=== mem_arbiter ===
==> mem_arbiter/drive_strength.png <==
Bar = 20 um.
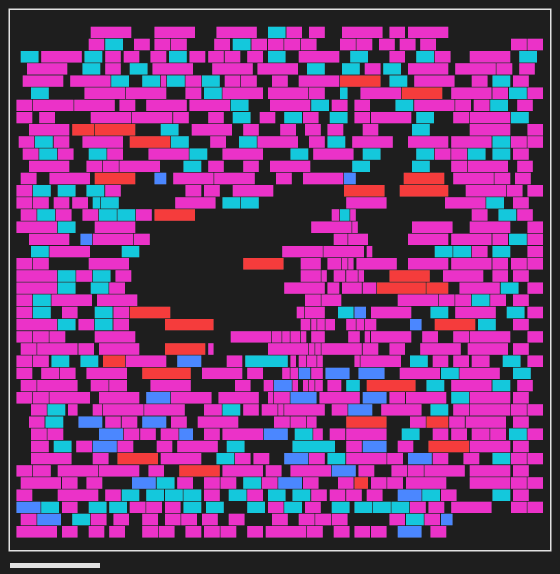

File: src/rtl/mem_arbiter.sv
// Shares the single-port mem between instruction fetch and load/store.
// Define MEM_ARB_ROUND_ROBIN_EN for round-robin arbitration on contention.
module mem_arbiter #(
  parameter int MEM_READ_LATENCY = 1,
  parameter int ADDR_W = 32
) (
  input  logic              clock,
  input  logic              reset,
  input  logic              i_req,
  input  logic [ADDR_W-1:0] i_addr_32,
  output logic [31:0]       i_rdata_32,
  output logic              i_ack,
  input  logic              d_req,
  input  logic              d_rw,
  input  logic [ADDR_W-1:0] d_addr_32,
  input  logic [31:0]       d_wdata_32,
  output logic [31:0]       d_rdata_32,
  output logic              d_ack,
  output logic              d_err,
  output logic              i_err,
  output logic [ADDR_W-1:0] m_addr_32,
  output logic [31:0]       m_data_in_32,
  input  logic [31:0]       m_data_out_32,
  output logic              m_rw,
  output logic              m_en,
  output logic              busy
);

  localparam logic [1:0] S_IDLE   = 2'd0;
  localparam logic [1:0] S_ACCESS = 2'd1;
  localparam logic [1:0] S_WAIT   = 2'd2;
  localparam logic [1:0] S_RESP   = 2'd3;

  localparam logic [2:0] LAT_M1 = 3'(MEM_READ_LATENCY - 1);

  logic [1:0]        state_q;
  logic [2:0]        cnt_q;
  logic              sel_q;
  logic              rw_q;
  logic              gnt_d;
  logic              gnt_i;
  logic [ADDR_W-1:0] win_addr;
  logic              win_rw;
  logic              misal;

`ifdef MEM_ARB_ROUND_ROBIN_EN
  // rr_q: 0 = data granted last, 1 = fetch granted last
  logic rr_q;
  assign gnt_d = d_req & (~i_req | rr_q);
`else
  assign gnt_d = d_req;
`endif
  assign gnt_i = i_req & ~gnt_d;

  assign win_addr = gnt_d ? d_addr_32 : i_addr_32;
  assign win_rw   = gnt_d ? d_rw : 1'b1;
  assign misal    = |win_addr[1:0];
  assign busy     = (state_q != S_IDLE);

`ifdef MEM_ARB_ROUND_ROBIN_EN
  always_ff @(posedge clock or posedge reset) begin
    if (reset)
      rr_q <= 1'b0;
    else if (state_q == S_IDLE && (gnt_d || gnt_i))
      rr_q <= gnt_i;
  end
`endif

  always_ff @(posedge clock or posedge reset) begin
    if (reset) begin
      state_q      <= S_IDLE;
      cnt_q        <= '0;
      sel_q        <= 1'b0;
      rw_q         <= 1'b1;
      m_en         <= 1'b0;
      m_rw         <= 1'b1;
      m_addr_32    <= '0;
      m_data_in_32 <= '0;
      i_ack        <= 1'b0;
      d_ack        <= 1'b0;
      i_err        <= 1'b0;
      d_err        <= 1'b0;
      i_rdata_32   <= '0;
      d_rdata_32   <= '0;
    end else begin
      i_ack <= 1'b0;
      d_ack <= 1'b0;
      i_err <= 1'b0;
      d_err <= 1'b0;
      unique case (state_q)
        S_IDLE: begin
          if (gnt_d || gnt_i) begin
            sel_q <= gnt_i;
            rw_q  <= win_rw;
            if (misal) begin
              i_ack   <= gnt_i;
              d_ack   <= gnt_d;
              i_err   <= gnt_i;
              d_err   <= gnt_d;
              state_q <= S_RESP;
            end else begin
              m_en      <= 1'b1;
              m_rw      <= win_rw;
              m_addr_32 <= win_addr;
              if (gnt_d)
                m_data_in_32 <= d_wdata_32;
              state_q <= S_ACCESS;
            end
          end
        end
        S_ACCESS: begin
          m_en <= 1'b0;
          if (!rw_q) begin
            i_ack   <= sel_q;
            d_ack   <= ~sel_q;
            state_q <= S_RESP;
          end else begin
            cnt_q   <= LAT_M1;
            state_q <= S_WAIT;
          end
        end
        S_WAIT: begin
          if (cnt_q == 3'd0) begin
            if (sel_q)
              i_rdata_32 <= m_data_out_32;
            else
              d_rdata_32 <= m_data_out_32;
            i_ack   <= sel_q;
            d_ack   <= ~sel_q;
            state_q <= S_RESP;
          end else begin
            cnt_q <= cnt_q - 3'd1;
          end
        end
        S_RESP: state_q <= S_IDLE;
        default: state_q <= S_IDLE;
      endcase
    end
  end

endmodule

File: config.mk
export PLATFORM = sky130hd
export DESIGN_NAME = mem_arbiter
export DESIGN_NICKNAME = d
export VERILOG_FILES = /design/src/rtl/mem_arbiter.sv
export SDC_FILE = /design/constraint.sdc
export NUM_CORES = 1
export LEC_CHECK = 0
export CORE_MARGIN = 1
export CORE_UTILIZATION = 42
export DETAILED_ROUTE_END_ITERATION = 6
export PLACE_DENSITY = 0.86
export SYNTH_ARGS = -nofsm -noshare
export SYNTH_HDL_FRONTEND = slang
export SYNTH_SLANG_ARGS = --single-unit
File: constraint.sdc
create_clock -name clock -period 7.45 [get_ports clock]
set_input_delay 2.235 -clock clock [delete_from_list [all_inputs] [get_ports clock]]
set_output_delay 2.235 -clock clock [all_outputs]
set_load 0.005 [all_outputs]
=== ethernet_packet_framer ===
<file path="src/rtl/ethernet_packet_framer.sv">
// rtl/ethernet_packet_framer.sv - 1000BASE-T transmit framer driving RGMII DDR output nibble pairs
module ethernet_packet_framer #(
  parameter int MIN_FRAME_BYTES = 60,
  parameter int INTER_FRAME_GAP = 12
) (
  input  logic       clock,
  input  logic       reset,
  input  logic       enable,
  input  logic [8:0] transmit_data,
  input  logic       transmit_data_enable,
  output logic       transmit_data_ready,
  output logic [3:0] ddr_data_rising,
  output logic [3:0] ddr_data_falling,
  output logic       ddr_txctl_rising,
  output logic       ddr_txctl_falling,
  output logic       frame_done,
  output logic       underrun
);

  typedef enum logic [2:0] {IDLE, PREAMBLE, SFD, DATA, PAD, FCS, DROP, GAP} state_t;

  localparam logic [11:0] MIN_LEN  = 12'(MIN_FRAME_BYTES);
  localparam logic [15:0] GAP_LAST = 16'((INTER_FRAME_GAP > 0) ? INTER_FRAME_GAP - 1 : 0);

  state_t      state, state_next;
  logic [31:0] crc, crc_next;
  logic [10:0] byte_count, byte_count_next, byte_count_inc;
  logic [11:0] count_plus_one;
  logic [15:0] cnt, cnt_next;
  logic [31:0] fcs_word;
  logic [7:0]  line_byte;
  logic        line_en, line_er, done_next, underrun_next;

  // Reflected IEEE 802.3 CRC-32, one byte per clock, LSB first.
  function automatic logic [31:0] crc_byte(input logic [31:0] c, input logic [7:0] d);
    logic [31:0] r;
    r = c;
    for (int i = 0; i < 8; i++) begin
      r = (r >> 1) ^ (32'hEDB88320 & {32{r[0] ^ d[i]}});
    end
    return r;
  endfunction

  assign transmit_data_ready = (state == DATA) || (state == DROP);
  assign byte_count_inc      = (byte_count == 11'h7FF) ? byte_count : byte_count + 11'd1;
  assign count_plus_one      = {1'b0, byte_count} + 12'd1;
  assign fcs_word            = ~crc;

  always_comb begin
    state_next      = state;
    cnt_next        = cnt;
    crc_next        = crc;
    byte_count_next = byte_count;
    line_byte       = 8'h00;
    line_en         = 1'b0;
    line_er         = 1'b0;
    done_next       = 1'b0;
    underrun_next   = 1'b0;
    case (state)
      IDLE: begin
        if (enable && transmit_data_enable) begin
          state_next = PREAMBLE;
          cnt_next   = 16'd0;
        end
      end
      PREAMBLE: begin
        line_byte = 8'h55;
        line_en   = 1'b1;
        cnt_next  = cnt + 16'd1;
        if (cnt == 16'd6) begin
          state_next = SFD;
          cnt_next   = 16'd0;
        end
      end
      SFD: begin
        line_byte       = 8'hD5;
        line_en         = 1'b1;
        crc_next        = 32'hFFFFFFFF;
        byte_count_next = 11'd0;
        state_next      = DATA;
      end
      DATA: begin
        if (transmit_data_enable) begin
          line_byte       = transmit_data[7:0];
          line_en         = 1'b1;
          crc_next        = crc_byte(crc, transmit_data[7:0]);
          byte_count_next = byte_count_inc;
          cnt_next        = 16'd0;
          if (transmit_data[8]) begin
            state_next = (count_plus_one < MIN_LEN) ? PAD : FCS;
          end
        end else begin
          // Starved mid-frame: poison the frame on the wire with one error byte.
          line_en       = 1'b1;
          line_er       = 1'b1;
          underrun_next = 1'b1;
          state_next    = DROP;
        end
      end
      PAD: begin
        line_en         = 1'b1;
        crc_next        = crc_byte(crc, 8'h00);
        byte_count_next = byte_count_inc;
        if (count_plus_one >= MIN_LEN) begin
          state_next = FCS;
          cnt_next   = 16'd0;
        end
      end
      FCS: begin
        line_byte = fcs_word[{cnt[1:0], 3'b000} +: 8];
        line_en   = 1'b1;
        cnt_next  = cnt + 16'd1;
        if (cnt[1:0] == 2'd3) begin
          done_next  = 1'b1;
          state_next = GAP;
          cnt_next   = 16'd0;
        end
      end
      DROP: begin
        if (transmit_data_enable && transmit_data[8]) begin
          state_next = GAP;
          cnt_next   = 16'd0;
        end
      end
      GAP: begin
        cnt_next = cnt + 16'd1;
        // The last gap cycle stands in for IDLE so back-to-back frames get exactly the gap.
        if (cnt >= GAP_LAST) begin
          cnt_next   = 16'd0;
          state_next = (enable && transmit_data_enable) ? PREAMBLE : IDLE;
        end
      end
      default: state_next = IDLE;
    endcase
  end

  always_ff @(posedge clock or posedge reset) begin
    if (reset) begin
      state             <= IDLE;
      crc               <= 32'hFFFFFFFF;
      byte_count        <= 11'd0;
      cnt               <= 16'd0;
      ddr_data_rising   <= 4'd0;
      ddr_data_falling  <= 4'd0;
      ddr_txctl_rising  <= 1'b0;
      ddr_txctl_falling <= 1'b0;
      frame_done        <= 1'b0;
      underrun          <= 1'b0;
    end else begin
      state             <= state_next;
      crc               <= crc_next;
      byte_count        <= byte_count_next;
      cnt               <= cnt_next;
      ddr_data_rising   <= line_byte[3:0];
      ddr_data_falling  <= line_byte[7:4];
      ddr_txctl_rising  <= line_en;
      ddr_txctl_falling <= line_en ^ line_er;
      frame_done        <= done_next;
      underrun          <= underrun_next;
    end
  end

endmodule

</file>
<file path="config.mk">
export PLATFORM = sky130hd
export DESIGN_NAME = ethernet_packet_framer
export DESIGN_NICKNAME = d
export VERILOG_FILES = /design/src/rtl/ethernet_packet_framer.sv
export SDC_FILE = /design/constraint.sdc
export NUM_CORES = 1
export LEC_CHECK = 0
export CAP_MARGIN = 20
export CORE_MARGIN = 5
export CORE_UTILIZATION = 55
export DETAILED_ROUTE_END_ITERATION = 8
export PLACE_DENSITY = 0.74
export SKIP_CTS_REPAIR_TIMING = 1
export SLEW_MARGIN = 20
export SYNTH_ARGS = -nofsm -noshare
export SYNTH_HDL_FRONTEND = slang
export SYNTH_SLANG_ARGS = --single-unit
</file>
<file path="constraint.sdc">
create_clock -name clock -period 2.82 [get_ports clock]
set_input_delay 0.564 -clock clock [delete_from_list [all_inputs] [get_ports clock]]
set_output_delay 0.564 -clock clock [all_outputs]
set_load 0.005 [all_outputs]
</file>
=== w_ctrl_gray ===
### src/rtl/w_ctrl_gray.sv
// rtl/w_ctrl_gray.sv - write-side pointer/flag controller for the dual-clock FIFO
// Binary write pointer with Gray copy, read-pointer synchroniser, full/almost-full/level/overflow.
module w_ctrl_gray #(
    parameter int unsigned ADDR_W      = 4,
    parameter int unsigned SYNC_STAGES = 2,
    parameter int unsigned AF_THRESH   = 12
) (
    input  logic              w_clk,
    input  logic              rst_n,
    input  logic              w_en,
    input  logic [ADDR_W:0]   r_gptr,
    input  logic              ovf_clr,
    output logic              w_ram_we,
    output logic [ADDR_W-1:0] w_addr,
    output logic [ADDR_W:0]   w_gptr,
    output logic              w_full,
    output logic              w_almost_full,
    output logic [ADDR_W:0]   w_level,
    output logic              w_overflow
);

    localparam logic [ADDR_W:0] AF_LVL = (ADDR_W+1)'(AF_THRESH);

    logic [ADDR_W:0] bin_q, bin_d;
    logic [ADDR_W:0] gray_q, gray_d;
    logic [ADDR_W:0] level_q, lvl_d;
    logic [ADDR_W:0] sync_q [SYNC_STAGES];
    logic [ADDR_W:0] rg_sync, rb_sync, full_cmp;
    logic            full_q, full_d;
    logic            af_q, af_d;
    logic            ovf_q, ovf_d;
    logic            accept;

    assign accept  = w_en & ~full_q;
    assign rg_sync = sync_q[SYNC_STAGES-1];

    // The top two Gray bits differ exactly when the write pointer is one lap ahead.
    assign full_cmp = {~rg_sync[ADDR_W:ADDR_W-1], rg_sync[ADDR_W-2:0]};

    always_comb begin
        rb_sync = '0;
        for (int i = 0; i <= ADDR_W; i++) begin
            rb_sync[i] = ^(rg_sync >> i);
        end
    end

    always_comb begin
        bin_d  = bin_q + {{ADDR_W{1'b0}}, accept};
        gray_d = bin_d ^ (bin_d >> 1);
        lvl_d  = bin_d - rb_sync;
        full_d = (gray_d == full_cmp);
        af_d   = (lvl_d >= AF_LVL);
        ovf_d  = ovf_q;
        if (w_en && full_q) begin
            ovf_d = 1'b1;
        end else if (ovf_clr) begin
            ovf_d = 1'b0;
        end
    end

    always_ff @(posedge w_clk or negedge rst_n) begin
        if (!rst_n) begin
            bin_q   <= '0;
            gray_q  <= '0;
            level_q <= '0;
            full_q  <= 1'b0;
            af_q    <= 1'b0;
            ovf_q   <= 1'b0;
            for (int s = 0; s < SYNC_STAGES; s++) begin
                sync_q[s] <= '0;
            end
        end else begin
            bin_q   <= bin_d;
            gray_q  <= gray_d;
            level_q <= lvl_d;
            full_q  <= full_d;
            af_q    <= af_d;
            ovf_q   <= ovf_d;
            sync_q[0] <= r_gptr;
            for (int s = 1; s < SYNC_STAGES; s++) begin
                sync_q[s] <= sync_q[s-1];
            end
        end
    end

    assign w_ram_we      = accept;
    assign w_addr        = bin_q[ADDR_W-1:0];
    assign w_gptr        = gray_q;
    assign w_full        = full_q;
    assign w_almost_full = af_q;
    assign w_level       = level_q;
    assign w_overflow    = ovf_q;

endmodule

### config.mk
export PLATFORM = sky130hd
export DESIGN_NAME = w_ctrl_gray
export DESIGN_NICKNAME = d
export VERILOG_FILES = /design/src/rtl/w_ctrl_gray.sv
export SDC_FILE = /design/constraint.sdc
export NUM_CORES = 1
export LEC_CHECK = 0
export ABC_AREA = 1
export CORE_UTILIZATION = 35
export CTS_CLUSTER_SIZE = 25
export DETAILED_ROUTE_END_ITERATION = 10
export HOLD_SLACK_MARGIN = 0.08
export SETUP_SLACK_MARGIN = 0.4
export SYNTH_ARGS = -nofsm -noshare
export SYNTH_HDL_FRONTEND = slang
export SYNTH_SLANG_ARGS = --single-unit
### constraint.sdc
create_clock -name w_clk -period 2.32 [get_ports w_clk]
set_clock_uncertainty 0.15 [all_clocks]
set_input_delay 0.464 -clock w_clk [delete_from_list [all_inputs] [get_ports w_clk]]
set_output_delay 0.464 -clock w_clk [all_outputs]
set_load 0.05 [all_outputs]

==> notes/layouts.md <==
Pictures saved along the way, in no particular order.

Wiring by layer.
Two of the layers only.
shot_01.png
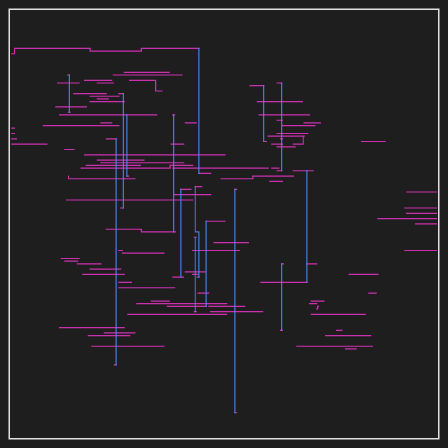
shot_02.png
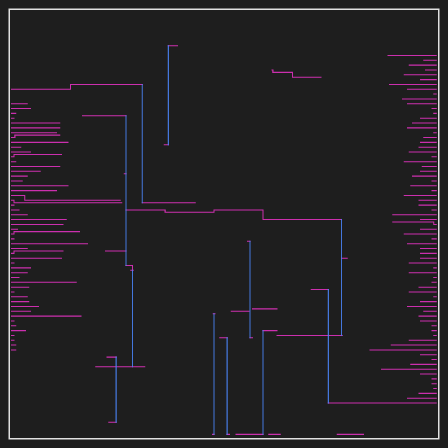
shot_03.png
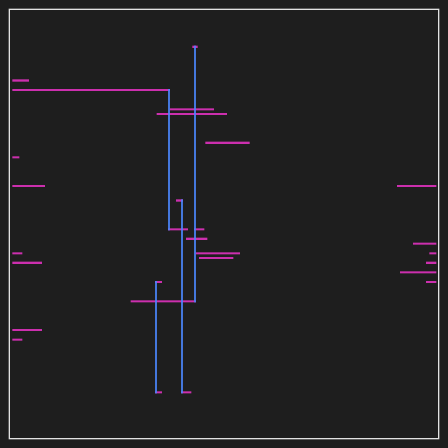
shot_01.png: ethernet_packet_framer
shot_03.png: w_ctrl_gray
shot_02.png: mem_arbiter
Of these, least wire: shot_03.png

==> mem_arbiter/met4.png <==
Bar = 20 um.
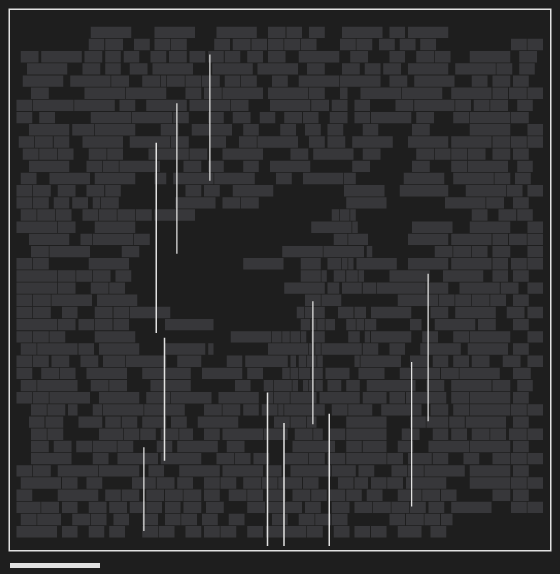
The longest straight run is 42.2 um. The layer holds 2.2% of the routed length. 9 nets have wire on it. The wires run mostly vertical.

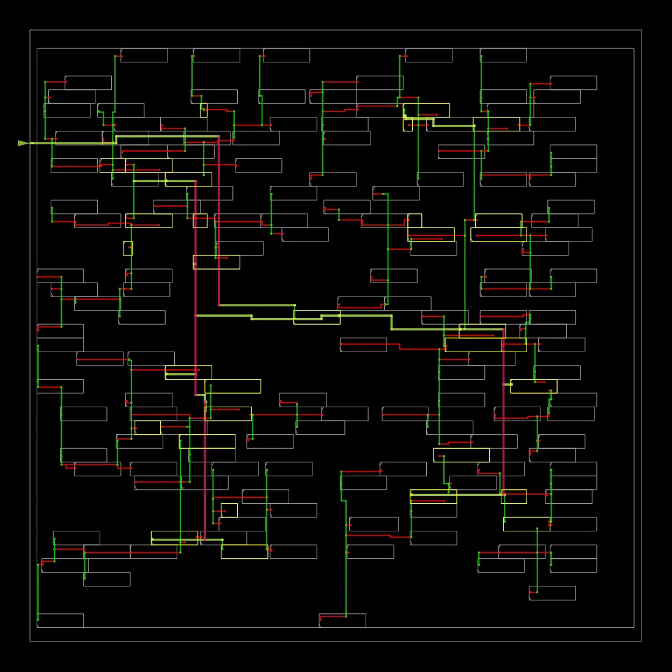
(mem_arbiter/final_clocks.png)
total clock buffers created by CTS: 17
layout clock buffer count: 22
sequential cell count: 141

Notes on mem_arbiter/drive_strength.png above:
Key: drive 2 = cyan [cells 135, share 20%, most used mux2_2]; drive 6 and up = red [cells 27, share 4.0%, most used clkbuf_16]; drive 3 to 4 = blue [cells 31, share 4.6%, most used mux2_4]; drive 1 or less = magenta [cells 475, share 71%, most used clkdlybuf4s50_1]

==> impl_metrics.env, mem_arbiter <==
# flow metrics
export IMPL_status="complete, no violations"
export IMPL_max_cap_viol_count=0
export IMPL_htreeDepth=4
export IMPL_fin_worst_skew_ns=0.00642
export IMPL_fmax_mhz=229
export IMPL_mostFrequentLayoutCells="267 x sky130_fd_sc_hd__clkdlybuf4s50_1, 139 x sky130_fd_sc_hd__dfrtp_1, 128 x sky130_fd_sc_hd__mux2_2"
export IMPL_rows=42
export IMPL_pre_cts_ws_ns=2.67
export IMPL_yosys_stat_seqShare_pct=59.8
export IMPL_timing_worst_setup_path_type="input port to flop"
export IMPL_starting_density_of_the_core_pct=43.9
export IMPL_detailedRoute_firstIterationViolations=160
export IMPL_dominant_cells="flip-flops and latches"
export IMPL_postLayoutSetupSlackWorst_ns=3.08
export IMPL_setup_fix_buffers_added_after_clock_tree_synthesis=0
export IMPL_post_synth_top_area_cell="sky130_fd_sc_hd__dfrtp_1"
export IMPL_wl_met2_um=7850
export IMPL_period_minus_slack_ns=4.37
export IMPL_buffer_area_share_pct=28.8
export IMPL_cpMostUsedCell="sky130_fd_sc_hd__buf_4"
export IMPL_cp_num_buf_inv=3
mem_arbiter: worst paths after layout:
path	startpoint	endpoint	slack, ns	cells past startpoint
setup reg to reg	cnt_q[0]	i_rdata_32[20]	5.03	5
setup / recovery	d_req	m_addr_32[31]	3.08	6
hold / removal	rw_q	rw_q	0.46	2
min in group asynchronous	reset	m_addr_32[21]	2.35	2
hold reg to reg	rw_q	rw_q	0.46	2
max in group asynchronous	reset	m_addr_32[30]	3.87	3
mem_arbiter: through the flow:
| step | area (um^2) | instances |
|---|---|---|
| floorplan | 5910 | 383 |
| global placement | 8750 | 812 |
| detailed placement | 8750 | 812 |
| CTS | 9420 | 844 |
| global route | 9420 | 844 |
| finish | 9420 | 844 |
mem_arbiter: cells by family (layout without fill, tap and decap cells):
logic type,count (synthesis),count (layout),synth area share (%)
adder cells (fa/ha/maj),6,6,1.27
AND-OR/OR-AND,22,22,2.63
flip-flops,141,141,59.8
buffers and inverters,29,314,2.41
multiplexers,158,158,31.4
AND/OR/NAND/NOR,27,27,2.54
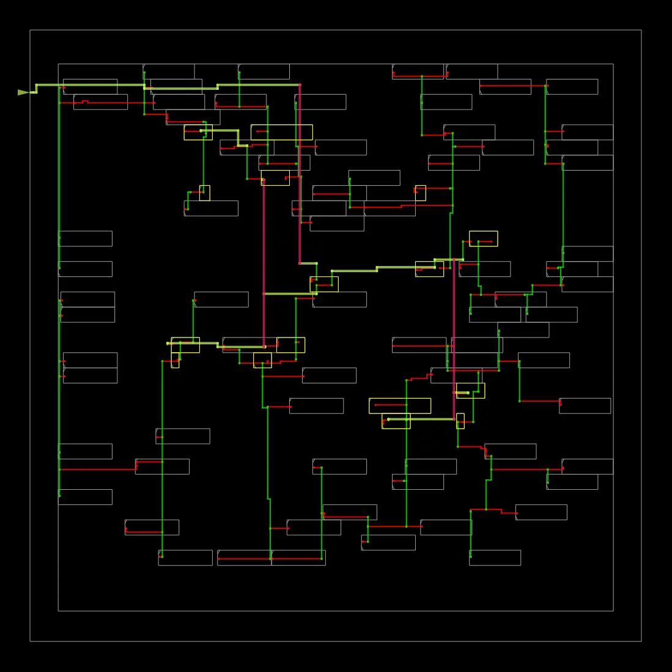
(ethernet_packet_framer/final_clocks.png)
worst skew pair latency: 0.35 ns

==> impl_metrics.env, ethernet_packet_framer <==
# flow metrics
export IMPL_die_h_um=109
export IMPL_timing_worst_setup_path_type="flop to flop"
export IMPL_synth_distinct_cells=57
export IMPL_io_buffer_count=25
export IMPL_main_area_contributors="sky130_fd_sc_hd__dfrtp_1 19%, sky130_fd_sc_hd__dfstp_2 15%, sky130_fd_sc_hd__xnor2_1 13%"
export IMPL_ant_nets=0
export IMPL_wl_um=14700
export IMPL_status="complete, no violations"
export IMPL_grt_util_met3_pct=4.70
export IMPL_clk_path_buf_depth=2
export IMPL_max_slew_worst_pin_slew_ns=0.605
export IMPL_core_area_mm2=0.00973
export IMPL_timing_final_crit_share_pct=91.3
export IMPL_place_congestion=0.941
export IMPL_maxSlewViolCount=0
export IMPL_grt_use_met2_pct=42.0
export IMPL_root_buffer="sky130_fd_sc_hd__clkbuf_8"
export IMPL_rows=36
export IMPL_synth_cells_most_frequent="78 x sky130_fd_sc_hd__nor2_1, 78 x sky130_fd_sc_hd__xnor2_1, 58 x sky130_fd_sc_hd__a21oi_1"
export IMPL_boundaryPins=26
export IMPL_grt_usage_pct=25.7
export IMPL_htreeDepth=3
export IMPL_pre_cts_ws_ns=-0.0987
export IMPL_clock_tree_from_tritoncts="done"
export IMPL_worst_ep_required_time_ns=3.02
export IMPL_worst_hold_path_num_cells=2
export IMPL_cts_sinks=74
export IMPL_antenna_found_initial=0
ethernet_packet_framer: cell type report:
cell class,instances,share of cell area [%]
clock inverters,5,1.28
flip-flops and latches,74,30.6
inverters,15,0.912
clock buffers,11,2.13
well taps,133,2.70
repair buffers,65,9.12
multi-input cells,487,53.2
ethernet_packet_framer: how the worst max path moves through the flow:
stage / from / end / slack [ns] / depth (start not counted)
6_report: byte_count[4] / cnt[2] / 0.25 / 7
5_1_grt: byte_count[0] / cnt[2] / 0.02 / 8
4_1_cts: byte_count[4] / cnt[2] / -0.04 / 7
3_5_place_dp: transmit_data[7] / crc[20] / -0.1 / 8
3_3_place_gp: transmit_data[7] / crc[20] / 0.002 / 8
2_1_floorplan: transmit_data[1] / crc[23] / 0.30 / 8
ethernet_packet_framer: through the flow:
step	instances
final	790
after floorplan	617
after detailed placement	774
after global placement	774
after CTS	790
after global routing	790
ethernet_packet_framer: state kept, by name, summed over array words and instances (netlist names):
name               flops
frame_done             1
crc                   32
byte_count            11
underrun               1
ddr_data_rising        4
ddr_data_falling       4
cnt                   16
ddr_txctl_falling      1
state                  3
ddr_txctl_rising       1
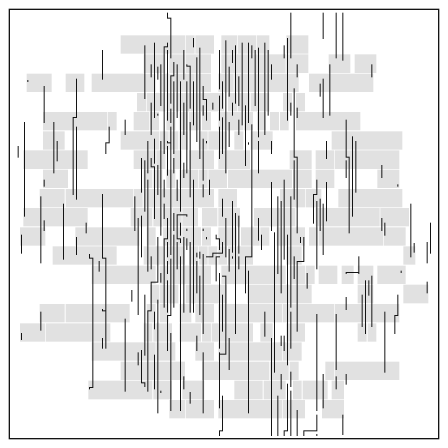
(w_ctrl_gray/met2.png)
174 nets have wire on it. The layer carries 1430 um of wire. The layer holds 52% of the routed length.
fraction of met2 tracks used by global routing: 31.7%
routed vias: 1017

==> impl_metrics.env, w_ctrl_gray <==
# flow metrics
export IMPL_status="complete, no violations"
export IMPL_ys_async_rst_share_pct=100
export IMPL_synth_main_ff_cell="sky130_fd_sc_hd__dfrtp_1"
export IMPL_r2r_worst_path_cells=13
export IMPL_avgRoutedWirePerCell_um=12.2
export IMPL_critical_path_reg2reg_startpoint="w_full"
export IMPL_remaining_drc_errors=0
export IMPL_reg2reg_setup_slack_ns=0.26
export IMPL_netlist_top_cell_by_instances="sky130_fd_sc_hd__nand2_1"
export IMPL_clk_path_buf_depth=2
export IMPL_core_area_mm2=0.00315
export IMPL_syn_avg_cell_area_um2=9.48
export IMPL_detailed_place_hpwl_um=1790
export IMPL_dominant_cells="flip-flops and latches"
export IMPL_post_synth_top_area_cell="sky130_fd_sc_hd__dfrtp_1"
export IMPL_hold_end="rg_sync[3]"
export IMPL_grt_start_max_net_pins=28
export IMPL_yosys_stat_seqShare_pct=56.1
export IMPL_final_setup_viol_count=0
export IMPL_insertion_delay_ns=0.34
export IMPL_clk_pin_slew_ns=0.14
export IMPL_postLayoutSetupSlackWorst_ns=0.239
-- w_ctrl_gray: worst max-delay path, stage by stage --
cell,delay (ns)
sky130_fd_sc_hd__dlygate4sd2_1,0.25
sky130_fd_sc_hd__inv_2,0.07
sky130_fd_sc_hd__nor2_4,0.05
sky130_fd_sc_hd__ha_4,0.16
sky130_fd_sc_hd__ha_4,0.16
sky130_fd_sc_hd__inv_2,0.05
sky130_fd_sc_hd__nand2_2,0.04
sky130_fd_sc_hd__nand2_2,0.08
sky130_fd_sc_hd__inv_2,0.05
sky130_fd_sc_hd__ha_4,0.29
sky130_fd_sc_hd__nand3_1,0.09
sky130_fd_sc_hd__nand2_1,0.07
sky130_fd_sc_hd__inv_1,0.07
sky130_fd_sc_hd__nand2_1,0.07
sky130_fd_sc_hd__nand2_1,0.07
sky130_fd_sc_hd__and2_1,0.14
-- w_ctrl_gray: repair_timing --
action                     in CTS  in global routing
hold buffers                    0                  0
setup buffers                   8                  0
resized                        41                 22
setup endpoints to repair      27                 10
pin swaps                      11                 13

=== control_sequencer ===
==> control_sequencer/final_clocks.png <==
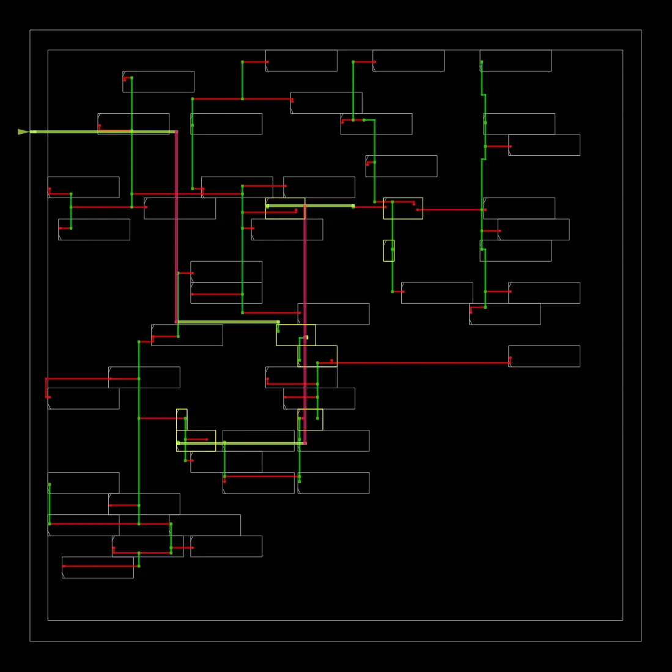

===== config.mk =====
export PLATFORM = sky130hd
export DESIGN_NAME = control_sequencer
export DESIGN_NICKNAME = d
export VERILOG_FILES = /design/src/rtl/control_sequencer.sv
export SDC_FILE = /design/constraint.sdc
export NUM_CORES = 1
export LEC_CHECK = 0
export CAP_MARGIN = 20
export CORE_MARGIN = 2
export CORE_UTILIZATION = 40
export CTS_CLUSTER_DIAMETER = 60
export DETAILED_ROUTE_END_ITERATION = 12
export PLACE_DENSITY = 0.78
export SLEW_MARGIN = 30
export SYNTH_ARGS = -nofsm -noshare
export SYNTH_HDL_FRONTEND = slang
export SYNTH_SLANG_ARGS = --single-unit

===== constraint.sdc =====
create_clock -name clk -period 3.3 [get_ports clk]
set_input_delay 0.99 -clock clk [delete_from_list [all_inputs] [get_ports clk]]
set_output_delay 0.99 -clock clk [all_outputs]
set_load 0.01 [all_outputs]

===== src/rtl/control_sequencer.sv =====
// Multicycle control sequencer: state register, instruction register, status flags and retired count.
// Latency: strobes are same-cycle Moore decodes of the registered state; registers update on the next edge.
// Backpressure: stall=1 freezes every register and forces all strobes (and instr_done) low for that cycle.
//
// Ports:
//   clk, reset            rising-edge clock, asynchronous active-high reset
//   stall                 hold-everything qualifier
//   next_state            next state from the external next-state logic
//   mem_rdata, alu_flags  IR and status_reg capture sources
//   state, instr,
//   status_reg, retired   registered outputs fed back to next-state logic / counters
//   ir_load .. alu_op     datapath and memory control decodes
//   instr_done            last cycle of the current instruction
module control_sequencer #(
    parameter int STATE_W = 8,
    parameter int INSTR_W = 16,
    parameter int CNT_W   = 16
) (
    input  logic               clk,
    input  logic               reset,
    input  logic               stall,
    input  logic [STATE_W-1:0] next_state,
    input  logic [INSTR_W-1:0] mem_rdata,
    input  logic [3:0]         alu_flags,
    output logic [STATE_W-1:0] state,
    output logic [INSTR_W-1:0] instr,
    output logic [3:0]         status_reg,
    output logic               ir_load,
    output logic               pc_inc,
    output logic               pc_load,
    output logic               rf_we,
    output logic               mem_we,
    output logic               flags_we,
    output logic [2:0]         alu_op,
    output logic               instr_done,
    output logic [CNT_W-1:0]   retired
);

    localparam logic [STATE_W-1:0] S_IDLE = STATE_W'(8'h00);

    localparam logic [2:0] ALU_PASS = 3'b000;
    localparam logic [2:0] ALU_ADD  = 3'b001;
    localparam logic [2:0] ALU_SUB  = 3'b010;
    localparam logic [2:0] ALU_XOR  = 3'b011;
    localparam logic [2:0] ALU_MUL  = 3'b100;

    logic [STATE_W-1:0] state_q, state_d;
    logic [INSTR_W-1:0] instr_q, instr_d;
    logic [3:0]         status_q, status_d;
    logic [CNT_W-1:0]   retired_q, retired_d;

    // Raw decodes of the registered state, before stall/reset qualification.
    logic dec_ir_load, dec_pc_inc, dec_pc_load, dec_rf_we, dec_mem_we, dec_flags_we;
    logic [2:0] dec_alu_op;
    logic       active;

    always_comb begin
        dec_ir_load  = 1'b0;
        dec_pc_inc   = 1'b0;
        dec_pc_load  = 1'b0;
        dec_rf_we    = 1'b0;
        dec_mem_we   = 1'b0;
        dec_flags_we = 1'b0;
        dec_alu_op   = ALU_PASS;

        case (state_q)
            STATE_W'(8'h0F): dec_ir_load = 1'b1;
            STATE_W'(8'h01): dec_pc_inc  = 1'b1;
            STATE_W'(8'h04), STATE_W'(8'h05), STATE_W'(8'h2D),
            STATE_W'(8'h24), STATE_W'(8'h25): dec_pc_load = 1'b1;
            STATE_W'(8'h15), STATE_W'(8'h1D): dec_mem_we  = 1'b1;
            default: ;
        endcase

        // Writeback states of add/sub/xor/mul also latch flags; 0x27 is a flag-only compare.
        case (state_q)
            STATE_W'(8'h0B), STATE_W'(8'h08), STATE_W'(8'h0E),
            STATE_W'(8'h12): begin
                dec_rf_we    = 1'b1;
                dec_flags_we = 1'b1;
            end
            STATE_W'(8'h02), STATE_W'(8'h03), STATE_W'(8'h1A): dec_rf_we = 1'b1;
            STATE_W'(8'h27): dec_flags_we = 1'b1;
            default: ;
        endcase

        case (state_q)
            STATE_W'(8'h09), STATE_W'(8'h0A), STATE_W'(8'h0B): dec_alu_op = ALU_ADD;
            STATE_W'(8'h06), STATE_W'(8'h07), STATE_W'(8'h08),
            STATE_W'(8'h26), STATE_W'(8'h27): dec_alu_op = ALU_SUB;
            STATE_W'(8'h0C), STATE_W'(8'h0D), STATE_W'(8'h0E): dec_alu_op = ALU_XOR;
            STATE_W'(8'h28), STATE_W'(8'h10), STATE_W'(8'h11),
            STATE_W'(8'h12): dec_alu_op = ALU_MUL;
            default: dec_alu_op = ALU_PASS;
        endcase
    end

    // Reset is folded in so nothing pulses in the window between reset rising and the flops clearing.
    assign active = !stall && !reset;

    assign ir_load    = active && dec_ir_load;
    assign pc_inc     = active && dec_pc_inc;
    assign pc_load    = active && dec_pc_load;
    assign rf_we      = active && dec_rf_we;
    assign mem_we     = active && dec_mem_we;
    assign flags_we   = active && dec_flags_we;
    // alu_op is a mux select rather than a write strobe, so it stays valid during stall.
    assign alu_op     = reset ? ALU_PASS : dec_alu_op;
    assign instr_done = active && (state_q != S_IDLE) && (next_state == S_IDLE);

    always_comb begin
        state_d   = state_q;
        instr_d   = instr_q;
        status_d  = status_q;
        retired_d = retired_q;
        if (!stall) begin
            state_d = next_state;
            if (dec_ir_load)  instr_d  = mem_rdata;
            if (dec_flags_we) status_d = alu_flags;
            if (instr_done)   retired_d = retired_q + CNT_W'(1);  // wraps naturally
        end
    end

    always_ff @(posedge clk or posedge reset) begin
        if (reset) begin
            state_q   <= S_IDLE;
            instr_q   <= '0;
            status_q  <= '0;
            retired_q <= '0;
        end else begin
            state_q   <= state_d;
            instr_q   <= instr_d;
            status_q  <= status_d;
            retired_q <= retired_d;
        end
    end

    assign state      = state_q;
    assign instr      = instr_q;
    assign status_reg = status_q;
    assign retired    = retired_q;

endmodule


=== sipo_frame_flat ===
**src/rtl/sipo_frame_if.sv**
```systemverilog
// sipo_frame_if: serial-in / parallel-out bus bundle.
// master drives the serial side, slave is the deframer.
interface sipo_frame_if #(
   parameter int WIDTH = 8
) ();
   logic             clr;
   logic             shift_en;
   logic             si;
   logic             so;
   logic [WIDTH-1:0] pdata;
   logic             pvalid;
   logic             busy;
   logic             parity_err;

   modport master (
      output clr, shift_en, si,
      input  so, pdata, pvalid, busy, parity_err
   );

   modport slave (
      input  clr, shift_en, si,
      output so, pdata, pvalid, busy, parity_err
   );
endinterface

```
**src/rtl/sipo_frame.sv**
```systemverilog
// sipo_frame: parametrised serial-in/parallel-out deframer.
// Optional even-parity trailer bit enabled by SIPO_PARITY_EN.
module sipo_frame #(
   parameter int WIDTH     = 8,
   parameter bit MSB_FIRST = 1'b1
) (
   input logic         clk,
   input logic         rst,
   sipo_frame_if.slave bus
);
   localparam int CW = $clog2(WIDTH);
   localparam logic [CW-1:0] LAST = CW'(WIDTH - 1);

   typedef enum logic [1:0] {
      IDLE    = 2'd0,
      COLLECT = 2'd1,
      PARITY  = 2'd2
   } state_t;

   state_t           state_q, state_d;
   logic [CW-1:0]    cnt_q, cnt_d;
   logic [WIDTH-1:0] sr_q, sr_d;
   logic [WIDTH-1:0] pdata_q, pdata_d;
   logic             pvalid_q, pvalid_d;
   logic [WIDTH-1:0] shifted;
`ifdef SIPO_PARITY_EN
   logic             perr_q, perr_d;
`endif

   // State register: all flops, async active-low clear.
   always_ff @(posedge clk or negedge rst) begin
      if (!rst) begin
         state_q  <= IDLE;
         cnt_q    <= '0;
         sr_q     <= '0;
         pdata_q  <= '0;
         pvalid_q <= 1'b0;
`ifdef SIPO_PARITY_EN
         perr_q   <= 1'b0;
`endif
      end else begin
         state_q  <= state_d;
         cnt_q    <= cnt_d;
         sr_q     <= sr_d;
         pdata_q  <= pdata_d;
         pvalid_q <= pvalid_d;
`ifdef SIPO_PARITY_EN
         perr_q   <= perr_d;
`endif
      end
   end

   // Next state: clr beats shift_en; the word is captured on its last bit.
   always_comb begin
      shifted  = MSB_FIRST ? {sr_q[WIDTH-2:0], bus.si}
                           : {bus.si, sr_q[WIDTH-1:1]};
      state_d  = state_q;
      cnt_d    = cnt_q;
      sr_d     = sr_q;
      pdata_d  = pdata_q;
      pvalid_d = 1'b0;
`ifdef SIPO_PARITY_EN
      perr_d   = perr_q;
`endif
      if (bus.clr) begin
         state_d = IDLE;
         cnt_d   = '0;
         sr_d    = '0;
      end else if (bus.shift_en) begin
`ifdef SIPO_PARITY_EN
         if (state_q == PARITY) begin
            state_d  = IDLE;
            pdata_d  = sr_q;
            pvalid_d = 1'b1;
            perr_d   = (^sr_q) ^ bus.si;
         end else
`endif
         begin
            sr_d = shifted;
            if (cnt_q == LAST) begin
               cnt_d = '0;
`ifdef SIPO_PARITY_EN
               state_d = PARITY;
`else
               state_d  = IDLE;
               pdata_d  = shifted;
               pvalid_d = 1'b1;
`endif
            end else begin
               cnt_d   = cnt_q + 1'b1;
               state_d = COLLECT;
            end
         end
      end
   end

   // Outputs: all taken straight from flops.
   always_comb begin
      bus.so     = MSB_FIRST ? sr_q[WIDTH-1] : sr_q[0];
      bus.pdata  = pdata_q;
      bus.pvalid = pvalid_q;
      bus.busy   = (state_q != IDLE);
`ifdef SIPO_PARITY_EN
      bus.parity_err = perr_q;
`else
      bus.parity_err = 1'b0;
`endif
   end
endmodule

```
**src/flat_wrapper.sv**
```systemverilog
// flat-port wrapper written by rule: the top's interface ports become plain ports
module sipo_frame_flat 
#(
   parameter int WIDTH     = 8,
   parameter bit MSB_FIRST = 1'b1
)
  (clk, rst, bus_clr, bus_shift_en, bus_si, bus_so, bus_pdata, bus_pvalid, bus_busy, bus_parity_err);
  sipo_frame_if #(.WIDTH(WIDTH)) bus_i ();
  input logic clk;
  input logic rst;
  input wire logic [$bits(bus_i.clr)-1:0] bus_clr;
  input wire logic [$bits(bus_i.shift_en)-1:0] bus_shift_en;
  input wire logic [$bits(bus_i.si)-1:0] bus_si;
  output wire logic [$bits(bus_i.so)-1:0] bus_so;
  output wire logic [$bits(bus_i.pdata)-1:0] bus_pdata;
  output wire logic [$bits(bus_i.pvalid)-1:0] bus_pvalid;
  output wire logic [$bits(bus_i.busy)-1:0] bus_busy;
  output wire logic [$bits(bus_i.parity_err)-1:0] bus_parity_err;
  assign bus_i.clr = bus_clr;
  assign bus_i.shift_en = bus_shift_en;
  assign bus_i.si = bus_si;
  assign bus_so = bus_i.so;
  assign bus_pdata = bus_i.pdata;
  assign bus_pvalid = bus_i.pvalid;
  assign bus_busy = bus_i.busy;
  assign bus_parity_err = bus_i.parity_err;
  sipo_frame #(.WIDTH(WIDTH), .MSB_FIRST(MSB_FIRST)) u_core (.clk(clk), .rst(rst), .bus(bus_i));
endmodule
```
**config.mk**
```make
export PLATFORM = sky130hd
export DESIGN_NAME = sipo_frame_flat
export DESIGN_NICKNAME = d
export VERILOG_FILES = /design/src/rtl/sipo_frame_if.sv /design/src/rtl/sipo_frame.sv /design/src/flat_wrapper.sv
export SDC_FILE = /design/constraint.sdc
export NUM_CORES = 1
export LEC_CHECK = 0
export CORE_MARGIN = 5
export CORE_UTILIZATION = 52
export CTS_CLUSTER_SIZE = 40
export DETAILED_ROUTE_END_ITERATION = 10
export GPL_TIMING_DRIVEN = 0
export PLACE_DENSITY = 0.8
export SLEW_MARGIN = 10
export SYNTH_ARGS = -nofsm -noshare
export SYNTH_HDL_FRONTEND = slang
export SYNTH_SLANG_ARGS = --single-unit
```
**constraint.sdc**
```tcl
create_clock -name clk -period 3.6 [get_ports clk]
set_input_delay 1.08 -clock clk [delete_from_list [all_inputs] [get_ports clk]]
set_output_delay 1.08 -clock clk [all_outputs]
set_load 0.005 [all_outputs]
```
=== mem_req_arbiter ===
<file path="config.mk">
export PLATFORM = sky130hd
export DESIGN_NAME = mem_req_arbiter
export DESIGN_NICKNAME = d
export VERILOG_FILES = /design/src/rtl/mem_req_arbiter.sv
export SDC_FILE = /design/constraint.sdc
export NUM_CORES = 1
export LEC_CHECK = 0
export CORE_UTILIZATION = 31
export CTS_CLUSTER_DIAMETER = 80
export DETAILED_ROUTE_END_ITERATION = 16
export PLACE_DENSITY = 0.76
export SLEW_MARGIN = 20
export SYNTH_ARGS = -nofsm -noshare
export SYNTH_HDL_FRONTEND = slang
export SYNTH_SLANG_ARGS = --single-unit
</file>
<file path="constraint.sdc">
create_clock -name clk -period 6.15 [get_ports clk]
set_input_delay 1.845 -clock clk [delete_from_list [all_inputs] [get_ports clk]]
set_output_delay 1.845 -clock clk [all_outputs]
set_load 0.02 [all_outputs]
</file>
<file path="src/rtl/mem_req_arbiter.sv">
// N-channel memory request arbiter, round-robin or fixed priority (ARB_FIXED_PRIO_EN); one grant at a time.
// Latency: request sampled in IDLE -> mem_* next cycle; ch_resp same cycle as mem_resp, then one IDLE cycle.
// Backpressure: requesters hold read/write until their ch_resp; inputs are ignored while a grant is outstanding.
module mem_req_arbiter #(
  parameter int NUM_CH = 2,
  parameter int ADDR_W = 32,
  parameter int DATA_W = 32,
  localparam int BE_W  = DATA_W / 8,
  localparam int IDX_W = $clog2(NUM_CH)
) (
  input  logic                     clk,
  input  logic                     rst,
  input  logic [NUM_CH-1:0]        ch_read,
  input  logic [NUM_CH-1:0]        ch_write,
  input  logic [NUM_CH*ADDR_W-1:0] ch_address,
  input  logic [NUM_CH*DATA_W-1:0] ch_wdata,
  input  logic [NUM_CH*BE_W-1:0]   ch_byte_enable,
  output logic [DATA_W-1:0]        ch_rdata,
  output logic [NUM_CH-1:0]        ch_resp,
  output logic                     mem_read,
  output logic                     mem_write,
  output logic [ADDR_W-1:0]        mem_address,
  output logic [DATA_W-1:0]        mem_wdata,
  output logic [BE_W-1:0]          mem_byte_enable,
  input  logic [DATA_W-1:0]        mem_rdata,
  input  logic                     mem_resp,
  output logic                     busy
);

  typedef enum logic {IDLE, BUSY} state_t;

  state_t            state_q;
  state_t            state_d;
  logic [IDX_W-1:0]  grant_q;
  logic [IDX_W-1:0]  rr_ptr;
  logic [NUM_CH-1:0] req;
  logic              win_found;
  logic [IDX_W-1:0]  win_idx;
  int                cand;
  logic              start_grant;
  logic              complete;

  assign req         = ch_read | ch_write;
  assign ch_rdata    = mem_rdata;
  assign busy        = (state_q == BUSY);
  assign start_grant = (state_q == IDLE) && win_found;
  assign complete    = (state_q == BUSY) && mem_resp;

  // Ascending search from rr_ptr with wrap; in fixed-priority builds rr_ptr is 0.
  always_comb begin
    win_found = 1'b0;
    win_idx   = '0;
    cand      = 0;
    for (int k = 0; k < NUM_CH; k++) begin
      cand = int'(rr_ptr) + k;
      if (cand >= NUM_CH) cand = cand - NUM_CH;
      if (!win_found && req[IDX_W'(cand)]) begin
        win_found = 1'b1;
        win_idx   = IDX_W'(cand);
      end
    end
  end

  always_ff @(posedge clk or posedge rst) begin
    if (rst) state_q <= IDLE;
    else     state_q <= state_d;
  end

  always_comb begin
    state_d = state_q;
    ch_resp = '0;
    case (state_q)
      IDLE: if (win_found) state_d = BUSY;
      BUSY: begin
        if (mem_resp) begin
          ch_resp[grant_q] = 1'b1;
          state_d          = IDLE;
        end
      end
      default: state_d = IDLE;
    endcase
  end

  // Winner fields are captured once; the mem_* outputs hold them for the whole grant.
  always_ff @(posedge clk or posedge rst) begin
    if (rst) begin
      grant_q         <= '0;
      mem_read        <= 1'b0;
      mem_write       <= 1'b0;
      mem_address     <= '0;
      mem_wdata       <= '0;
      mem_byte_enable <= '0;
    end else if (start_grant) begin
      grant_q         <= win_idx;
      mem_write       <= ch_write[win_idx];
      mem_read        <= ch_read[win_idx] & ~ch_write[win_idx];
      mem_address     <= ch_address[int'(win_idx)*ADDR_W +: ADDR_W];
      mem_wdata       <= ch_wdata[int'(win_idx)*DATA_W +: DATA_W];
      mem_byte_enable <= ch_byte_enable[int'(win_idx)*BE_W +: BE_W];
    end else if (complete) begin
      mem_read  <= 1'b0;
      mem_write <= 1'b0;
    end
  end

`ifdef ARB_FIXED_PRIO_EN
  assign rr_ptr = '0;
`else
  always_ff @(posedge clk or posedge rst) begin
    if (rst)           rr_ptr <= '0;
    else if (complete) rr_ptr <= (grant_q == IDX_W'(NUM_CH - 1)) ? '0 : grant_q + 1'b1;
  end
`endif

endmodule

</file>
=== ddr3_rdback_adapter ===
[config.mk]
export PLATFORM = sky130hd
export DESIGN_NAME = ddr3_rdback_adapter
export DESIGN_NICKNAME = d
export VERILOG_FILES = /design/src/rtl/ddr3_rdback_adapter.sv
export SDC_FILE = /design/constraint.sdc
export NUM_CORES = 2
export LEC_CHECK = 0
export CORE_AREA = 3 3 405 407
export DETAILED_ROUTE_END_ITERATION = 16
export DIE_AREA = 0 0 408 410
export PLACE_DENSITY = 0.7
export SLEW_MARGIN = 0
export SYNTH_ARGS = -nofsm -noshare
export SYNTH_HDL_FRONTEND = slang
export SYNTH_SLANG_ARGS = --single-unit
[constraint.sdc]
create_clock -name clk -period 123.4 [get_ports clk]
set_input_delay 37.02 -clock clk [delete_from_list [all_inputs] [get_ports clk]]
set_output_delay 37.02 -clock clk [all_outputs]
set_load 0.02 [all_outputs]
[src/rtl/ddr3_rdback_adapter.sv]
// ddr3_rdback_adapter: matches PHY read bursts in order to issued READs, drops maintenance data, buffers user data
module ddr3_rdback_adapter #(
  parameter int DATA_W    = 512,
  parameter int TAG_DEPTH = 16,
  parameter int OUT_DEPTH = 4,
  parameter int TIMEOUT   = 255
) (
  input  logic                             clk,
  input  logic                             rst,
  input  logic                             init_calib_complete,
  input  logic                             rd_issue,
  input  logic                             rd_issue_maint,
  input  logic                             phy_rddata_valid,
  input  logic [DATA_W-1:0]                phy_rd_data,
  output logic [DATA_W-1:0]                rdback_data,
  output logic                             rdback_valid,
  input  logic                             rdback_ready,
  output logic [$clog2(TAG_DEPTH+1)-1:0]   outstanding,
  output logic                             idle,
  output logic                             err_unexpected,
  output logic                             err_overflow,
  output logic                             err_tag_full,
  output logic                             err_timeout
);
  localparam int TW  = $clog2(TAG_DEPTH);
  localparam int OW  = $clog2(OUT_DEPTH);
  localparam int CW  = $clog2(TAG_DEPTH+1);
  localparam int OCW = $clog2(OUT_DEPTH+1);
  localparam logic [CW-1:0]  TAG_MAX = CW'(TAG_DEPTH);
  localparam logic [OCW-1:0] OUT_MAX = OCW'(OUT_DEPTH);
  localparam logic [7:0]     TMO     = 8'(TIMEOUT);
  logic              tag_mem [TAG_DEPTH];
  logic [DATA_W-1:0] out_mem [OUT_DEPTH];
  logic [TW-1:0]     tag_wp, tag_rp;
  logic [OW-1:0]     out_wp, out_rp;
  logic [OCW-1:0]    out_cnt;
  logic [7:0]        tmo_cnt;
  logic              iss, ret, pop, push, user, rd, wr;
  // pop is resolved first so a full tag FIFO can still accept a push alongside a return
  always_comb begin
    iss  = rd_issue & init_calib_complete;
    ret  = phy_rddata_valid & init_calib_complete;
    pop  = ret & (outstanding != '0);
    push = iss & ((outstanding != TAG_MAX) | pop);
    user = pop & !tag_mem[tag_rp];
    rd   = rdback_valid & rdback_ready;
    wr   = user & ((out_cnt != OUT_MAX) | rd);
  end
  assign rdback_valid = out_cnt != '0;
  assign rdback_data  = rdback_valid ? out_mem[out_rp] : '0;
  assign idle         = (outstanding == '0) && (out_cnt == '0);
  always_ff @(posedge clk) begin
    if (push) tag_mem[tag_wp] <= rd_issue_maint;
    if (wr) out_mem[out_wp] <= phy_rd_data;
  end
  always_ff @(posedge clk) begin
    if (rst) begin
      tag_wp         <= '0;
      tag_rp         <= '0;
      outstanding    <= '0;
      out_wp         <= '0;
      out_rp         <= '0;
      out_cnt        <= '0;
      tmo_cnt        <= '0;
      err_unexpected <= 1'b0;
      err_overflow   <= 1'b0;
      err_tag_full   <= 1'b0;
      err_timeout    <= 1'b0;
    end else begin
      tag_wp         <= tag_wp + TW'(push);
      tag_rp         <= tag_rp + TW'(pop);
      outstanding    <= outstanding + CW'(push) - CW'(pop);
      out_wp         <= out_wp + OW'(wr);
      out_rp         <= out_rp + OW'(rd);
      out_cnt        <= out_cnt + OCW'(wr) - OCW'(rd);
      tmo_cnt        <= (ret || outstanding == '0) ? '0 : (tmo_cnt == TMO ? tmo_cnt : tmo_cnt + 8'd1);
      err_unexpected <= err_unexpected | (ret & (outstanding == '0));
      err_overflow   <= err_overflow | (user & (out_cnt == OUT_MAX) & !rd);
      err_tag_full   <= err_tag_full | (iss & (outstanding == TAG_MAX) & !pop);
      err_timeout    <= err_timeout | (!ret & (outstanding != '0) & (tmo_cnt == TMO));
    end
  end
endmodule

=== ex_muldiv_unit ===
--- src/rtl/ex_muldiv_unit.sv ---
// Iterative RV32M multiply/divide sequencer beside the EX-stage ALU.
// One multiplier/quotient bit per cycle; stalls the front end while running.
//
// state | meaning
// IDLE  | waiting for an M-op in EX
// RUN   | shift-add multiply or restoring divide, one bit per cycle
// FIX   | apply signs, select result half, register result
// DONE  | one-cycle done pulse, instruction leaves EX
module ex_muldiv_unit #(
  parameter int WIDTH = 32
) (
  input  logic             clk,
  input  logic             rst,
  input  logic             start,
  input  logic             flush,
  input  logic [2:0]       funct3,
  input  logic [WIDTH-1:0] op_a,
  input  logic [WIDTH-1:0] op_b,
  input  logic [4:0]       rd_in,
  output logic             stall,
  output logic             busy,
  output logic             done,
  output logic [WIDTH-1:0] result,
  output logic [4:0]       rd_out
);
  localparam int CW = $clog2(WIDTH);
  localparam logic [WIDTH-1:0] MIN_NEG = {1'b1, {(WIDTH-1){1'b0}}};

  typedef enum logic [1:0] {IDLE, RUN, FIX, DONE} state_t;

  state_t             state, state_nxt;
  logic [CW-1:0]      cnt;
  logic [2:0]         f3_q;
  logic [4:0]         rd_q;
  logic [WIDTH-1:0]   mag_a, mag_b;
  logic               sign_a, sign_b;
  logic [2*WIDTH-1:0] acc;

  logic               signed_a_in, signed_b_in, neg_a_in, neg_b_in;
  logic [WIDTH-1:0]   mag_a_in, mag_b_in, special_res;
  logic               div0, ovf, special, accept;

  assign accept      = (state == IDLE) && start && !flush;
  assign signed_a_in = (funct3 == 3'b001) || (funct3 == 3'b010) ||
                       (funct3 == 3'b100) || (funct3 == 3'b110);
  assign signed_b_in = (funct3 == 3'b001) || (funct3 == 3'b100) || (funct3 == 3'b110);
  assign neg_a_in    = signed_a_in && op_a[WIDTH-1];
  assign neg_b_in    = signed_b_in && op_b[WIDTH-1];
  assign mag_a_in    = neg_a_in ? -op_a : op_a;
  assign mag_b_in    = neg_b_in ? -op_b : op_b;
  assign div0        = funct3[2] && (op_b == '0);
  assign ovf         = funct3[2] && !funct3[0] && (op_a == MIN_NEG) && (op_b == '1);
  assign special     = div0 || ovf;
  // funct3[1] separates quotient ops (DIV/DIVU) from remainder ops (REM/REMU)
  assign special_res = div0 ? (funct3[1] ? op_a : '1) : (funct3[1] ? '0 : MIN_NEG);

  logic [WIDTH:0]     mul_sum, rem_sh;
  logic [WIDTH-1:0]   rem_sub;
  logic               div_ge;
  logic [2*WIDTH-1:0] mul_step, div_step, acc_step;

  // Multiply: acc = {partial, multiplier}; add into the top, shift right.
  assign mul_sum  = {1'b0, acc[2*WIDTH-1:WIDTH]} + {1'b0, mag_a};
  assign mul_step = acc[0] ? {mul_sum, acc[WIDTH-1:1]} : {1'b0, acc[2*WIDTH-1:1]};
  // Divide: acc = {remainder, dividend/quotient}; shift left, trial subtract.
  assign rem_sh   = {acc[2*WIDTH-1:WIDTH], acc[WIDTH-1]};
  assign div_ge   = rem_sh >= {1'b0, mag_b};
  assign rem_sub  = rem_sh[WIDTH-1:0] - mag_b;
  assign div_step = div_ge ? {rem_sub, acc[WIDTH-2:0], 1'b1}
                           : {rem_sh[WIDTH-1:0], acc[WIDTH-2:0], 1'b0};
  assign acc_step = f3_q[2] ? div_step : mul_step;

  logic [2*WIDTH-1:0] prod_s;
  logic [WIDTH-1:0]   quo_s, rem_s, fix_res;

  assign prod_s = (sign_a ^ sign_b) ? -acc : acc;
  assign quo_s  = (sign_a ^ sign_b) ? -acc[WIDTH-1:0] : acc[WIDTH-1:0];
  assign rem_s  = sign_a ? -acc[2*WIDTH-1:WIDTH] : acc[2*WIDTH-1:WIDTH];

  always_comb begin
    fix_res = '0;
    case (f3_q)
      3'b000:                 fix_res = prod_s[WIDTH-1:0];
      3'b001, 3'b010, 3'b011: fix_res = prod_s[2*WIDTH-1:WIDTH];
      3'b100, 3'b101:         fix_res = quo_s;
      default:                fix_res = rem_s;
    endcase
  end

  always_ff @(posedge clk) begin
    if (!rst) state <= IDLE;
    else      state <= state_nxt;
  end

  always_comb begin
    state_nxt = state;
    stall     = 1'b0;
    done      = 1'b0;
    case (state)
      IDLE: begin
        stall = start && !flush;
        if (accept) state_nxt = special ? DONE : RUN;
      end
      RUN: begin
        stall = !flush;
        if (flush)          state_nxt = IDLE;
        else if (cnt == '0) state_nxt = FIX;
      end
      FIX: begin
        stall     = !flush;
        state_nxt = flush ? IDLE : DONE;
      end
      DONE: begin
        done      = !flush;
        state_nxt = IDLE;
      end
      default: state_nxt = IDLE;
    endcase
  end

  assign busy = (state != IDLE);

  always_ff @(posedge clk) begin
    if (!rst) begin
      cnt    <= '0;
      f3_q   <= '0;
      rd_q   <= '0;
      mag_a  <= '0;
      mag_b  <= '0;
      sign_a <= 1'b0;
      sign_b <= 1'b0;
      acc    <= '0;
      result <= '0;
      rd_out <= '0;
    end else begin
      case (state)
        IDLE: if (accept) begin
          f3_q   <= funct3;
          rd_q   <= rd_in;
          sign_a <= neg_a_in;
          sign_b <= neg_b_in;
          mag_a  <= mag_a_in;
          mag_b  <= mag_b_in;
          cnt    <= CW'(WIDTH - 1);
          acc    <= funct3[2] ? {{WIDTH{1'b0}}, mag_a_in} : {{WIDTH{1'b0}}, mag_b_in};
          if (special) begin
            result <= special_res;
            rd_out <= rd_in;
          end
        end
        RUN: if (!flush) begin
          acc <= acc_step;
          if (cnt != '0) cnt <= cnt - 1'b1;
        end
        FIX: if (!flush) begin
          result <= fix_res;
          rd_out <= rd_q;
        end
        default: ;
      endcase
    end
  end
endmodule

--- config.mk ---
export PLATFORM = sky130hd
export DESIGN_NAME = ex_muldiv_unit
export DESIGN_NICKNAME = d
export VERILOG_FILES = /design/src/rtl/ex_muldiv_unit.sv
export SDC_FILE = /design/constraint.sdc
export NUM_CORES = 1
export LEC_CHECK = 0
export CORE_ASPECT_RATIO = 0.8
export CORE_MARGIN = 3
export CORE_UTILIZATION = 49
export CTS_CLUSTER_SIZE = 16
export DETAILED_ROUTE_END_ITERATION = 6
export PLACE_DENSITY = 0.69
export SYNTH_ARGS = -nofsm -noshare
export SYNTH_HDL_FRONTEND = slang
export SYNTH_SLANG_ARGS = --single-unit
--- constraint.sdc ---
create_clock -name clk -period 4.44 [get_ports clk]
set_input_delay 0.888 -clock clk [delete_from_list [all_inputs] [get_ports clk]]
set_output_delay 0.888 -clock clk [all_outputs]
set_load 0.1 [all_outputs]

==> screenshots <==
The clock network.
picture 1
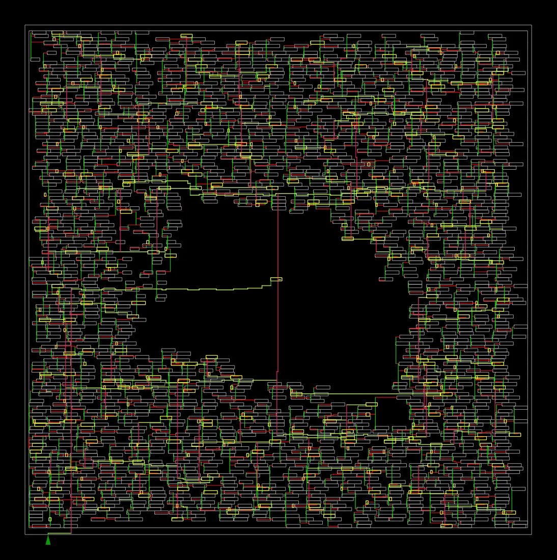
picture 2
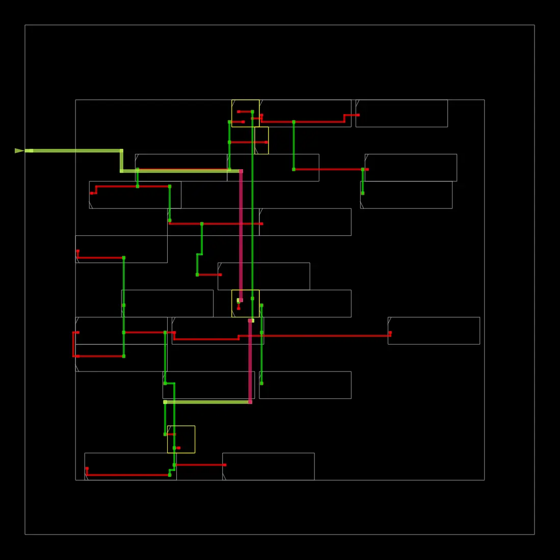
picture 3
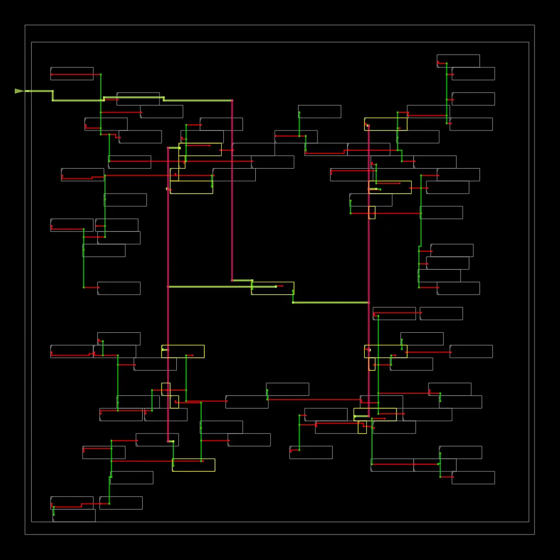
picture 4
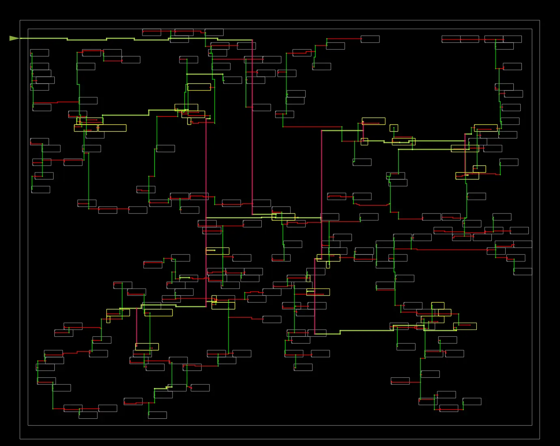
picture 3: mem_req_arbiter
picture 2: sipo_frame_flat
picture 4: ex_muldiv_unit
picture 1: ddr3_rdback_adapter
The one with the fewest clock buffers is picture 2.
The one with the most sequential cells is picture 1.

==> sipo_frame_flat/met1.png <==
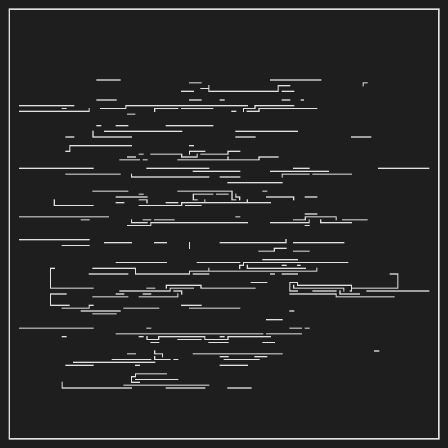
The longest straight run is 17.5 um. The layer carries 711 um of wire. The layer holds 51% of the routed length.
met1 layer usage reported by global route: 18.2%
routed vias: 521
Routed WL: 1400 um

==> impl_metrics.env, sipo_frame_flat <==
# flow metrics
export IMPL_status="complete, no violations"
export IMPL_p_switching_uw=84.9
export IMPL_netlist_top_cell_by_instances="sky130_fd_sc_hd__dfrtp_1"
export IMPL_enable_flop_cells=0
export IMPL_lay_top_count="sky130_fd_sc_hd__dfrtp_1"
export IMPL_yosysTopAreaCellShare_pct=60.1
export IMPL_power_combinational_uw=27.0
export IMPL_timing_worst_setup_path_type="flop to output pin"
export IMPL_hold_end="u_core.bus.pdata[3]"
export IMPL_path_max_fanout=2
export IMPL_instance_area_after_placement_mm2=0.00103
export IMPL_power_share_clock_pct=29.3
export IMPL_worst_path_stages=1
export IMPL_final_layout_size_suffix_gt1_share_pct=16.9
export IMPL_clk_pin_slew_ns=0.11
export IMPL_place_inst=95
export IMPL_yosys_synthesis_chip_area_um2=875
export IMPL_yosys_stat_seqShare_pct=60.1
export IMPL_openroad_warnings=26
export IMPL_worst_setup_ep_type="output pin"
export IMPL_max_slew_worst_pin_slew_ns=0.909
export IMPL_post_cts_resized_instances=0
export IMPL_worstHoldStart="u_core.bus.pdata[3]"
export IMPL_postSynthNetCount=72
export IMPL_p_sw_share_pct=22.3
export IMPL_cts_hold_fix_buffers=0
sipo_frame_flat: cell type report:
| cell class | count | area, um^2 | share of cell area [%] |
|---|---|---|---|
| Buffer | 4 | 26.3 | 2.48 |
| Clock buffer | 4 | 26.3 | 2.48 |
| Inverter | 1 | 3.75 | 0.354 |
| Multi-Input combinational cell | 39 | 319 | 30.1 |
| Sequential cell | 21 | 526 | 49.5 |
| Tap cell | 16 | 20.0 | 1.89 |
| Timing Repair Buffer | 14 | 140 | 13.2 |
sipo_frame_flat: sequential cells by signal (all words and copies together) (netlist names):
signal	cells
u_core.bus.pvalid	1
u_core.cnt_q	3
u_core.state_q	1
u_core.sr_q	8
u_core.bus.pdata	8
sipo_frame_flat: routing by layer:
layer	vias to the layer above	wire length, um	share of wire, %	global-route usage [%]
li1	253	-	-	-
met1	247	711	51	18.2
met2	17	592	42	19.1
met3	4	70	5.0	4.07
met4	0	21	1.5	9.42
met5	-	0	0	0
sipo_frame_flat: kinds of logic after synthesis:
kind of cell	synth area share [%]
AND/OR/NAND/NOR	10.9
multiplexers	20.6
adder cells (fa/ha/maj)	2.86
other	0.429
buffers and inverters	3.43
AND-OR/OR-AND	1.72
flip-flops	60.1
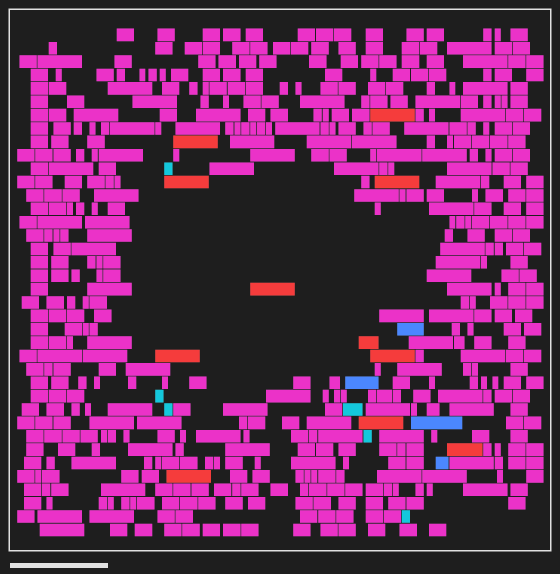
(mem_req_arbiter/drive_strength.png)
Bar = 20 um.
Key: drive 1 or less = magenta [cells 506, share 96%, most used clkdlybuf4s50_1]; drive 3 to 4 = blue [cells 4, share 0.76%]; drive 6 and up = red [cells 11, share 2.1%, most used clkbuf_16]; drive 2 = cyan [cells 6, share 1.1%, most used clkinv_2]

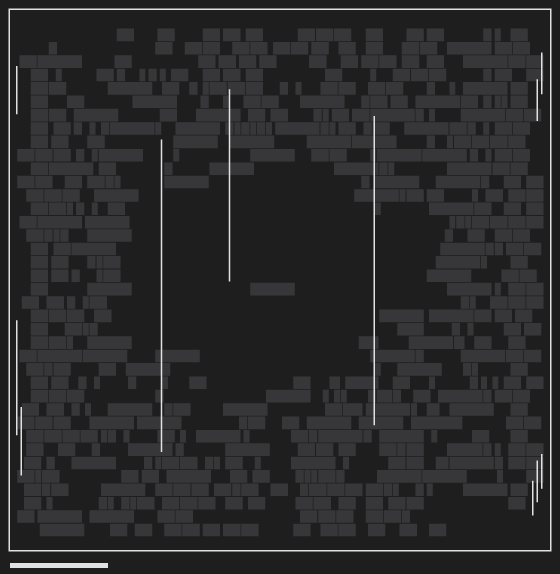
(mem_req_arbiter/met4.png)
Bar = 20 um.
The longest straight run is 63.2 um. 10 nets have wire on it. The layer carries 249 um of wire. The layer holds 2.6% of the routed length.
routed vias: 3042
Routed WL: 9490 um

==> impl_metrics.env, mem_req_arbiter <==
# flow metrics
export IMPL_post_synth_fa_ha_maj_area_fraction_pct=0
export IMPL_boundaryPins=280
export IMPL_rows=38
export IMPL_register_area_mm2=0.00183
export IMPL_buffer_area_share_pct=37.5
export IMPL_netlist_top_cell_by_instances="sky130_fd_sc_hd__dfrtp_1"
export IMPL_root_buffer="sky130_fd_sc_hd__clkbuf_16"
export IMPL_worst_setup_path_start_kind="input port"
export IMPL_max_slew_worst_pin_slew_ns=0.865
export IMPL_status="complete, no violations"
export IMPL_power_clock_uw=452
export IMPL_period_minus_slack_ns=5.12
export IMPL_synth_distinct_cells=20
export IMPL_number_of_hold_slack_violations_in_the_final_timing_report=0
export IMPL_clk_pin_slew_ns=0.05
mem_req_arbiter: layer usage:
metal	vias up	wire [um]	GRT usage, %
li1	1496	-	-
met1	1378	3740	17.6
met2	140	4580	27.1
met3	28	916	4.51
met4	0	248	8.38
met5	-	0	0
mem_req_arbiter: metrics by stage:
stage               cells  power [uW]
detailed placement    650        1690
CTS                   666        2150
global route          667        2250
global placement      650        1660
floorplan             348        1270
finish                667        2120
mem_req_arbiter: worst paths after layout:
path	startpoint	to	slack, ns
max in group asynchronous	rst	rr_ptr	3.36
min	mem_wdata[8]	mem_wdata[8]	0.48
min reg2reg	mem_wdata[8]	mem_wdata[8]	0.48
max reg2reg	rr_ptr	mem_write	4.29
min in group asynchronous	rst	mem_address[20]	1.70
max	mem_resp	ch_resp[0]	1.03
mem_req_arbiter: flip-flops by register name, indices dropped and copies added, names as in the netlist:
| register | flops |
|---|---|
| busy | 1 |
| grant_q | 1 |
| mem_address | 32 |
| mem_byte_enable | 4 |
| mem_read | 1 |
| mem_wdata | 32 |
| mem_write | 1 |
| rr_ptr | 1 |
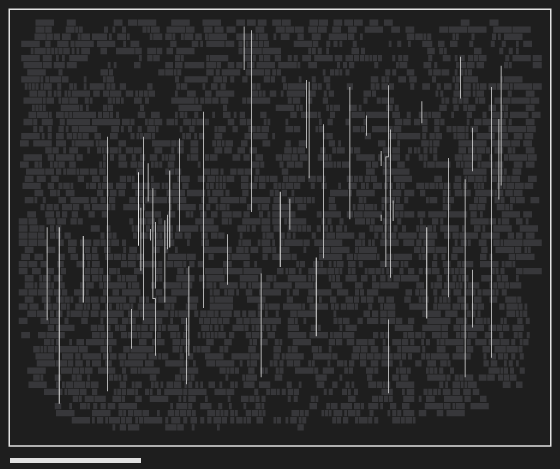
(ex_muldiv_unit/met4.png)
Bar = 50 um.
The wires run mostly vertical. 41 nets have wire on it. The longest straight run is 103 um. The layer holds 2.7% of the routed length. The layer carries 1670 um of wire.
Routed WL: 63200 um
routed vias: 17253

==> impl_metrics.env, ex_muldiv_unit <==
# flow metrics
export IMPL_status="complete, no violations"
export IMPL_combGateArea_mm2=0.0113
export IMPL_post_synth_instance_area_mm2=0.0158
export IMPL_combinational_fraction_of_the_cell_area_pct=61.8
export IMPL_seq_area_share_pct=19.9
export IMPL_final_setup_viol_count=0
export IMPL_n_tap_cell=420
export IMPL_worstHoldStart="result[14]"
export IMPL_postSynthNetCount=2321
export IMPL_fin_worst_skew_ns=0.0144
export IMPL_max_stage_delay_ns=0.65
export IMPL_fill_cells=3009
export IMPL_simple_gate_area_share_pct=20.1
export IMPL_synth_flop_count=182
export IMPL_max_cap_viol_count=0
export IMPL_synthesis_instances=2167
export IMPL_xor_share_pct=10.7
export IMPL_design_die_area_mm2=0.0345
export IMPL_diodes=0
export IMPL_openroad_warnings=32
export IMPL_reg2reg_setup_slack_ns=0.48
export IMPL_worst_ep_required_time_ns=4.76
export IMPL_final_layout_size_suffix_gt1_share_pct=7.74
export IMPL_timing_worst_setup_path_type="input port to flop"
==> ex_muldiv_unit: power groups by stage <==
stage          logic [uW]  clock network (uW)  registers [uW]
2_1_floorplan        2510                   0            2190
3_3_place_gp         3680                   0            2180
3_5_place_dp         3700                   0            2190
4_1_cts              3720                1680            2150
5_1_grt              4120                1740            2180
6_report             3820                1680            2160
==> ex_muldiv_unit: metal layers <==
layer	share of wire (%)	global-route usage, %
met5	0	0
met4	2.6	10.5
met3	12	9.07
met2	41	50.6
met1	45	53.8
==> ex_muldiv_unit: flip-flops by register name, summed over array words and instances (netlist names) <==
name / cells
f3_q: 3
state: 2
mag_b: 32
sign_a: 1
mag_a: 32
rd_q: 5
result: 32
rd_out: 5
sign_b: 1
acc: 64
cnt: 5
==> ex_muldiv_unit: cell families (layout without fill, tap and decap cells) <==
| kind of cell | Yosys count | count (layout) |
|---|---|---|
| xor+xnor | 193 | 193 |
| simple gates | 686 | 686 |
| fa+ha+maj | 78 | 78 |
| buf+inv | 237 | 319 |
| mux | 73 | 73 |
| flops | 182 | 182 |
| compound gates | 718 | 718 |
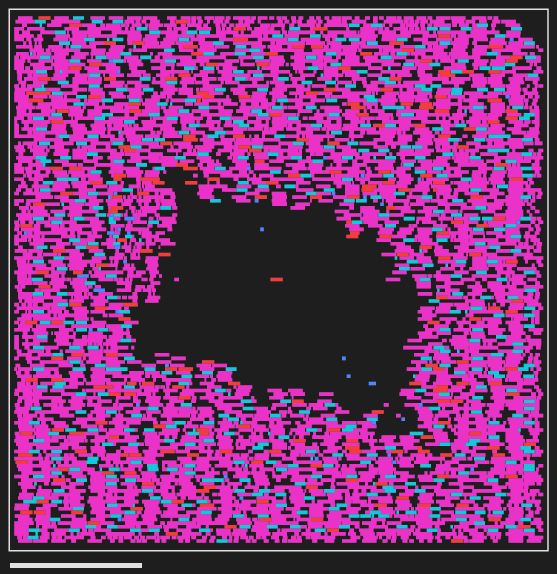
(ddr3_rdback_adapter/drive_strength.png)
Bar = 100 um.
Key: drive 1 or less = magenta [cells 3891, share 82%, most used edfxtp_1]; drive 2 = cyan [cells 567, share 12%, most used mux4_2]; drive 6 and up = red [cells 250, share 5.3%, most used clkbuf_16]; drive 3 to 4 = blue [cells 44, share 0.93%, most used buf_4]

==> impl_metrics.env, ddr3_rdback_adapter <==
# flow metrics
export IMPL_status="complete, no violations"
export IMPL_instance_area_after_placement_mm2=0.0921
export IMPL_number_of_hold_slack_violations_in_the_final_timing_report=0
export IMPL_lay_top_count="sky130_fd_sc_hd__edfxtp_1"
export IMPL_postLayoutCoreUtil_pct=61.6
export IMPL_min_hold_slack_ns=0.473
export IMPL_xor_share_pct=0.154
export IMPL_ys_cells=3454
export IMPL_post_synth_top_area_cell="sky130_fd_sc_hd__edfxtp_1"
export IMPL_vias_per_cell=5.60
export IMPL_mux_area_share_pct=14.7
export IMPL_crit_start="out_rp[0]"
export IMPL_global_route_wire_length_before_repair_um=274000
export IMPL_setup_fix_buffers_added_after_clock_tree_synthesis=0
export IMPL_grt_pass1_vias=39411
export IMPL_irDropWorstVdd_mv=0.0232
export IMPL_r2r_worst_path_cells=11
export IMPL_grt_usage_pct=22.5
export IMPL_register_area_mm2=0.0626
export IMPL_synth_flop_count=2096
export IMPL_p_sw_share_pct=30.5
export IMPL_cts_sinks=2096
export IMPL_htreeDepth=4
export IMPL_dominant_cells="flip-flops and latches"
export IMPL_yosysTopAreaCellShare_pct=78.0
export IMPL_maxSlewViolCount=0
ddr3_rdback_adapter: worst reg2reg max path, delay by kind of cell, from the launching register on:
family / cells / cell delay [ns]
buffers and inverters: 6 / 3.53
AND/OR/NAND/NOR: 3 / 0.83
flip-flops: 1 / 0.37
adder cells (fa/ha/maj): 1 / 0.22
AND-OR/OR-AND: 1 / 0.18
ddr3_rdback_adapter: metal layers:
| metal | up-vias | routed length [um] |
|---|---|---|
| met5 | - | 346 |
| met4 | 52 | 7150 |
| met3 | 361 | 15600 |
| met2 | 1563 | 97000 |
| met1 | 20429 | 70200 |
| li1 | 16498 | - |
ddr3_rdback_adapter: state kept, by name, summed over array words and instances (netlist names):
register,flops
err_tag_full,1
out_rp,2
err_overflow,1
tag_mem,16
out_cnt,3
err_timeout,1
tag_wp,4
out_mem,2048
tag_rp,4
err_unexpected,1
out_wp,2
outstanding,5
tmo_cnt,8
ddr3_rdback_adapter: power by group through the flow:
stage	logic, uW	clock network (uW)	registers, uW
3_5_place_dp	712	0	835
2_1_floorplan	392	0	875
5_1_grt	740	648	822
6_report	704	604	820
4_1_cts	716	616	821
3_3_place_gp	712	0	834
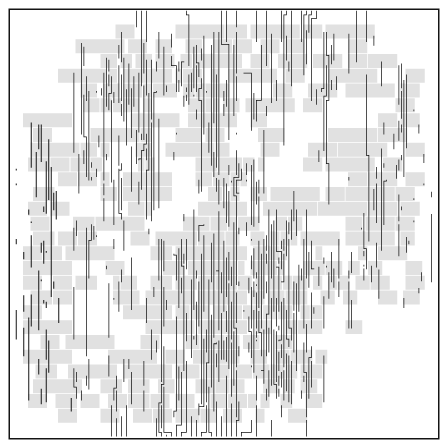
(control_sequencer/met2.png)
The layer carries 2810 um of wire. The longest straight run is 27.5 um. 294 nets have wire on it.
fraction of met2 tracks used by global routing: 32.0%
Routed WL: 5690 um
routed vias: 1872

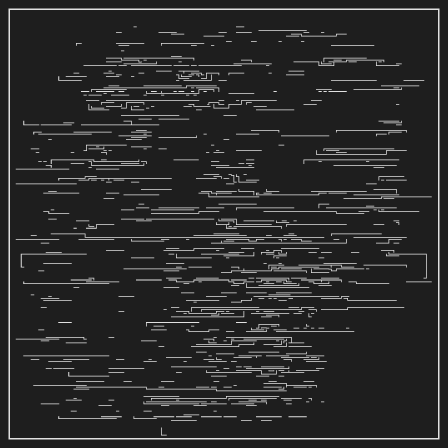
(control_sequencer/met1.png)
The longest straight run is 43.9 um. The layer carries 2380 um of wire. The wires run mostly horizontal.
met1 layer usage reported by global route: 24.0%

About control_sequencer/final_clocks.png:
Clock Power: 332 uW
worst skew pair latency: 0.29 ns
TritonCTS sink count: 44
layout clock buffer count: 7

==> impl_metrics.env, control_sequencer <==
# flow metrics
export IMPL_p_sw_share_pct=26.8
export IMPL_worst_setup_ep_type="output pin"
export IMPL_root_buffer="sky130_fd_sc_hd__clkbuf_8"
export IMPL_powerDensity_mw_per_mm2=383
export IMPL_mostFrequentLayoutCells="68 x sky130_fd_sc_hd__clkdlybuf4s50_1, 44 x sky130_fd_sc_hd__dfrtp_1, 26 x sky130_fd_sc_hd__buf_4"
export IMPL_postSynthNetCount=212
export IMPL_status="complete, no violations"
export IMPL_final_setup_viol_count=0
export IMPL_route_layer_met1_wl_um=2380
export IMPL_yosys_dominant_comb_family="simple AND/OR/NAND/NOR gates"
export IMPL_synthAoiAreaFrac_pct=3.53
export IMPL_clk_pin_slew_ns=0.08
export IMPL_final_layout_size_suffix_gt1_share_pct=30.4
export IMPL_design_die_area_mm2=0.00620
export IMPL_detailedRoute_firstIterationViolations=104
export IMPL_cpLargestDelayFamily="buffers and inverters"
export IMPL_synth_main_ff_cell="sky130_fd_sc_hd__dfrtp_1"
export IMPL_yosysTopAreaCellShare_pct=49.3
export IMPL_fin_worst_skew_ns=0.0101
export IMPL_die_h_um=78.7
export IMPL_total_clock_buffers_created_by_cts=5
export IMPL_lay_top_count="sky130_fd_sc_hd__clkdlybuf4s50_1"
export IMPL_pre_cts_ws_ns=-0.423
export IMPL_mux_area_share_pct=17.3
==> control_sequencer: final timing paths <==
path / startpoint / endpoint / cells past startpoint
setup / recovery: next_state[0] / instr_done / 5
hold / removal: retired[15] / retired[15] / 1
setup reg to reg: state[6] / instr[12] / 4
hold reg to reg: retired[15] / retired[15] / 1
max in group asynchronous: reset / state[6] / 4
min in group asynchronous: reset / retired[0] / 4
==> control_sequencer: power groups by stage <==
stage	Clock (uW)	Combinational [uW]	Sequential, uW
2_1_floorplan	0	128	663
3_3_place_gp	0	321	642
3_5_place_dp	0	326	645
4_1_cts	343	335	635
5_1_grt	362	360	644
6_report	332	335	635
==> control_sequencer: layout make-up <==
cell class | instances | area (um^2) | share of cell area, %
Multi-Input combinational cell | 126 | 1120 | 33.0
Clock inverter | 1 | 8.76 | 0.257
Clock buffer | 7 | 76.3 | 2.24
Tap cell | 72 | 90.1 | 2.65
Sequential cell | 44 | 1100 | 32.3
Inverter | 2 | 7.51 | 0.221
Timing Repair Buffer | 109 | 998 | 29.3
==> control_sequencer: what timing repair did <==
item                       4_1_cts  5_1_grt
buffers inserted                11        0
gates resized                   40        9
pin swaps                        3        3
setup endpoints to repair        9        9

=== pc_sequencer ===
==> pc_sequencer/metal_stack.png <==
Two of the layers only.
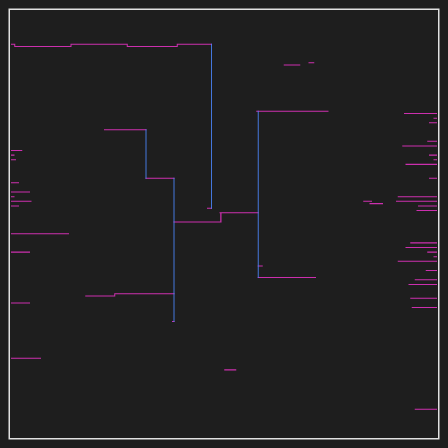

**config.mk**
```make
export PLATFORM = sky130hd
export DESIGN_NAME = pc_sequencer
export DESIGN_NICKNAME = d
export VERILOG_FILES = /design/src/rtl/cpu_seq_pkg.sv /design/src/rtl/branch_lut.sv /design/src/rtl/pc_sequencer.sv
export SDC_FILE = /design/constraint.sdc
export NUM_CORES = 1
export LEC_CHECK = 0
export CAP_MARGIN = 10
export CORE_MARGIN = 2
export CORE_UTILIZATION = 30
export CTS_BUF_LIST = sky130_fd_sc_hd__clkbuf_8
export CTS_CLUSTER_DIAMETER = 80
export DETAILED_ROUTE_END_ITERATION = 10
export PLACE_DENSITY_LB_ADDON = 0.08
export SYNTH_ARGS = -nofsm -noshare
export SYNTH_HDL_FRONTEND = slang
export SYNTH_SLANG_ARGS = --single-unit
```
**constraint.sdc**
```tcl
create_clock -name clk -period 2.4 [get_ports clk]
set_input_delay 0.24 -clock clk [delete_from_list [all_inputs] [get_ports clk]]
set_output_delay 0.24 -clock clk [all_outputs]
set_load 0.005 [all_outputs]
```
**src/rtl/cpu_seq_pkg.sv**
```systemverilog
// Shared types and constants for the fetch/execute sequencer of the 9-bit CPU.
package cpu_seq_pkg;

    typedef enum logic [2:0] {
        IDLE,
        FETCH,
        EXEC,
        MEM,
        DONE
    } seq_state_t;

    localparam int CNT_W        = 16;
    localparam int DEF_START_PC = 0;

    // Cycle counter increment that sticks at all-ones instead of wrapping.
    function automatic logic [CNT_W-1:0] sat_inc(input logic [CNT_W-1:0] v);
        return (&v) ? v : v + 1'b1;
    endfunction

endpackage

```
**src/rtl/branch_lut.sv**
```systemverilog
// Small branch-target register file: one clocked write port, one combinational read port.
module branch_lut #(
    parameter int IDX_W  = 2,
    parameter int DATA_W = 10
) (
    input  logic              clk,
    input  logic              reset_n,
    input  logic              we,
    input  logic [IDX_W-1:0]  widx,
    input  logic [DATA_W-1:0] wdata,
    input  logic [IDX_W-1:0]  ridx,
    output logic [DATA_W-1:0] rdata
);

    logic [DATA_W-1:0] mem [2**IDX_W];

    always_ff @(posedge clk or negedge reset_n) begin
        if (!reset_n) begin
            for (int i = 0; i < 2**IDX_W; i++) begin
                mem[i] <= '0;
            end
        end else if (we) begin
            mem[widx] <= wdata;
        end
    end

    assign rdata = mem[ridx];

endmodule

```
**src/rtl/pc_sequencer.sv**
```systemverilog
// Multi-cycle fetch/execute sequencer: owns PC and IR, gates commits and runs the req/done handshake.
module pc_sequencer
    import cpu_seq_pkg::*;
#(
    parameter int PC_W       = 10,
    parameter int MCODE_W    = 9,
    parameter int LUT_IDX_W  = 2,
    parameter int START_PC   = DEF_START_PC,
    parameter int MAX_CYCLES = 0
) (
    input  logic                 clk,
    input  logic                 reset_n,
    input  logic                 req,
    output logic [PC_W-1:0]      imem_addr,
    input  logic [MCODE_W-1:0]   imem_data,
    output logic [MCODE_W-1:0]   ir,
    input  logic                 ctl_branch,
    input  logic                 ctl_halt,
    input  logic                 ctl_memtoreg,
    input  logic                 ctl_memwrite,
    input  logic                 alu_taken,
    output logic                 mem_req,
    output logic                 commit,
    output logic                 busy,
    output logic                 done,
    output logic                 overrun,
    output logic                 timeout,
    output logic [CNT_W-1:0]     cycle_cnt,
    input  logic                 cfg_we,
    input  logic [LUT_IDX_W-1:0] cfg_idx,
    input  logic [PC_W-1:0]      cfg_data
);

    seq_state_t         state, state_nx;
    logic [PC_W-1:0]    pc, mem_pc_q, lut_rdata, exec_target;
    logic [MCODE_W-1:0] ir_q;
    logic [CNT_W-1:0]   cnt, cnt_inc;
    logic               mem_ovr_q, overrun_q, timeout_q, busy_q, done_q;
    logic               in_run, wd_fire, is_mem, take_br, exec_ovr;

    // The table index rides in ir[4:3], which the branch encoding leaves free.
    branch_lut #(
        .IDX_W  (LUT_IDX_W),
        .DATA_W (PC_W)
    ) u_lut (
        .clk     (clk),
        .reset_n (reset_n),
        .we      (cfg_we && (state == IDLE)),
        .widx    (cfg_idx),
        .wdata   (cfg_data),
        .ridx    (ir_q[3 +: LUT_IDX_W]),
        .rdata   (lut_rdata)
    );

    assign in_run      = (state == FETCH) || (state == EXEC) || (state == MEM);
    assign cnt_inc     = sat_inc(cnt);
    assign wd_fire     = (MAX_CYCLES != 0) && in_run && (cnt_inc == CNT_W'(MAX_CYCLES));
    assign is_mem      = ctl_memtoreg || ctl_memwrite;
    assign take_br     = ctl_branch && alu_taken;
    assign exec_target = take_br ? lut_rdata : pc + 1'b1;
    assign exec_ovr    = !take_br && (pc == {PC_W{1'b1}});

    always_ff @(posedge clk or negedge reset_n) begin
        if (!reset_n) begin
            state  <= IDLE;
            busy_q <= 1'b0;
            done_q <= 1'b0;
        end else begin
            state  <= state_nx;
            busy_q <= (state_nx == FETCH) || (state_nx == EXEC) || (state_nx == MEM);
            done_q <= (state_nx == DONE);
        end
    end

    // The watchdog overrides every other transition.
    always_comb begin
        state_nx = state;
        case (state)
            IDLE:  if (req) state_nx = FETCH;
            FETCH: state_nx = EXEC;
            EXEC: begin
                if (ctl_halt)      state_nx = DONE;
                else if (is_mem)   state_nx = MEM;
                else if (exec_ovr) state_nx = DONE;
                else               state_nx = FETCH;
            end
            MEM:   state_nx = mem_ovr_q ? DONE : FETCH;
            DONE:  if (!req) state_nx = IDLE;
            default: state_nx = IDLE;
        endcase
        if (wd_fire) state_nx = DONE;
    end

    always_comb begin
        commit  = 1'b0;
        mem_req = 1'b0;
        if (!wd_fire) begin
            if (state == EXEC && !ctl_halt) begin
                commit  = !is_mem;
                mem_req = is_mem;
            end else if (state == MEM) begin
                commit  = 1'b1;
            end
        end
    end

    // Loads/stores capture their PC outcome in EXEC and apply it in MEM.
    always_ff @(posedge clk or negedge reset_n) begin
        if (!reset_n) begin
            pc        <= PC_W'(START_PC);
            ir_q      <= '0;
            cnt       <= '0;
            overrun_q <= 1'b0;
            timeout_q <= 1'b0;
            mem_pc_q  <= '0;
            mem_ovr_q <= 1'b0;
        end else begin
            if (in_run)  cnt       <= cnt_inc;
            if (wd_fire) timeout_q <= 1'b1;
            case (state)
                IDLE: begin
                    if (req) begin
                        pc        <= PC_W'(START_PC);
                        cnt       <= '0;
                        overrun_q <= 1'b0;
                        timeout_q <= 1'b0;
                    end
                end
                FETCH: ir_q <= imem_data;
                EXEC: begin
                    if (!wd_fire && !ctl_halt) begin
                        if (is_mem) begin
                            mem_pc_q  <= exec_target;
                            mem_ovr_q <= exec_ovr;
                        end else if (exec_ovr) begin
                            overrun_q <= 1'b1;
                        end else begin
                            pc <= exec_target;
                        end
                    end
                end
                MEM: begin
                    if (!wd_fire) begin
                        if (mem_ovr_q) overrun_q <= 1'b1;
                        else           pc        <= mem_pc_q;
                    end
                end
                default: ;
            endcase
        end
    end

    assign imem_addr = pc;
    assign ir        = ir_q;
    assign cycle_cnt = cnt;
    assign busy      = busy_q;
    assign done      = done_q;
    assign overrun   = overrun_q;
    assign timeout   = timeout_q;

endmodule

```
=== somador_serial_2bits ===
==> src/rtl/somador_serial_2bits.sv <==
// Serial adder controller: feeds an external 2-bit full-adder one digit per
// clock, LSB digit first, and assembles the WIDTH-bit sum and final carry.
module somador_serial_2bits #(
    parameter int WIDTH = 8
) (
    input  logic             clk,
    input  logic             rst,
    input  logic             start,
    input  logic [WIDTH-1:0] a,
    input  logic [WIDTH-1:0] b,
    input  logic             cin,
    output logic [1:0]       add_a,
    output logic [1:0]       add_b,
    output logic             add_cin,
    input  logic [1:0]       add_s,
    input  logic             add_cout,
    output logic [WIDTH-1:0] sum,
    output logic             cout,
    output logic             busy,
    output logic             done
);

    localparam int STEPS = WIDTH / 2;
    localparam int CW    = (STEPS > 1) ? $clog2(STEPS) : 1;

    typedef enum logic [1:0] {
        IDLE,
        RUN,
        DONE
    } state_t;

    state_t           state_q;
    logic [WIDTH-1:0] a_q;
    logic [WIDTH-1:0] b_q;
    logic [WIDTH-1:0] s_q;
    logic [WIDTH-1:0] s_d;
    logic [WIDTH+1:0] s_ext;
    logic             carry_q;
    logic [CW-1:0]    cnt_q;
    logic             run;
    logic             last;

    assign run   = (state_q == RUN);
    assign last  = (cnt_q == CW'(STEPS - 1));

    // New digit enters at the top so the LSB digit ends up at bit 0.
    assign s_ext = {add_s, s_q};
    assign s_d   = s_ext[WIDTH+1:2];

    always_ff @(posedge clk or posedge rst) begin
        if (rst) begin
            state_q <= IDLE;
            a_q     <= '0;
            b_q     <= '0;
            s_q     <= '0;
            carry_q <= 1'b0;
            cnt_q   <= '0;
        end else begin
            unique case (state_q)
                IDLE: begin
                    if (start) begin
                        a_q     <= a;
                        b_q     <= b;
                        carry_q <= cin;
                        cnt_q   <= '0;
                        state_q <= RUN;
                    end
                end
                RUN: begin
                    s_q     <= s_d;
                    carry_q <= add_cout;
                    a_q     <= a_q >> 2;
                    b_q     <= b_q >> 2;
                    cnt_q   <= cnt_q + CW'(1);
                    if (last) begin
                        state_q <= DONE;
                    end
                end
                DONE: begin
                    if (start) begin
                        a_q     <= a;
                        b_q     <= b;
                        carry_q <= cin;
                        cnt_q   <= '0;
                        state_q <= RUN;
                    end else begin
                        state_q <= IDLE;
                    end
                end
                default: state_q <= IDLE;
            endcase
        end
    end

    assign add_a   = run ? a_q[1:0] : 2'b00;
    assign add_b   = run ? b_q[1:0] : 2'b00;
    assign add_cin = run ? carry_q : 1'b0;

    assign sum  = s_q;
    assign cout = carry_q;
    assign busy = run;
    assign done = (state_q == DONE);

endmodule
==> config.mk <==
export PLATFORM = sky130hd
export DESIGN_NAME = somador_serial_2bits
export DESIGN_NICKNAME = d
export VERILOG_FILES = /design/src/rtl/somador_serial_2bits.sv
export SDC_FILE = /design/constraint.sdc
export NUM_CORES = 1
export LEC_CHECK = 0
export CORE_MARGIN = 2
export CORE_UTILIZATION = 46
export DETAILED_ROUTE_END_ITERATION = 10
export GPL_ROUTABILITY_DRIVEN = 0
export GPL_TIMING_DRIVEN = 1
export PLACE_DENSITY = 0.85
export SLEW_MARGIN = 0
export SYNTH_ARGS = -nofsm -noshare
export SYNTH_HDL_FRONTEND = slang
export SYNTH_SLANG_ARGS = --single-unit
==> constraint.sdc <==
create_clock -name clk -period 1.9 [get_ports clk]
set_input_delay 0.475 -clock clk [delete_from_list [all_inputs] [get_ports clk]]
set_output_delay 0.475 -clock clk [all_outputs]
set_load 0.01 [all_outputs]
=== load_store_unit ===
## src/rtl/load_store_unit.sv

```systemverilog
// -----------------------------------------------------------------------------
// load_store_unit
//
// Connects the CPU load/store path to a single-port memory that uses a
// valid/grant handshake. A request is accepted only while the unit is idle.
// The unit then does one of two things:
//   - A misaligned or illegal request completes right away with resp_err=1.
//     It never reaches memory.
//   - A legal request drives one memory transaction. Loads then wait for
//     mem_rvalid, and the returned word is shifted and extended.
// Every accepted request ends with a one-cycle resp_valid pulse, unless rst
// abandons it.
//
// Ports
//   clk, rst              clock, synchronous active-high reset
//   req_valid/req_ready   CPU request handshake (ready == idle)
//   req_write             1 = store, 0 = load
//   maskmode              00 byte, 01 half, 10 word, 11 illegal
//   sext                  sign-extend (1) or zero-extend (0) load results
//   address, write_data   byte address and right-aligned store data
//   resp_valid, resp_err  completion pulse and misaligned/illegal flag
//   read_data             extended load result, held between responses
//   busy                  request in flight (PC stall)
//   mem_req, mem_we       memory request strobe and write enable
//   mem_addr              word-aligned memory address
//   mem_be, mem_wdata     byte enables and lane-replicated store data
//   mem_gnt, mem_rvalid   memory grant and read-data valid
//   mem_rdata             memory read word
// -----------------------------------------------------------------------------
module load_store_unit #(
  parameter int DATA_WIDTH = 32
) (
  input  logic                  clk,
  input  logic                  rst,
  input  logic                  req_valid,
  output logic                  req_ready,
  input  logic                  req_write,
  input  logic [1:0]            maskmode,
  input  logic                  sext,
  input  logic [DATA_WIDTH-1:0] address,
  input  logic [DATA_WIDTH-1:0] write_data,
  output logic                  resp_valid,
  output logic                  resp_err,
  output logic [DATA_WIDTH-1:0] read_data,
  output logic                  busy,
  output logic                  mem_req,
  output logic                  mem_we,
  output logic [DATA_WIDTH-1:0] mem_addr,
  output logic [3:0]            mem_be,
  output logic [DATA_WIDTH-1:0] mem_wdata,
  input  logic                  mem_gnt,
  input  logic                  mem_rvalid,
  input  logic [DATA_WIDTH-1:0] mem_rdata
);

  typedef enum logic [1:0] {
    IDLE   = 2'd0,
    REQ    = 2'd1,
    WAIT_R = 2'd2,
    RESP   = 2'd3
  } lsuState_t;

  lsuState_t state;

  // Request fields captured on acceptance. Only the low address bits are
  // kept here, because mem_addr already holds the word part of the address.
  logic       reqWrite;
  logic [1:0] reqMask;
  logic       reqSext;
  logic [1:0] reqAddrLo;

  logic                  misaligned;
  logic [3:0]            beNext;
  logic [DATA_WIDTH-1:0] wdataNext;
  logic [DATA_WIDTH-1:0] loadShifted;
  logic [DATA_WIDTH-1:0] loadExt;

  // Alignment check, byte enables and lane-replicated store data for the
  // request currently on the CPU inputs. These are evaluated while idle and
  // latched into the memory-side registers when the request is accepted.
  always_comb begin
    misaligned = 1'b0;
    beNext     = 4'b1111;
    wdataNext  = write_data;
    case (maskmode)
      2'b00: begin
        beNext    = 4'b0001 << address[1:0];
        wdataNext = {4{write_data[7:0]}};
      end
      2'b01: begin
        misaligned = address[0];
        beNext     = 4'b0011 << address[1:0];
        wdataNext  = {2{write_data[15:0]}};
      end
      2'b10: begin
        misaligned = (address[1:0] != 2'b00);
      end
      default: begin
        misaligned = 1'b1;
      end
    endcase
  end

  // The addressed lane is moved down to bit 0, truncated to the access
  // size, then extended. Illegal sizes never reach memory, so the default
  // arm only has to handle word loads.
  always_comb begin
    loadShifted = mem_rdata >> {reqAddrLo, 3'b000};
    loadExt     = mem_rdata;
    case (reqMask)
      2'b00: loadExt = {{(DATA_WIDTH-8){reqSext & loadShifted[7]}}, loadShifted[7:0]};
      2'b01: loadExt = {{(DATA_WIDTH-16){reqSext & loadShifted[15]}}, loadShifted[15:0]};
      default: loadExt = mem_rdata;
    endcase
  end

  // Main FSM. All outputs are registered, so each output changes on the same
  // edge as the state it belongs to. mem_req, mem_we and mem_be are set on
  // entry to REQ and cleared on the grant; they are never high in any other
  // state. mem_addr and mem_wdata stay at their last value, so they are
  // stable during REQ. resp_err and read_data change only on entry to RESP
  // and hold their value otherwise.
  always_ff @(posedge clk) begin
    if (rst) begin
      state      <= IDLE;
      req_ready  <= 1'b1;
      busy       <= 1'b0;
      resp_valid <= 1'b0;
      resp_err   <= 1'b0;
      read_data  <= '0;
      mem_req    <= 1'b0;
      mem_we     <= 1'b0;
      mem_be     <= 4'b0000;
      mem_addr   <= '0;
      mem_wdata  <= '0;
      reqWrite   <= 1'b0;
      reqMask    <= 2'b00;
      reqSext    <= 1'b0;
      reqAddrLo  <= 2'b00;
    end else begin
      resp_valid <= 1'b0;
      case (state)
        IDLE: begin
          if (req_valid) begin
            reqWrite  <= req_write;
            reqMask   <= maskmode;
            reqSext   <= sext;
            reqAddrLo <= address[1:0];
            mem_addr  <= {address[DATA_WIDTH-1:2], 2'b00};
            mem_wdata <= wdataNext;
            req_ready <= 1'b0;
            busy      <= 1'b1;
            if (misaligned) begin
              state      <= RESP;
              resp_valid <= 1'b1;
              resp_err   <= 1'b1;
            end else begin
              state   <= REQ;
              mem_req <= 1'b1;
              mem_we  <= req_write;
              mem_be  <= beNext;
            end
          end
        end

        REQ: begin
          if (mem_gnt) begin
            mem_req <= 1'b0;
            mem_we  <= 1'b0;
            mem_be  <= 4'b0000;
            if (reqWrite) begin
              state      <= RESP;
              resp_valid <= 1'b1;
              resp_err   <= 1'b0;
            end else begin
              state <= WAIT_R;
            end
          end
        end

        WAIT_R: begin
          if (mem_rvalid) begin
            state      <= RESP;
            read_data  <= loadExt;
            resp_valid <= 1'b1;
            resp_err   <= 1'b0;
          end
        end

        RESP: begin
          state     <= IDLE;
          req_ready <= 1'b1;
          busy      <= 1'b0;
        end

        default: begin
          state     <= IDLE;
          req_ready <= 1'b1;
          busy      <= 1'b0;
          mem_req   <= 1'b0;
          mem_we    <= 1'b0;
          mem_be    <= 4'b0000;
        end
      endcase
    end
  end

endmodule

```

## config.mk

```make
export PLATFORM = sky130hd
export DESIGN_NAME = load_store_unit
export DESIGN_NICKNAME = d
export VERILOG_FILES = /design/src/rtl/load_store_unit.sv
export SDC_FILE = /design/constraint.sdc
export NUM_CORES = 1
export LEC_CHECK = 0
export CAP_MARGIN = 20
export CORE_MARGIN = 2
export CORE_UTILIZATION = 40
export CTS_CLUSTER_DIAMETER = 80
export CTS_CLUSTER_SIZE = 10
export DETAILED_ROUTE_END_ITERATION = 7
export PLACE_DENSITY = 0.76
export SETUP_SLACK_MARGIN = 0.4
export SLEW_MARGIN = 15
export SYNTH_ARGS = -nofsm -noshare
export SYNTH_HDL_FRONTEND = slang
export SYNTH_SLANG_ARGS = --single-unit
```

## constraint.sdc

```tcl
create_clock -name clk -period 3.2 [get_ports clk]
set_input_delay 0.64 -clock clk [delete_from_list [all_inputs] [get_ports clk]]
set_output_delay 0.64 -clock clk [all_outputs]
set_load 0.1 [all_outputs]
```

==> pc_sequencer/met2.png <==
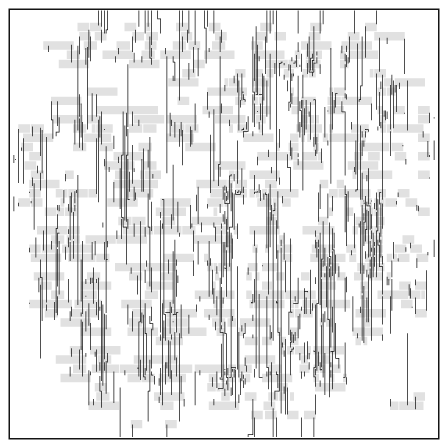
The layer holds 48% of the routed length. The longest straight run is 50.1 um. The layer carries 5130 um of wire. The wires run mostly vertical. 436 nets have wire on it.

## Picture notes: pc_sequencer/metal_stack.png
Key: met4 = blue [wire length 154 um]; met3 = magenta [wire length 390 um]
overall fraction of global-route tracks in use: 14.4%
average wire per cell in the routed design: 16.5 um

==> impl_metrics.env, pc_sequencer <==
# flow metrics
export IMPL_cts_sinks=92
export IMPL_status="complete, no violations"
export IMPL_clockNetworkAreaShare_pct=3.01
export IMPL_enable_flop_cells=0
export IMPL_synth_cells_most_frequent="92 x sky130_fd_sc_hd__dfrtp_1, 50 x sky130_fd_sc_hd__mux2_2, 36 x sky130_fd_sc_hd__nand2_1"
export IMPL_simple_gate_area_share_pct=14.3
export IMPL_postLayoutCoreUtil_pct=38.9
export IMPL_starting_density_of_the_core_pct=30.7
export IMPL_p_total_uw=6130
export IMPL_postLayoutSetupSlackWorst_ns=0.221
export IMPL_max_stage_delay_ns=0.50
export IMPL_mostFrequentLayoutCells="90 x sky130_fd_sc_hd__dfrtp_1, 68 x sky130_fd_sc_hd__clkdlybuf4s50_1, 50 x sky130_fd_sc_hd__mux2_2"
export IMPL_cp_cell_sequence="buf_4 -> nor3_1 -> o21ai_1 -> inv_2 -> clkdlybuf4s50_1"
export IMPL_dominant_cells="flip-flops and latches"
export IMPL_netlist_top_cell_by_instances="sky130_fd_sc_hd__dfrtp_1"
export IMPL_diodes=0
export IMPL_critical_path_reg2reg_startpoint="imem_addr[0]"
export IMPL_number_of_hold_slack_violations_in_the_final_timing_report=0
export IMPL_post_synth_fa_ha_maj_area_fraction_pct=0.560
export IMPL_combGateArea_mm2=0.00208
export IMPL_post_synth_top_area_cell="sky130_fd_sc_hd__dfrtp_1"
export IMPL_rows=44
export IMPL_grt_remaining_overflow=0
export IMPL_yosys_synthesis_chip_area_mm2=0.00447
[pc_sequencer: worst max-delay path, delay by kind of cell (launching register included)]
family                 cells  cell delay, ns
buffers and inverters      3            0.76
flip-flops                 1            0.45
AND-OR/OR-AND              1            0.14
AND/OR/NAND/NOR            1            0.22
[pc_sequencer: metal layers]
layer	up-vias	global-route usage, %	share of wire, %
met4	0	4.46	1.4
met1	1605	19.4	47
met3	12	3.48	3.6
li1	1561	-	-
met2	57	23.1	48
met5	-	0	0
[pc_sequencer: report_power, final]
part,switching [uW],internal (uW)
registers,460,2180
clock network,569,397
logic,1070,1450
total,2100,4030
[pc_sequencer: flip-flops by register name (all words and copies together), names as in the netlist]
name and cells:
done 1, ir 9, mem_ovr_q 1, overrun 1
busy 1, mem_pc_q 10, cycle_cnt 16, u_lut.mem 40
state 3, imem_addr 10
[pc_sequencer: cell families after synthesis]
group | count (synthesis)
AND/OR/NAND/NOR | 119
multiplexers | 68
AND-OR/OR-AND | 67
XOR/XNOR | 12
adder cells (fa/ha/maj) | 2
other | 1
flip-flops | 92
buffers and inverters | 18
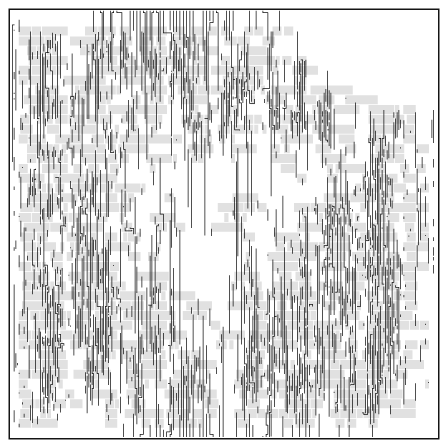
(load_store_unit/met2.png)
The layer carries 7670 um of wire. 778 nets have wire on it.
routed vias: 5320
fraction of met2 tracks used by global routing: 37.3%
Routed WL: 16300 um

==> impl_metrics.env, load_store_unit <==
# flow metrics
export IMPL_power_combinational_uw=3850
export IMPL_fill_cells=1170
export IMPL_min_delay_path_class="flop to flop"
export IMPL_place_inst=981
export IMPL_cts_sinks=112
export IMPL_reg2reg_setup_slack_ns=0.89
export IMPL_number_of_hold_slack_violations_in_the_final_timing_report=0
export IMPL_status="complete, no violations"
export IMPL_worst_ep_required_time_ns=3.40
export IMPL_max_slew_worst_pin_slew_ns=0.900
export IMPL_final_layout_size_suffix_gt1_share_pct=19.1
export IMPL_synth_main_ff_cell="sky130_fd_sc_hd__dfxtp_1"
export IMPL_root_buffer="sky130_fd_sc_hd__clkbuf_16"
export IMPL_route_layer_met1_wl_um=6540
export IMPL_path_max_fanout=20
export IMPL_instance_area_after_placement_mm2=0.00716
export IMPL_remaining_drc_errors=0
export IMPL_total_clock_buffers_created_by_cts=9
export IMPL_io_buffer_count=208
export IMPL_ys_async_rst_share_pct=0
export IMPL_core_area_mm2=0.0127
export IMPL_synthAoiAreaFrac_pct=25.6
export IMPL_top_usage_layer="met2"
export IMPL_fin_worst_skew_ns=0.0108
export IMPL_fmax_mhz=433
export IMPL_worstPathArrival_ns=2.51
export IMPL_openroad_warnings=30
export IMPL_maxSlewViolCount=0
export IMPL_max_cap_viol_count=0
[load_store_unit: layout make-up]
type	instances	area, um^2	area share [%]
sequential	112	2240	30.1
clock inverter	6	76.3	1.02
inverter	7	26.3	0.352
multi-input combinational	471	2750	36.8
timing repair buffer	219	1930	25.8
clock buffer	9	225	3.02
tap	172	215	2.88
[load_store_unit: synthesized netlist by cell type, drive strengths merged, types with 2 or more instances]
| cell type | number | area [um^2] |
|---|---|---|
| dfxtp | 112 | 2240 |
| a2bb2o | 7 | 70.1 |
| a311oi | 9 | 78.8 |
| nand3 | 6 | 30.0 |
| o211ai | 2 | 15.0 |
| a21oi | 89 | 460 |
| nand2 | 144 | 541 |
| o32ai | 3 | 26.3 |
| nand3b | 10 | 75.1 |
| o21ai | 26 | 130 |
| buf | 20 | 123 |
| clkbuf | 36 | 135 |
| ha | 5 | 62.6 |
| and2 | 3 | 18.8 |
| inv | 7 | 26.3 |
| o221ai | 7 | 61.3 |
| a31oi | 3 | 18.8 |
| nand2b | 11 | 68.8 |
| a211oi | 35 | 353 |
| mux2i | 35 | 350 |
| a2bb2oi | 7 | 61.3 |
| nor2 | 54 | 205 |
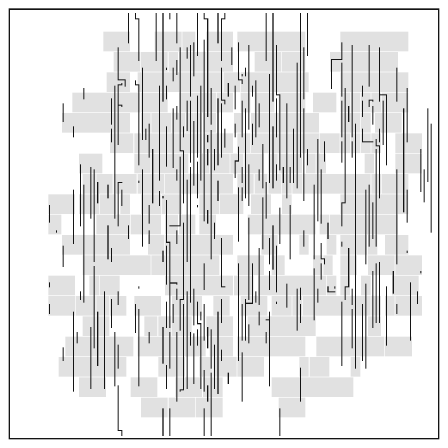
(somador_serial_2bits/met2.png)
The layer carries 1510 um of wire. The longest straight run is 32.6 um. 173 nets have wire on it.
fraction of met2 tracks used by global routing: 34.6%
Routed WL: 2980 um

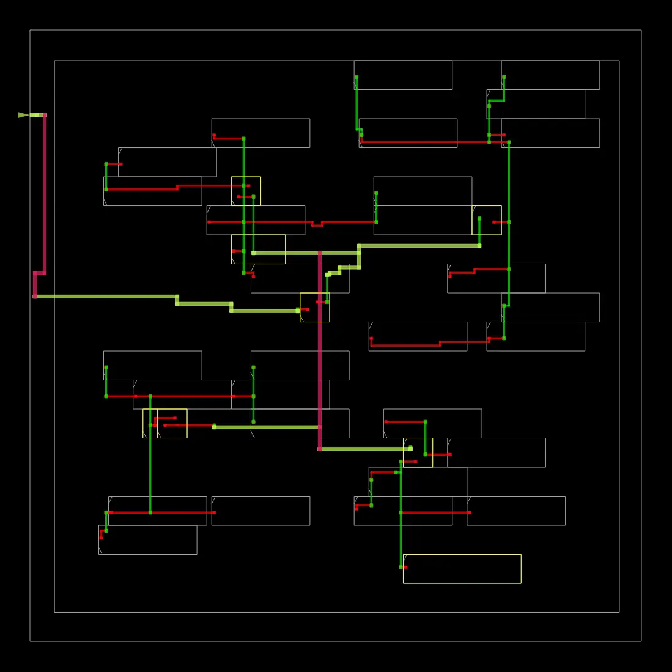
(somador_serial_2bits/final_clocks.png)
Clock Skew: 0.0139 ns
Clock Power: 517 uW
sequential cell count: 29
worst skew pair latency: 0.33 ns
total clock buffers created by CTS: 5

==> impl_metrics.env, somador_serial_2bits <==
# flow metrics
export IMPL_status="complete, no violations"
export IMPL_min_delay_path_class="flop to flop"
export IMPL_power_combinational_uw=1450
export IMPL_yosys_synthesis_chip_area_mm2=0.00131
export IMPL_period_minus_slack_ns=1.79
export IMPL_yosys_dominant_comb_family="simple AND/OR/NAND/NOR gates"
export IMPL_powerDensity_mw_per_mm2=1700
export IMPL_r2r_worst_path_cells=4
export IMPL_boundaryPins=39
export IMPL_yosysWarningCount=0
export IMPL_ys_cells=130
export IMPL_avgRoutedWirePerCell_um=14.4
export IMPL_fmax_mhz=558
export IMPL_design_die_area_mm2=0.00328
export IMPL_clk_pin_slew_ns=0.09
export IMPL_worst_hold_path_num_cells=2
export IMPL_place_inst=199
==> somador_serial_2bits: cells by family (layout without fill, tap and decap cells) <==
| logic type | count (synthesis) | in the layout |
|---|---|---|
| compound gates | 26 | 26 |
| xor+xnor | 1 | 1 |
| simple gates | 54 | 54 |
| flops | 29 | 29 |
| fa+ha+maj | 1 | 1 |
| buf+inv | 14 | 60 |
| mux | 5 | 5 |
==> somador_serial_2bits: routing by layer <==
metal | wire length (um) | part of all wire [%] | up-vias | GRT usage (%)
li1 | - | - | 530 | -
met1 | 1210 | 40 | 545 | 24.4
met2 | 1510 | 51 | 40 | 34.6
met3 | 168 | 5.6 | 13 | 8.84
met4 | 100 | 3.4 | 0 | 10.6
met5 | 0 | 0 | - | 0
==> somador_serial_2bits: sequential cells by signal (all words and copies together), names as in the netlist <==
register / cells
cout: 1
sum: 8
state_q: 2
a_q: 8
cnt_q: 2
b_q: 8
==> somador_serial_2bits: cell type report <==
cell class	count	area (um^2)	area share [%]
flip-flops and latches	29	726	40.2
multi-input cells	87	505	28.0
repair buffers	47	428	23.7
clock buffers	7	55.1	3.05
well taps	31	38.8	2.15
clock inverters	1	30.0	1.66
inverters	5	23.8	1.32

=== pause_frame_rx ===
==> pause_frame_rx/metal_stack.png <==
Two of the layers only.
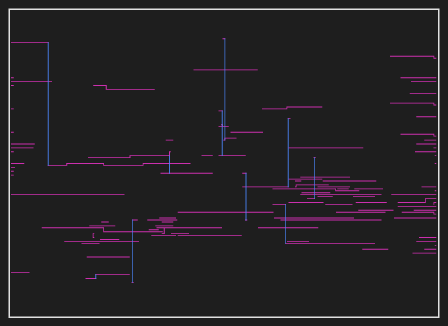
==> pause_frame_rx/drive_strength.png <==
Bar = 50 um.
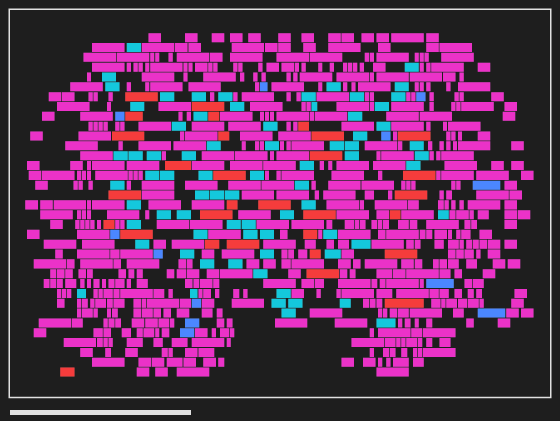
==> pause_frame_rx/met4.png <==
Bar = 50 um.
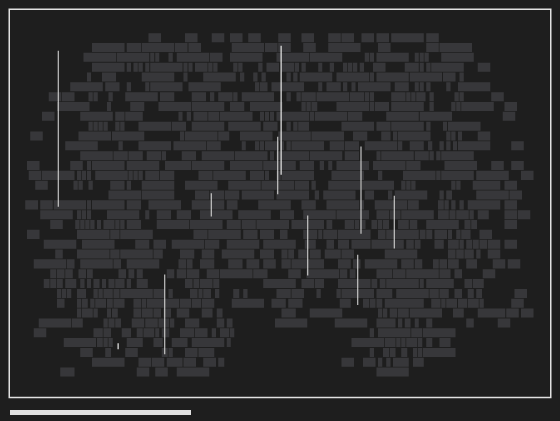
`src/rtl/eth_pkg.sv`:
```
// eth_pkg: MAC Control PAUSE constants, RX parser state encoding and a DA byte-lane helper.
package eth_pkg;

    localparam logic [15:0] ETH_TYPE_MAC_CTRL = 16'h8808;
    localparam logic [15:0] MAC_CTRL_OP_PAUSE = 16'h0001;
    localparam logic [47:0] PAUSE_MCAST_DA    = 48'h0180C2000001;
    localparam int          PAUSE_MIN_BYTES   = 18;

    typedef enum logic [2:0] {
        ST_IDLE,
        ST_DA,
        ST_SA,
        ST_TYPE,
        ST_OPCODE,
        ST_PTIME,
        ST_WAIT_LAST,
        ST_DISCARD
    } rx_state_e;

    // Byte idx of a 48-bit address in wire order (idx 0 = first byte); idx > 5 yields 0.
    function automatic logic [7:0] eth_byte(input logic [47:0] addr, input logic [2:0] idx);
        logic [47:0] s;
        s = addr << (8 * idx);
        return s[47:40];
    endfunction

endpackage

```
`src/rtl/pause_quanta_timer.sv`:
```
// pause_quanta_timer: counts down pause quanta of QUANTA_CYCLES clocks; a load always wins.
module pause_quanta_timer #(
    parameter int QUANTA_CYCLES = 64
) (
    input  logic        clk,
    input  logic        rst_n,
    input  logic        load,
    input  logic [15:0] load_val,
    output logic [15:0] quanta_left,
    output logic        hold
);

    localparam int CW = $clog2(QUANTA_CYCLES + 1);

    logic [CW-1:0] cyc_q, cyc_d;
    logic [15:0]   quanta_q, quanta_d;
    logic          hold_q;
    logic          tc;

    assign tc = cyc_q == CW'(QUANTA_CYCLES - 1);

    always_comb begin
        quanta_d = load ? load_val : (tc && quanta_q != 16'd0) ? quanta_q - 16'd1 : quanta_q;
        cyc_d    = (load || tc || quanta_q == 16'd0) ? '0 : cyc_q + CW'(1);
    end

    // hold tracks the next quanta value so it moves on the same edge as the count.
    always_ff @(posedge clk or negedge rst_n) begin
        if (!rst_n) begin
            cyc_q    <= '0;
            quanta_q <= '0;
            hold_q   <= 1'b0;
        end else begin
            cyc_q    <= cyc_d;
            quanta_q <= quanta_d;
            hold_q   <= quanta_d != 16'd0;
        end
    end

    assign quanta_left = quanta_q;
    assign hold        = hold_q;

endmodule

```
`src/rtl/pause_frame_rx.sv`:
```
// pause_frame_rx: taps the MAC RX stream, accepts 802.3x PAUSE frames and holds off TX for pause_time quanta.
// Define PAUSE_FRAME_STATS_EN to add pause_frm_cnt / pause_drop_cnt counters.
module pause_frame_rx
    import eth_pkg::*;
#(
    parameter int          QUANTA_CYCLES = 64,
    parameter logic [47:0] STATION_ADDR  = 48'h000000000000
) (
    input  logic        clk,
    input  logic        rst_n,
    input  logic [7:0]  rx_mac_data,
    input  logic        rx_mac_valid,
    input  logic        rx_mac_last,
    input  logic        rx_frame_err,
    output logic        tx_pause_hold,
    output logic [15:0] pause_quanta_left,
    output logic        pause_frame_det,
    output logic [47:0] pause_src_addr
`ifdef PAUSE_FRAME_STATS_EN
    ,
    output logic [15:0] pause_frm_cnt,
    output logic [15:0] pause_drop_cnt
`endif
);

    rx_state_e   state_q, state_d;
    logic [4:0]  cnt_q, cnt_d;
    logic        mc_ok_q, mc_ok_d, st_ok_q, st_ok_d, armed_q, armed_d;
    logic [47:0] sa_q, sa_d, src_q;
    logic [15:0] ptime_q, ptime_d, load_val;
    logic        det_q;
    logic        mc_hit, st_hit, fld_hit, last_v, accept;
    logic [7:0]  fld_byte;

    assign mc_hit   = rx_mac_data == eth_byte(PAUSE_MCAST_DA, cnt_q[2:0]);
    assign st_hit   = rx_mac_data == eth_byte(STATION_ADDR, cnt_q[2:0]);
    assign fld_byte = state_q == ST_TYPE
                    ? (cnt_q[0] ? ETH_TYPE_MAC_CTRL[7:0] : ETH_TYPE_MAC_CTRL[15:8])
                    : (cnt_q[0] ? MAC_CTRL_OP_PAUSE[7:0] : MAC_CTRL_OP_PAUSE[15:8]);
    assign fld_hit  = rx_mac_data == fld_byte;
    assign last_v   = rx_mac_valid && rx_mac_last;
    // PTIME only reaches the length threshold on its second byte.
    assign accept   = last_v && !rx_frame_err && cnt_q >= 5'(PAUSE_MIN_BYTES - 1)
                   && (state_q == ST_WAIT_LAST || state_q == ST_PTIME);
    assign load_val = state_q == ST_PTIME ? {ptime_q[15:8], rx_mac_data} : ptime_q;

    always_comb begin
        state_d = state_q;
        cnt_d   = cnt_q;
        mc_ok_d = mc_ok_q;
        st_ok_d = st_ok_q;
        armed_d = armed_q;
        sa_d    = sa_q;
        ptime_d = ptime_q;
        if (rx_mac_valid) begin
            cnt_d   = rx_mac_last ? 5'd0 : cnt_q == 5'd20 ? cnt_q : cnt_q + 5'd1;
            armed_d = armed_q | rx_mac_last;
            case (state_q)
                ST_IDLE: if (armed_q) begin
                    mc_ok_d = mc_hit;
                    st_ok_d = st_hit;
                    state_d = ST_DA;
                end
                ST_DA: begin
                    mc_ok_d = mc_ok_q && mc_hit;
                    st_ok_d = st_ok_q && st_hit;
                    if (cnt_q == 5'd5) state_d = (mc_ok_d || st_ok_d) ? ST_SA : ST_DISCARD;
                end
                ST_SA: begin
                    sa_d = {sa_q[39:0], rx_mac_data};
                    if (cnt_q == 5'd11) state_d = ST_TYPE;
                end
                ST_TYPE:   state_d = !fld_hit ? ST_DISCARD : cnt_q[0] ? ST_OPCODE : ST_TYPE;
                ST_OPCODE: state_d = !fld_hit ? ST_DISCARD : cnt_q[0] ? ST_PTIME : ST_OPCODE;
                ST_PTIME: begin
                    ptime_d = cnt_q[0] ? {ptime_q[15:8], rx_mac_data} : {rx_mac_data, ptime_q[7:0]};
                    if (cnt_q[0]) state_d = ST_WAIT_LAST;
                end
                default: ;
            endcase
            if (rx_mac_last) state_d = ST_IDLE;
        end
    end

    always_ff @(posedge clk or negedge rst_n) begin
        if (!rst_n) begin
            state_q <= ST_IDLE;
            cnt_q   <= '0;
            mc_ok_q <= 1'b0;
            st_ok_q <= 1'b0;
            armed_q <= 1'b0;
            sa_q    <= '0;
            ptime_q <= '0;
            det_q   <= 1'b0;
            src_q   <= '0;
        end else begin
            state_q <= state_d;
            cnt_q   <= cnt_d;
            mc_ok_q <= mc_ok_d;
            st_ok_q <= st_ok_d;
            armed_q <= armed_d;
            sa_q    <= sa_d;
            ptime_q <= ptime_d;
            det_q   <= accept;
            if (accept) src_q <= sa_q;
        end
    end

    pause_quanta_timer #(.QUANTA_CYCLES(QUANTA_CYCLES)) u_timer (
        .clk        (clk),
        .rst_n      (rst_n),
        .load       (accept),
        .load_val   (load_val),
        .quanta_left(pause_quanta_left),
        .hold       (tx_pause_hold)
    );

    assign pause_frame_det = det_q;
    assign pause_src_addr  = src_q;

`ifdef PAUSE_FRAME_STATS_EN
    logic        hdr_ok;
    logic [15:0] frm_q, drop_q;

    // Header is known good once past OPCODE, or on the final opcode byte itself.
    assign hdr_ok = state_q == ST_PTIME || state_q == ST_WAIT_LAST
                 || (state_q == ST_OPCODE && cnt_q[0] && fld_hit);

    always_ff @(posedge clk or negedge rst_n) begin
        if (!rst_n) begin
            frm_q  <= '0;
            drop_q <= '0;
        end else begin
            if (accept && frm_q != 16'hFFFF) frm_q <= frm_q + 16'd1;
            if (last_v && hdr_ok && !accept && drop_q != 16'hFFFF) drop_q <= drop_q + 16'd1;
        end
    end

    assign pause_frm_cnt  = frm_q;
    assign pause_drop_cnt = drop_q;
`endif

endmodule
```
`config.mk`:
```
export PLATFORM = sky130hd
export DESIGN_NAME = pause_frame_rx
export DESIGN_NICKNAME = d
export VERILOG_FILES = /design/src/rtl/eth_pkg.sv /design/src/rtl/pause_quanta_timer.sv /design/src/rtl/pause_frame_rx.sv
export SDC_FILE = /design/constraint.sdc
export NUM_CORES = 1
export LEC_CHECK = 0
export ABC_AREA = 0
export ABC_CLOCK_PERIOD_IN_PS = 6910
export CAP_MARGIN = 20
export CORE_ASPECT_RATIO = 0.7
export CORE_MARGIN = 4
export CORE_UTILIZATION = 48
export CTS_CLUSTER_SIZE = 30
export DETAILED_ROUTE_END_ITERATION = 8
export HOLD_SLACK_MARGIN = 0.12
export PLACE_DENSITY = 0.7
export SLEW_MARGIN = 0
export SYNTH_ARGS = -nofsm -noshare
export SYNTH_HDL_FRONTEND = slang
export SYNTH_SLANG_ARGS = --single-unit
export TNS_END_PERCENT = 50
```
`constraint.sdc`:
```
create_clock -name clk -period 6.91 [get_ports clk]
set_input_delay 1.0365 -clock clk [delete_from_list [all_inputs] [get_ports clk]]
set_output_delay 1.0365 -clock clk [all_outputs]
set_load 0.005 [all_outputs]
```
==> impl_metrics.env <==
# flow metrics
export IMPL_status="complete, no violations"
export IMPL_period_minus_slack_ns=4.24
export IMPL_post_synth_top_area_cell="sky130_fd_sc_hd__dfrtp_1"
export IMPL_hold_end="u_timer.cyc_q[0]"
export IMPL_synth_flop_count=148
export IMPL_diodes=0
export IMPL_postLayoutCoreUtil_pct=61.4
export IMPL_ys_async_rst_share_pct=100
export IMPL_vias_per_cell=5.57
export IMPL_finalSetupTns_ns=0
export IMPL_seq_power_uw=1410
export IMPL_yosysWarningCount=0
export IMPL_remaining_drc_errors=0
export IMPL_max_cap_viol_count=0
export IMPL_root_buffer="sky130_fd_sc_hd__clkbuf_16"
## Picture notes: pause_frame_rx/metal_stack.png
Key: met3 = magenta [wire length 1170 um]; met4 = blue [wire length 191 um]
routed vias: 5004
overall fraction of global-route tracks in use: 20.8%
average wire per cell in the routed design: 17.7 um

## Picture notes: pause_frame_rx/drive_strength.png
Key: drive 6 and up = red [cells 30, share 4.2%, most used clkbuf_16]; drive 1 or less = magenta [cells 599, share 84%, most used nand2_1]; drive 3 to 4 = blue [cells 12, share 1.7%]; drive 2 = cyan [cells 73, share 10%, most used mux2_2]
Non-CTS buffers: 82
area grow syn2layout: 22.6%
area of all placed cells without fillers: 0.00823 mm^2
final worst slack: 2.67 ns

## Picture notes: pause_frame_rx/met4.png
The layer carries 191 um of wire. The wires run mostly vertical. 7 nets have wire on it.
Routed WL: 15900 um

## kinds of logic after synthesis
kind of cell               Yosys count  share of synthesized area, %
AOI/OAI and AO/OA                   64                          6.34
xor gates and xnor gates            12                          1.57
adders and majority gates            7                          1.31
buffers and inverters               37                          2.41
DFF                                148                          55.2
muxes                               79                          13.0
and+or+nand+nor                    280                          20.2
## layout make-up
class,count,area (um^2)
clock buffers,18,439
clock inverters,14,141
fillers,1095,5170
inverters,10,40.0
multi-input cells,442,2850
flip-flops and latches,148,3700
well taps,185,231
repair buffers,82,825
## per-layer routing
| layer | vias up | GRT usage (%) | part of all wire, % |
|---|---|---|---|
| met1 | 2486 | 30.9 | 48 |
| met5 | - | 0 | 0 |
| met2 | 177 | 29.9 | 44 |
| li1 | 2321 | - | - |
| met4 | 0 | 6.73 | 1.2 |
| met3 | 20 | 5.45 | 7.3 |
## worst max path at each step
stage,start,endpoint,cells past startpoint
2_1_floorplan,rx_mac_last,u_timer.hold,9
3_3_place_gp,rx_mac_valid,u_timer.hold,10
3_5_place_dp,rx_mac_valid,u_timer.hold,10
4_1_cts,rx_mac_valid,u_timer.hold,10
5_1_grt,rx_mac_valid,u_timer.hold,10
6_report,rx_mac_valid,u_timer.hold,10


==> layout pictures side by side <==
Wiring by layer.
Two of the layers only.
Plate I
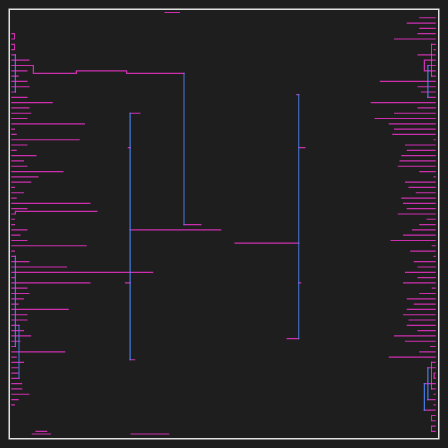
Plate II
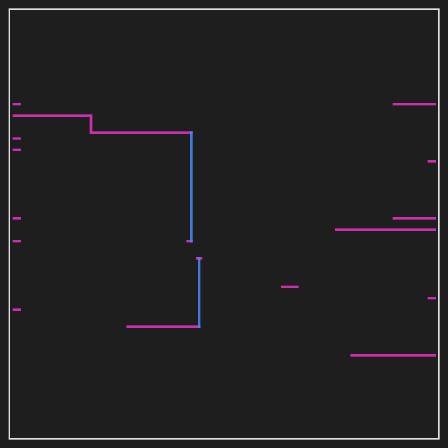
Plate III
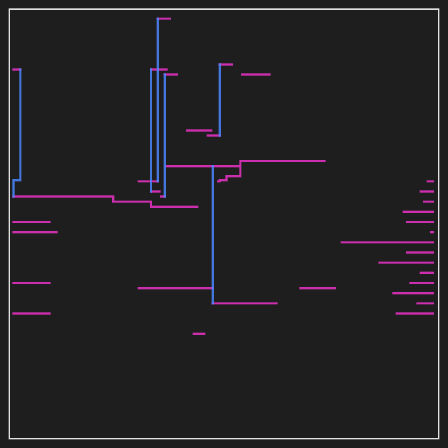
Plate IV
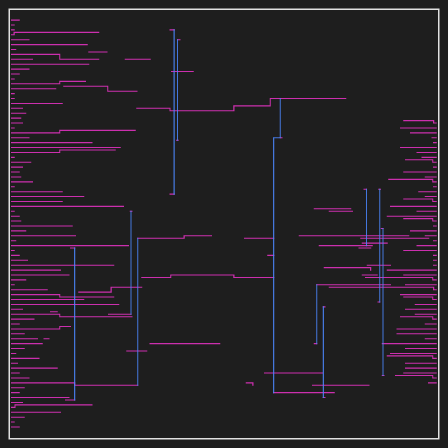
Plate V
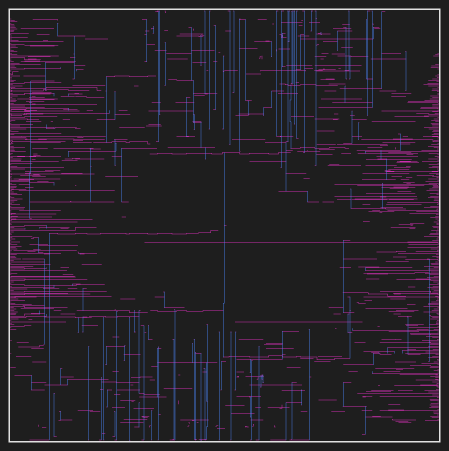
Plate VI
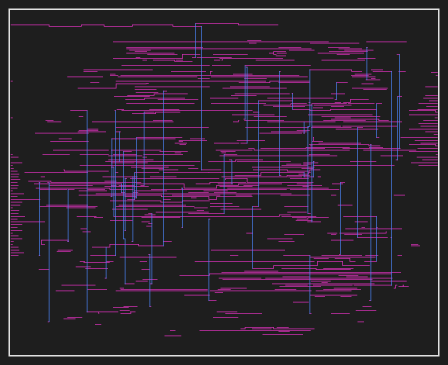
load_store_unit is Plate IV.
ex_muldiv_unit is Plate VI.
mem_req_arbiter is Plate I.
ddr3_rdback_adapter is Plate V.
somador_serial_2bits is Plate III.
sipo_frame_flat is Plate II.

Key to Plate II:
Key: met4 = blue [wire length 21.1 um]; met3 = magenta [wire length 70.9 um]


## Gallery

Met2 routing.
panel A
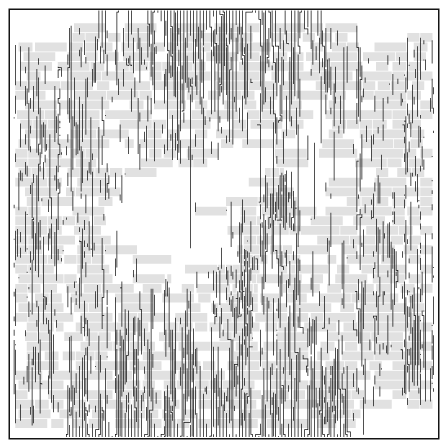
panel B
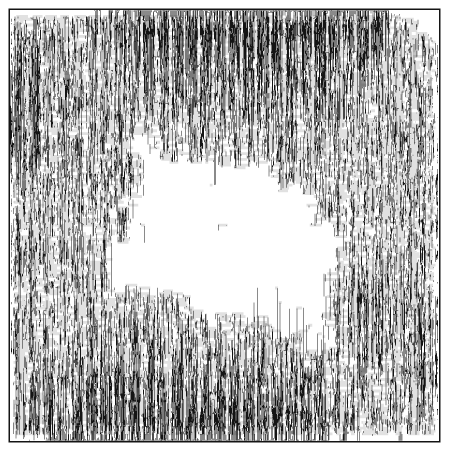
panel C
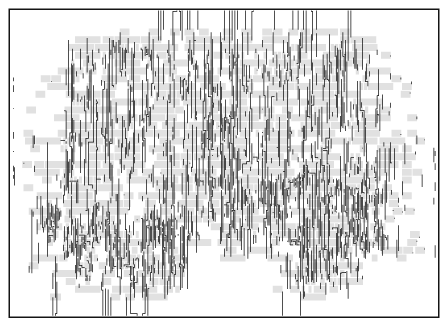
panel D
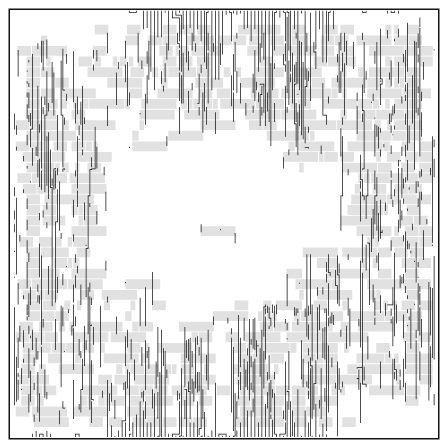
panel E
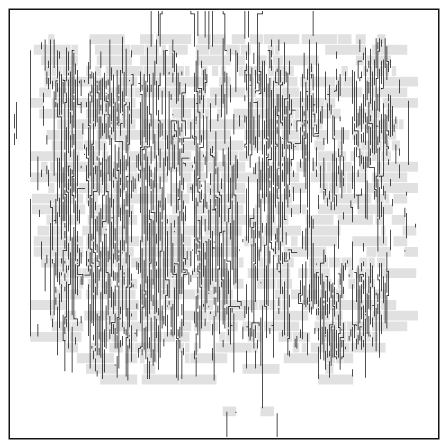
panel F
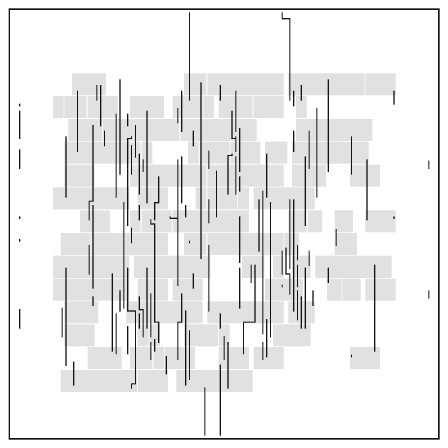
| from | picture |
|---|---|
| ethernet_packet_framer | panel E |
| sipo_frame_flat | panel F |
| pause_frame_rx | panel C |
| ddr3_rdback_adapter | panel B |
| mem_req_arbiter | panel D |
| mem_arbiter | panel A |

Power and IR drop assume default switching activity.
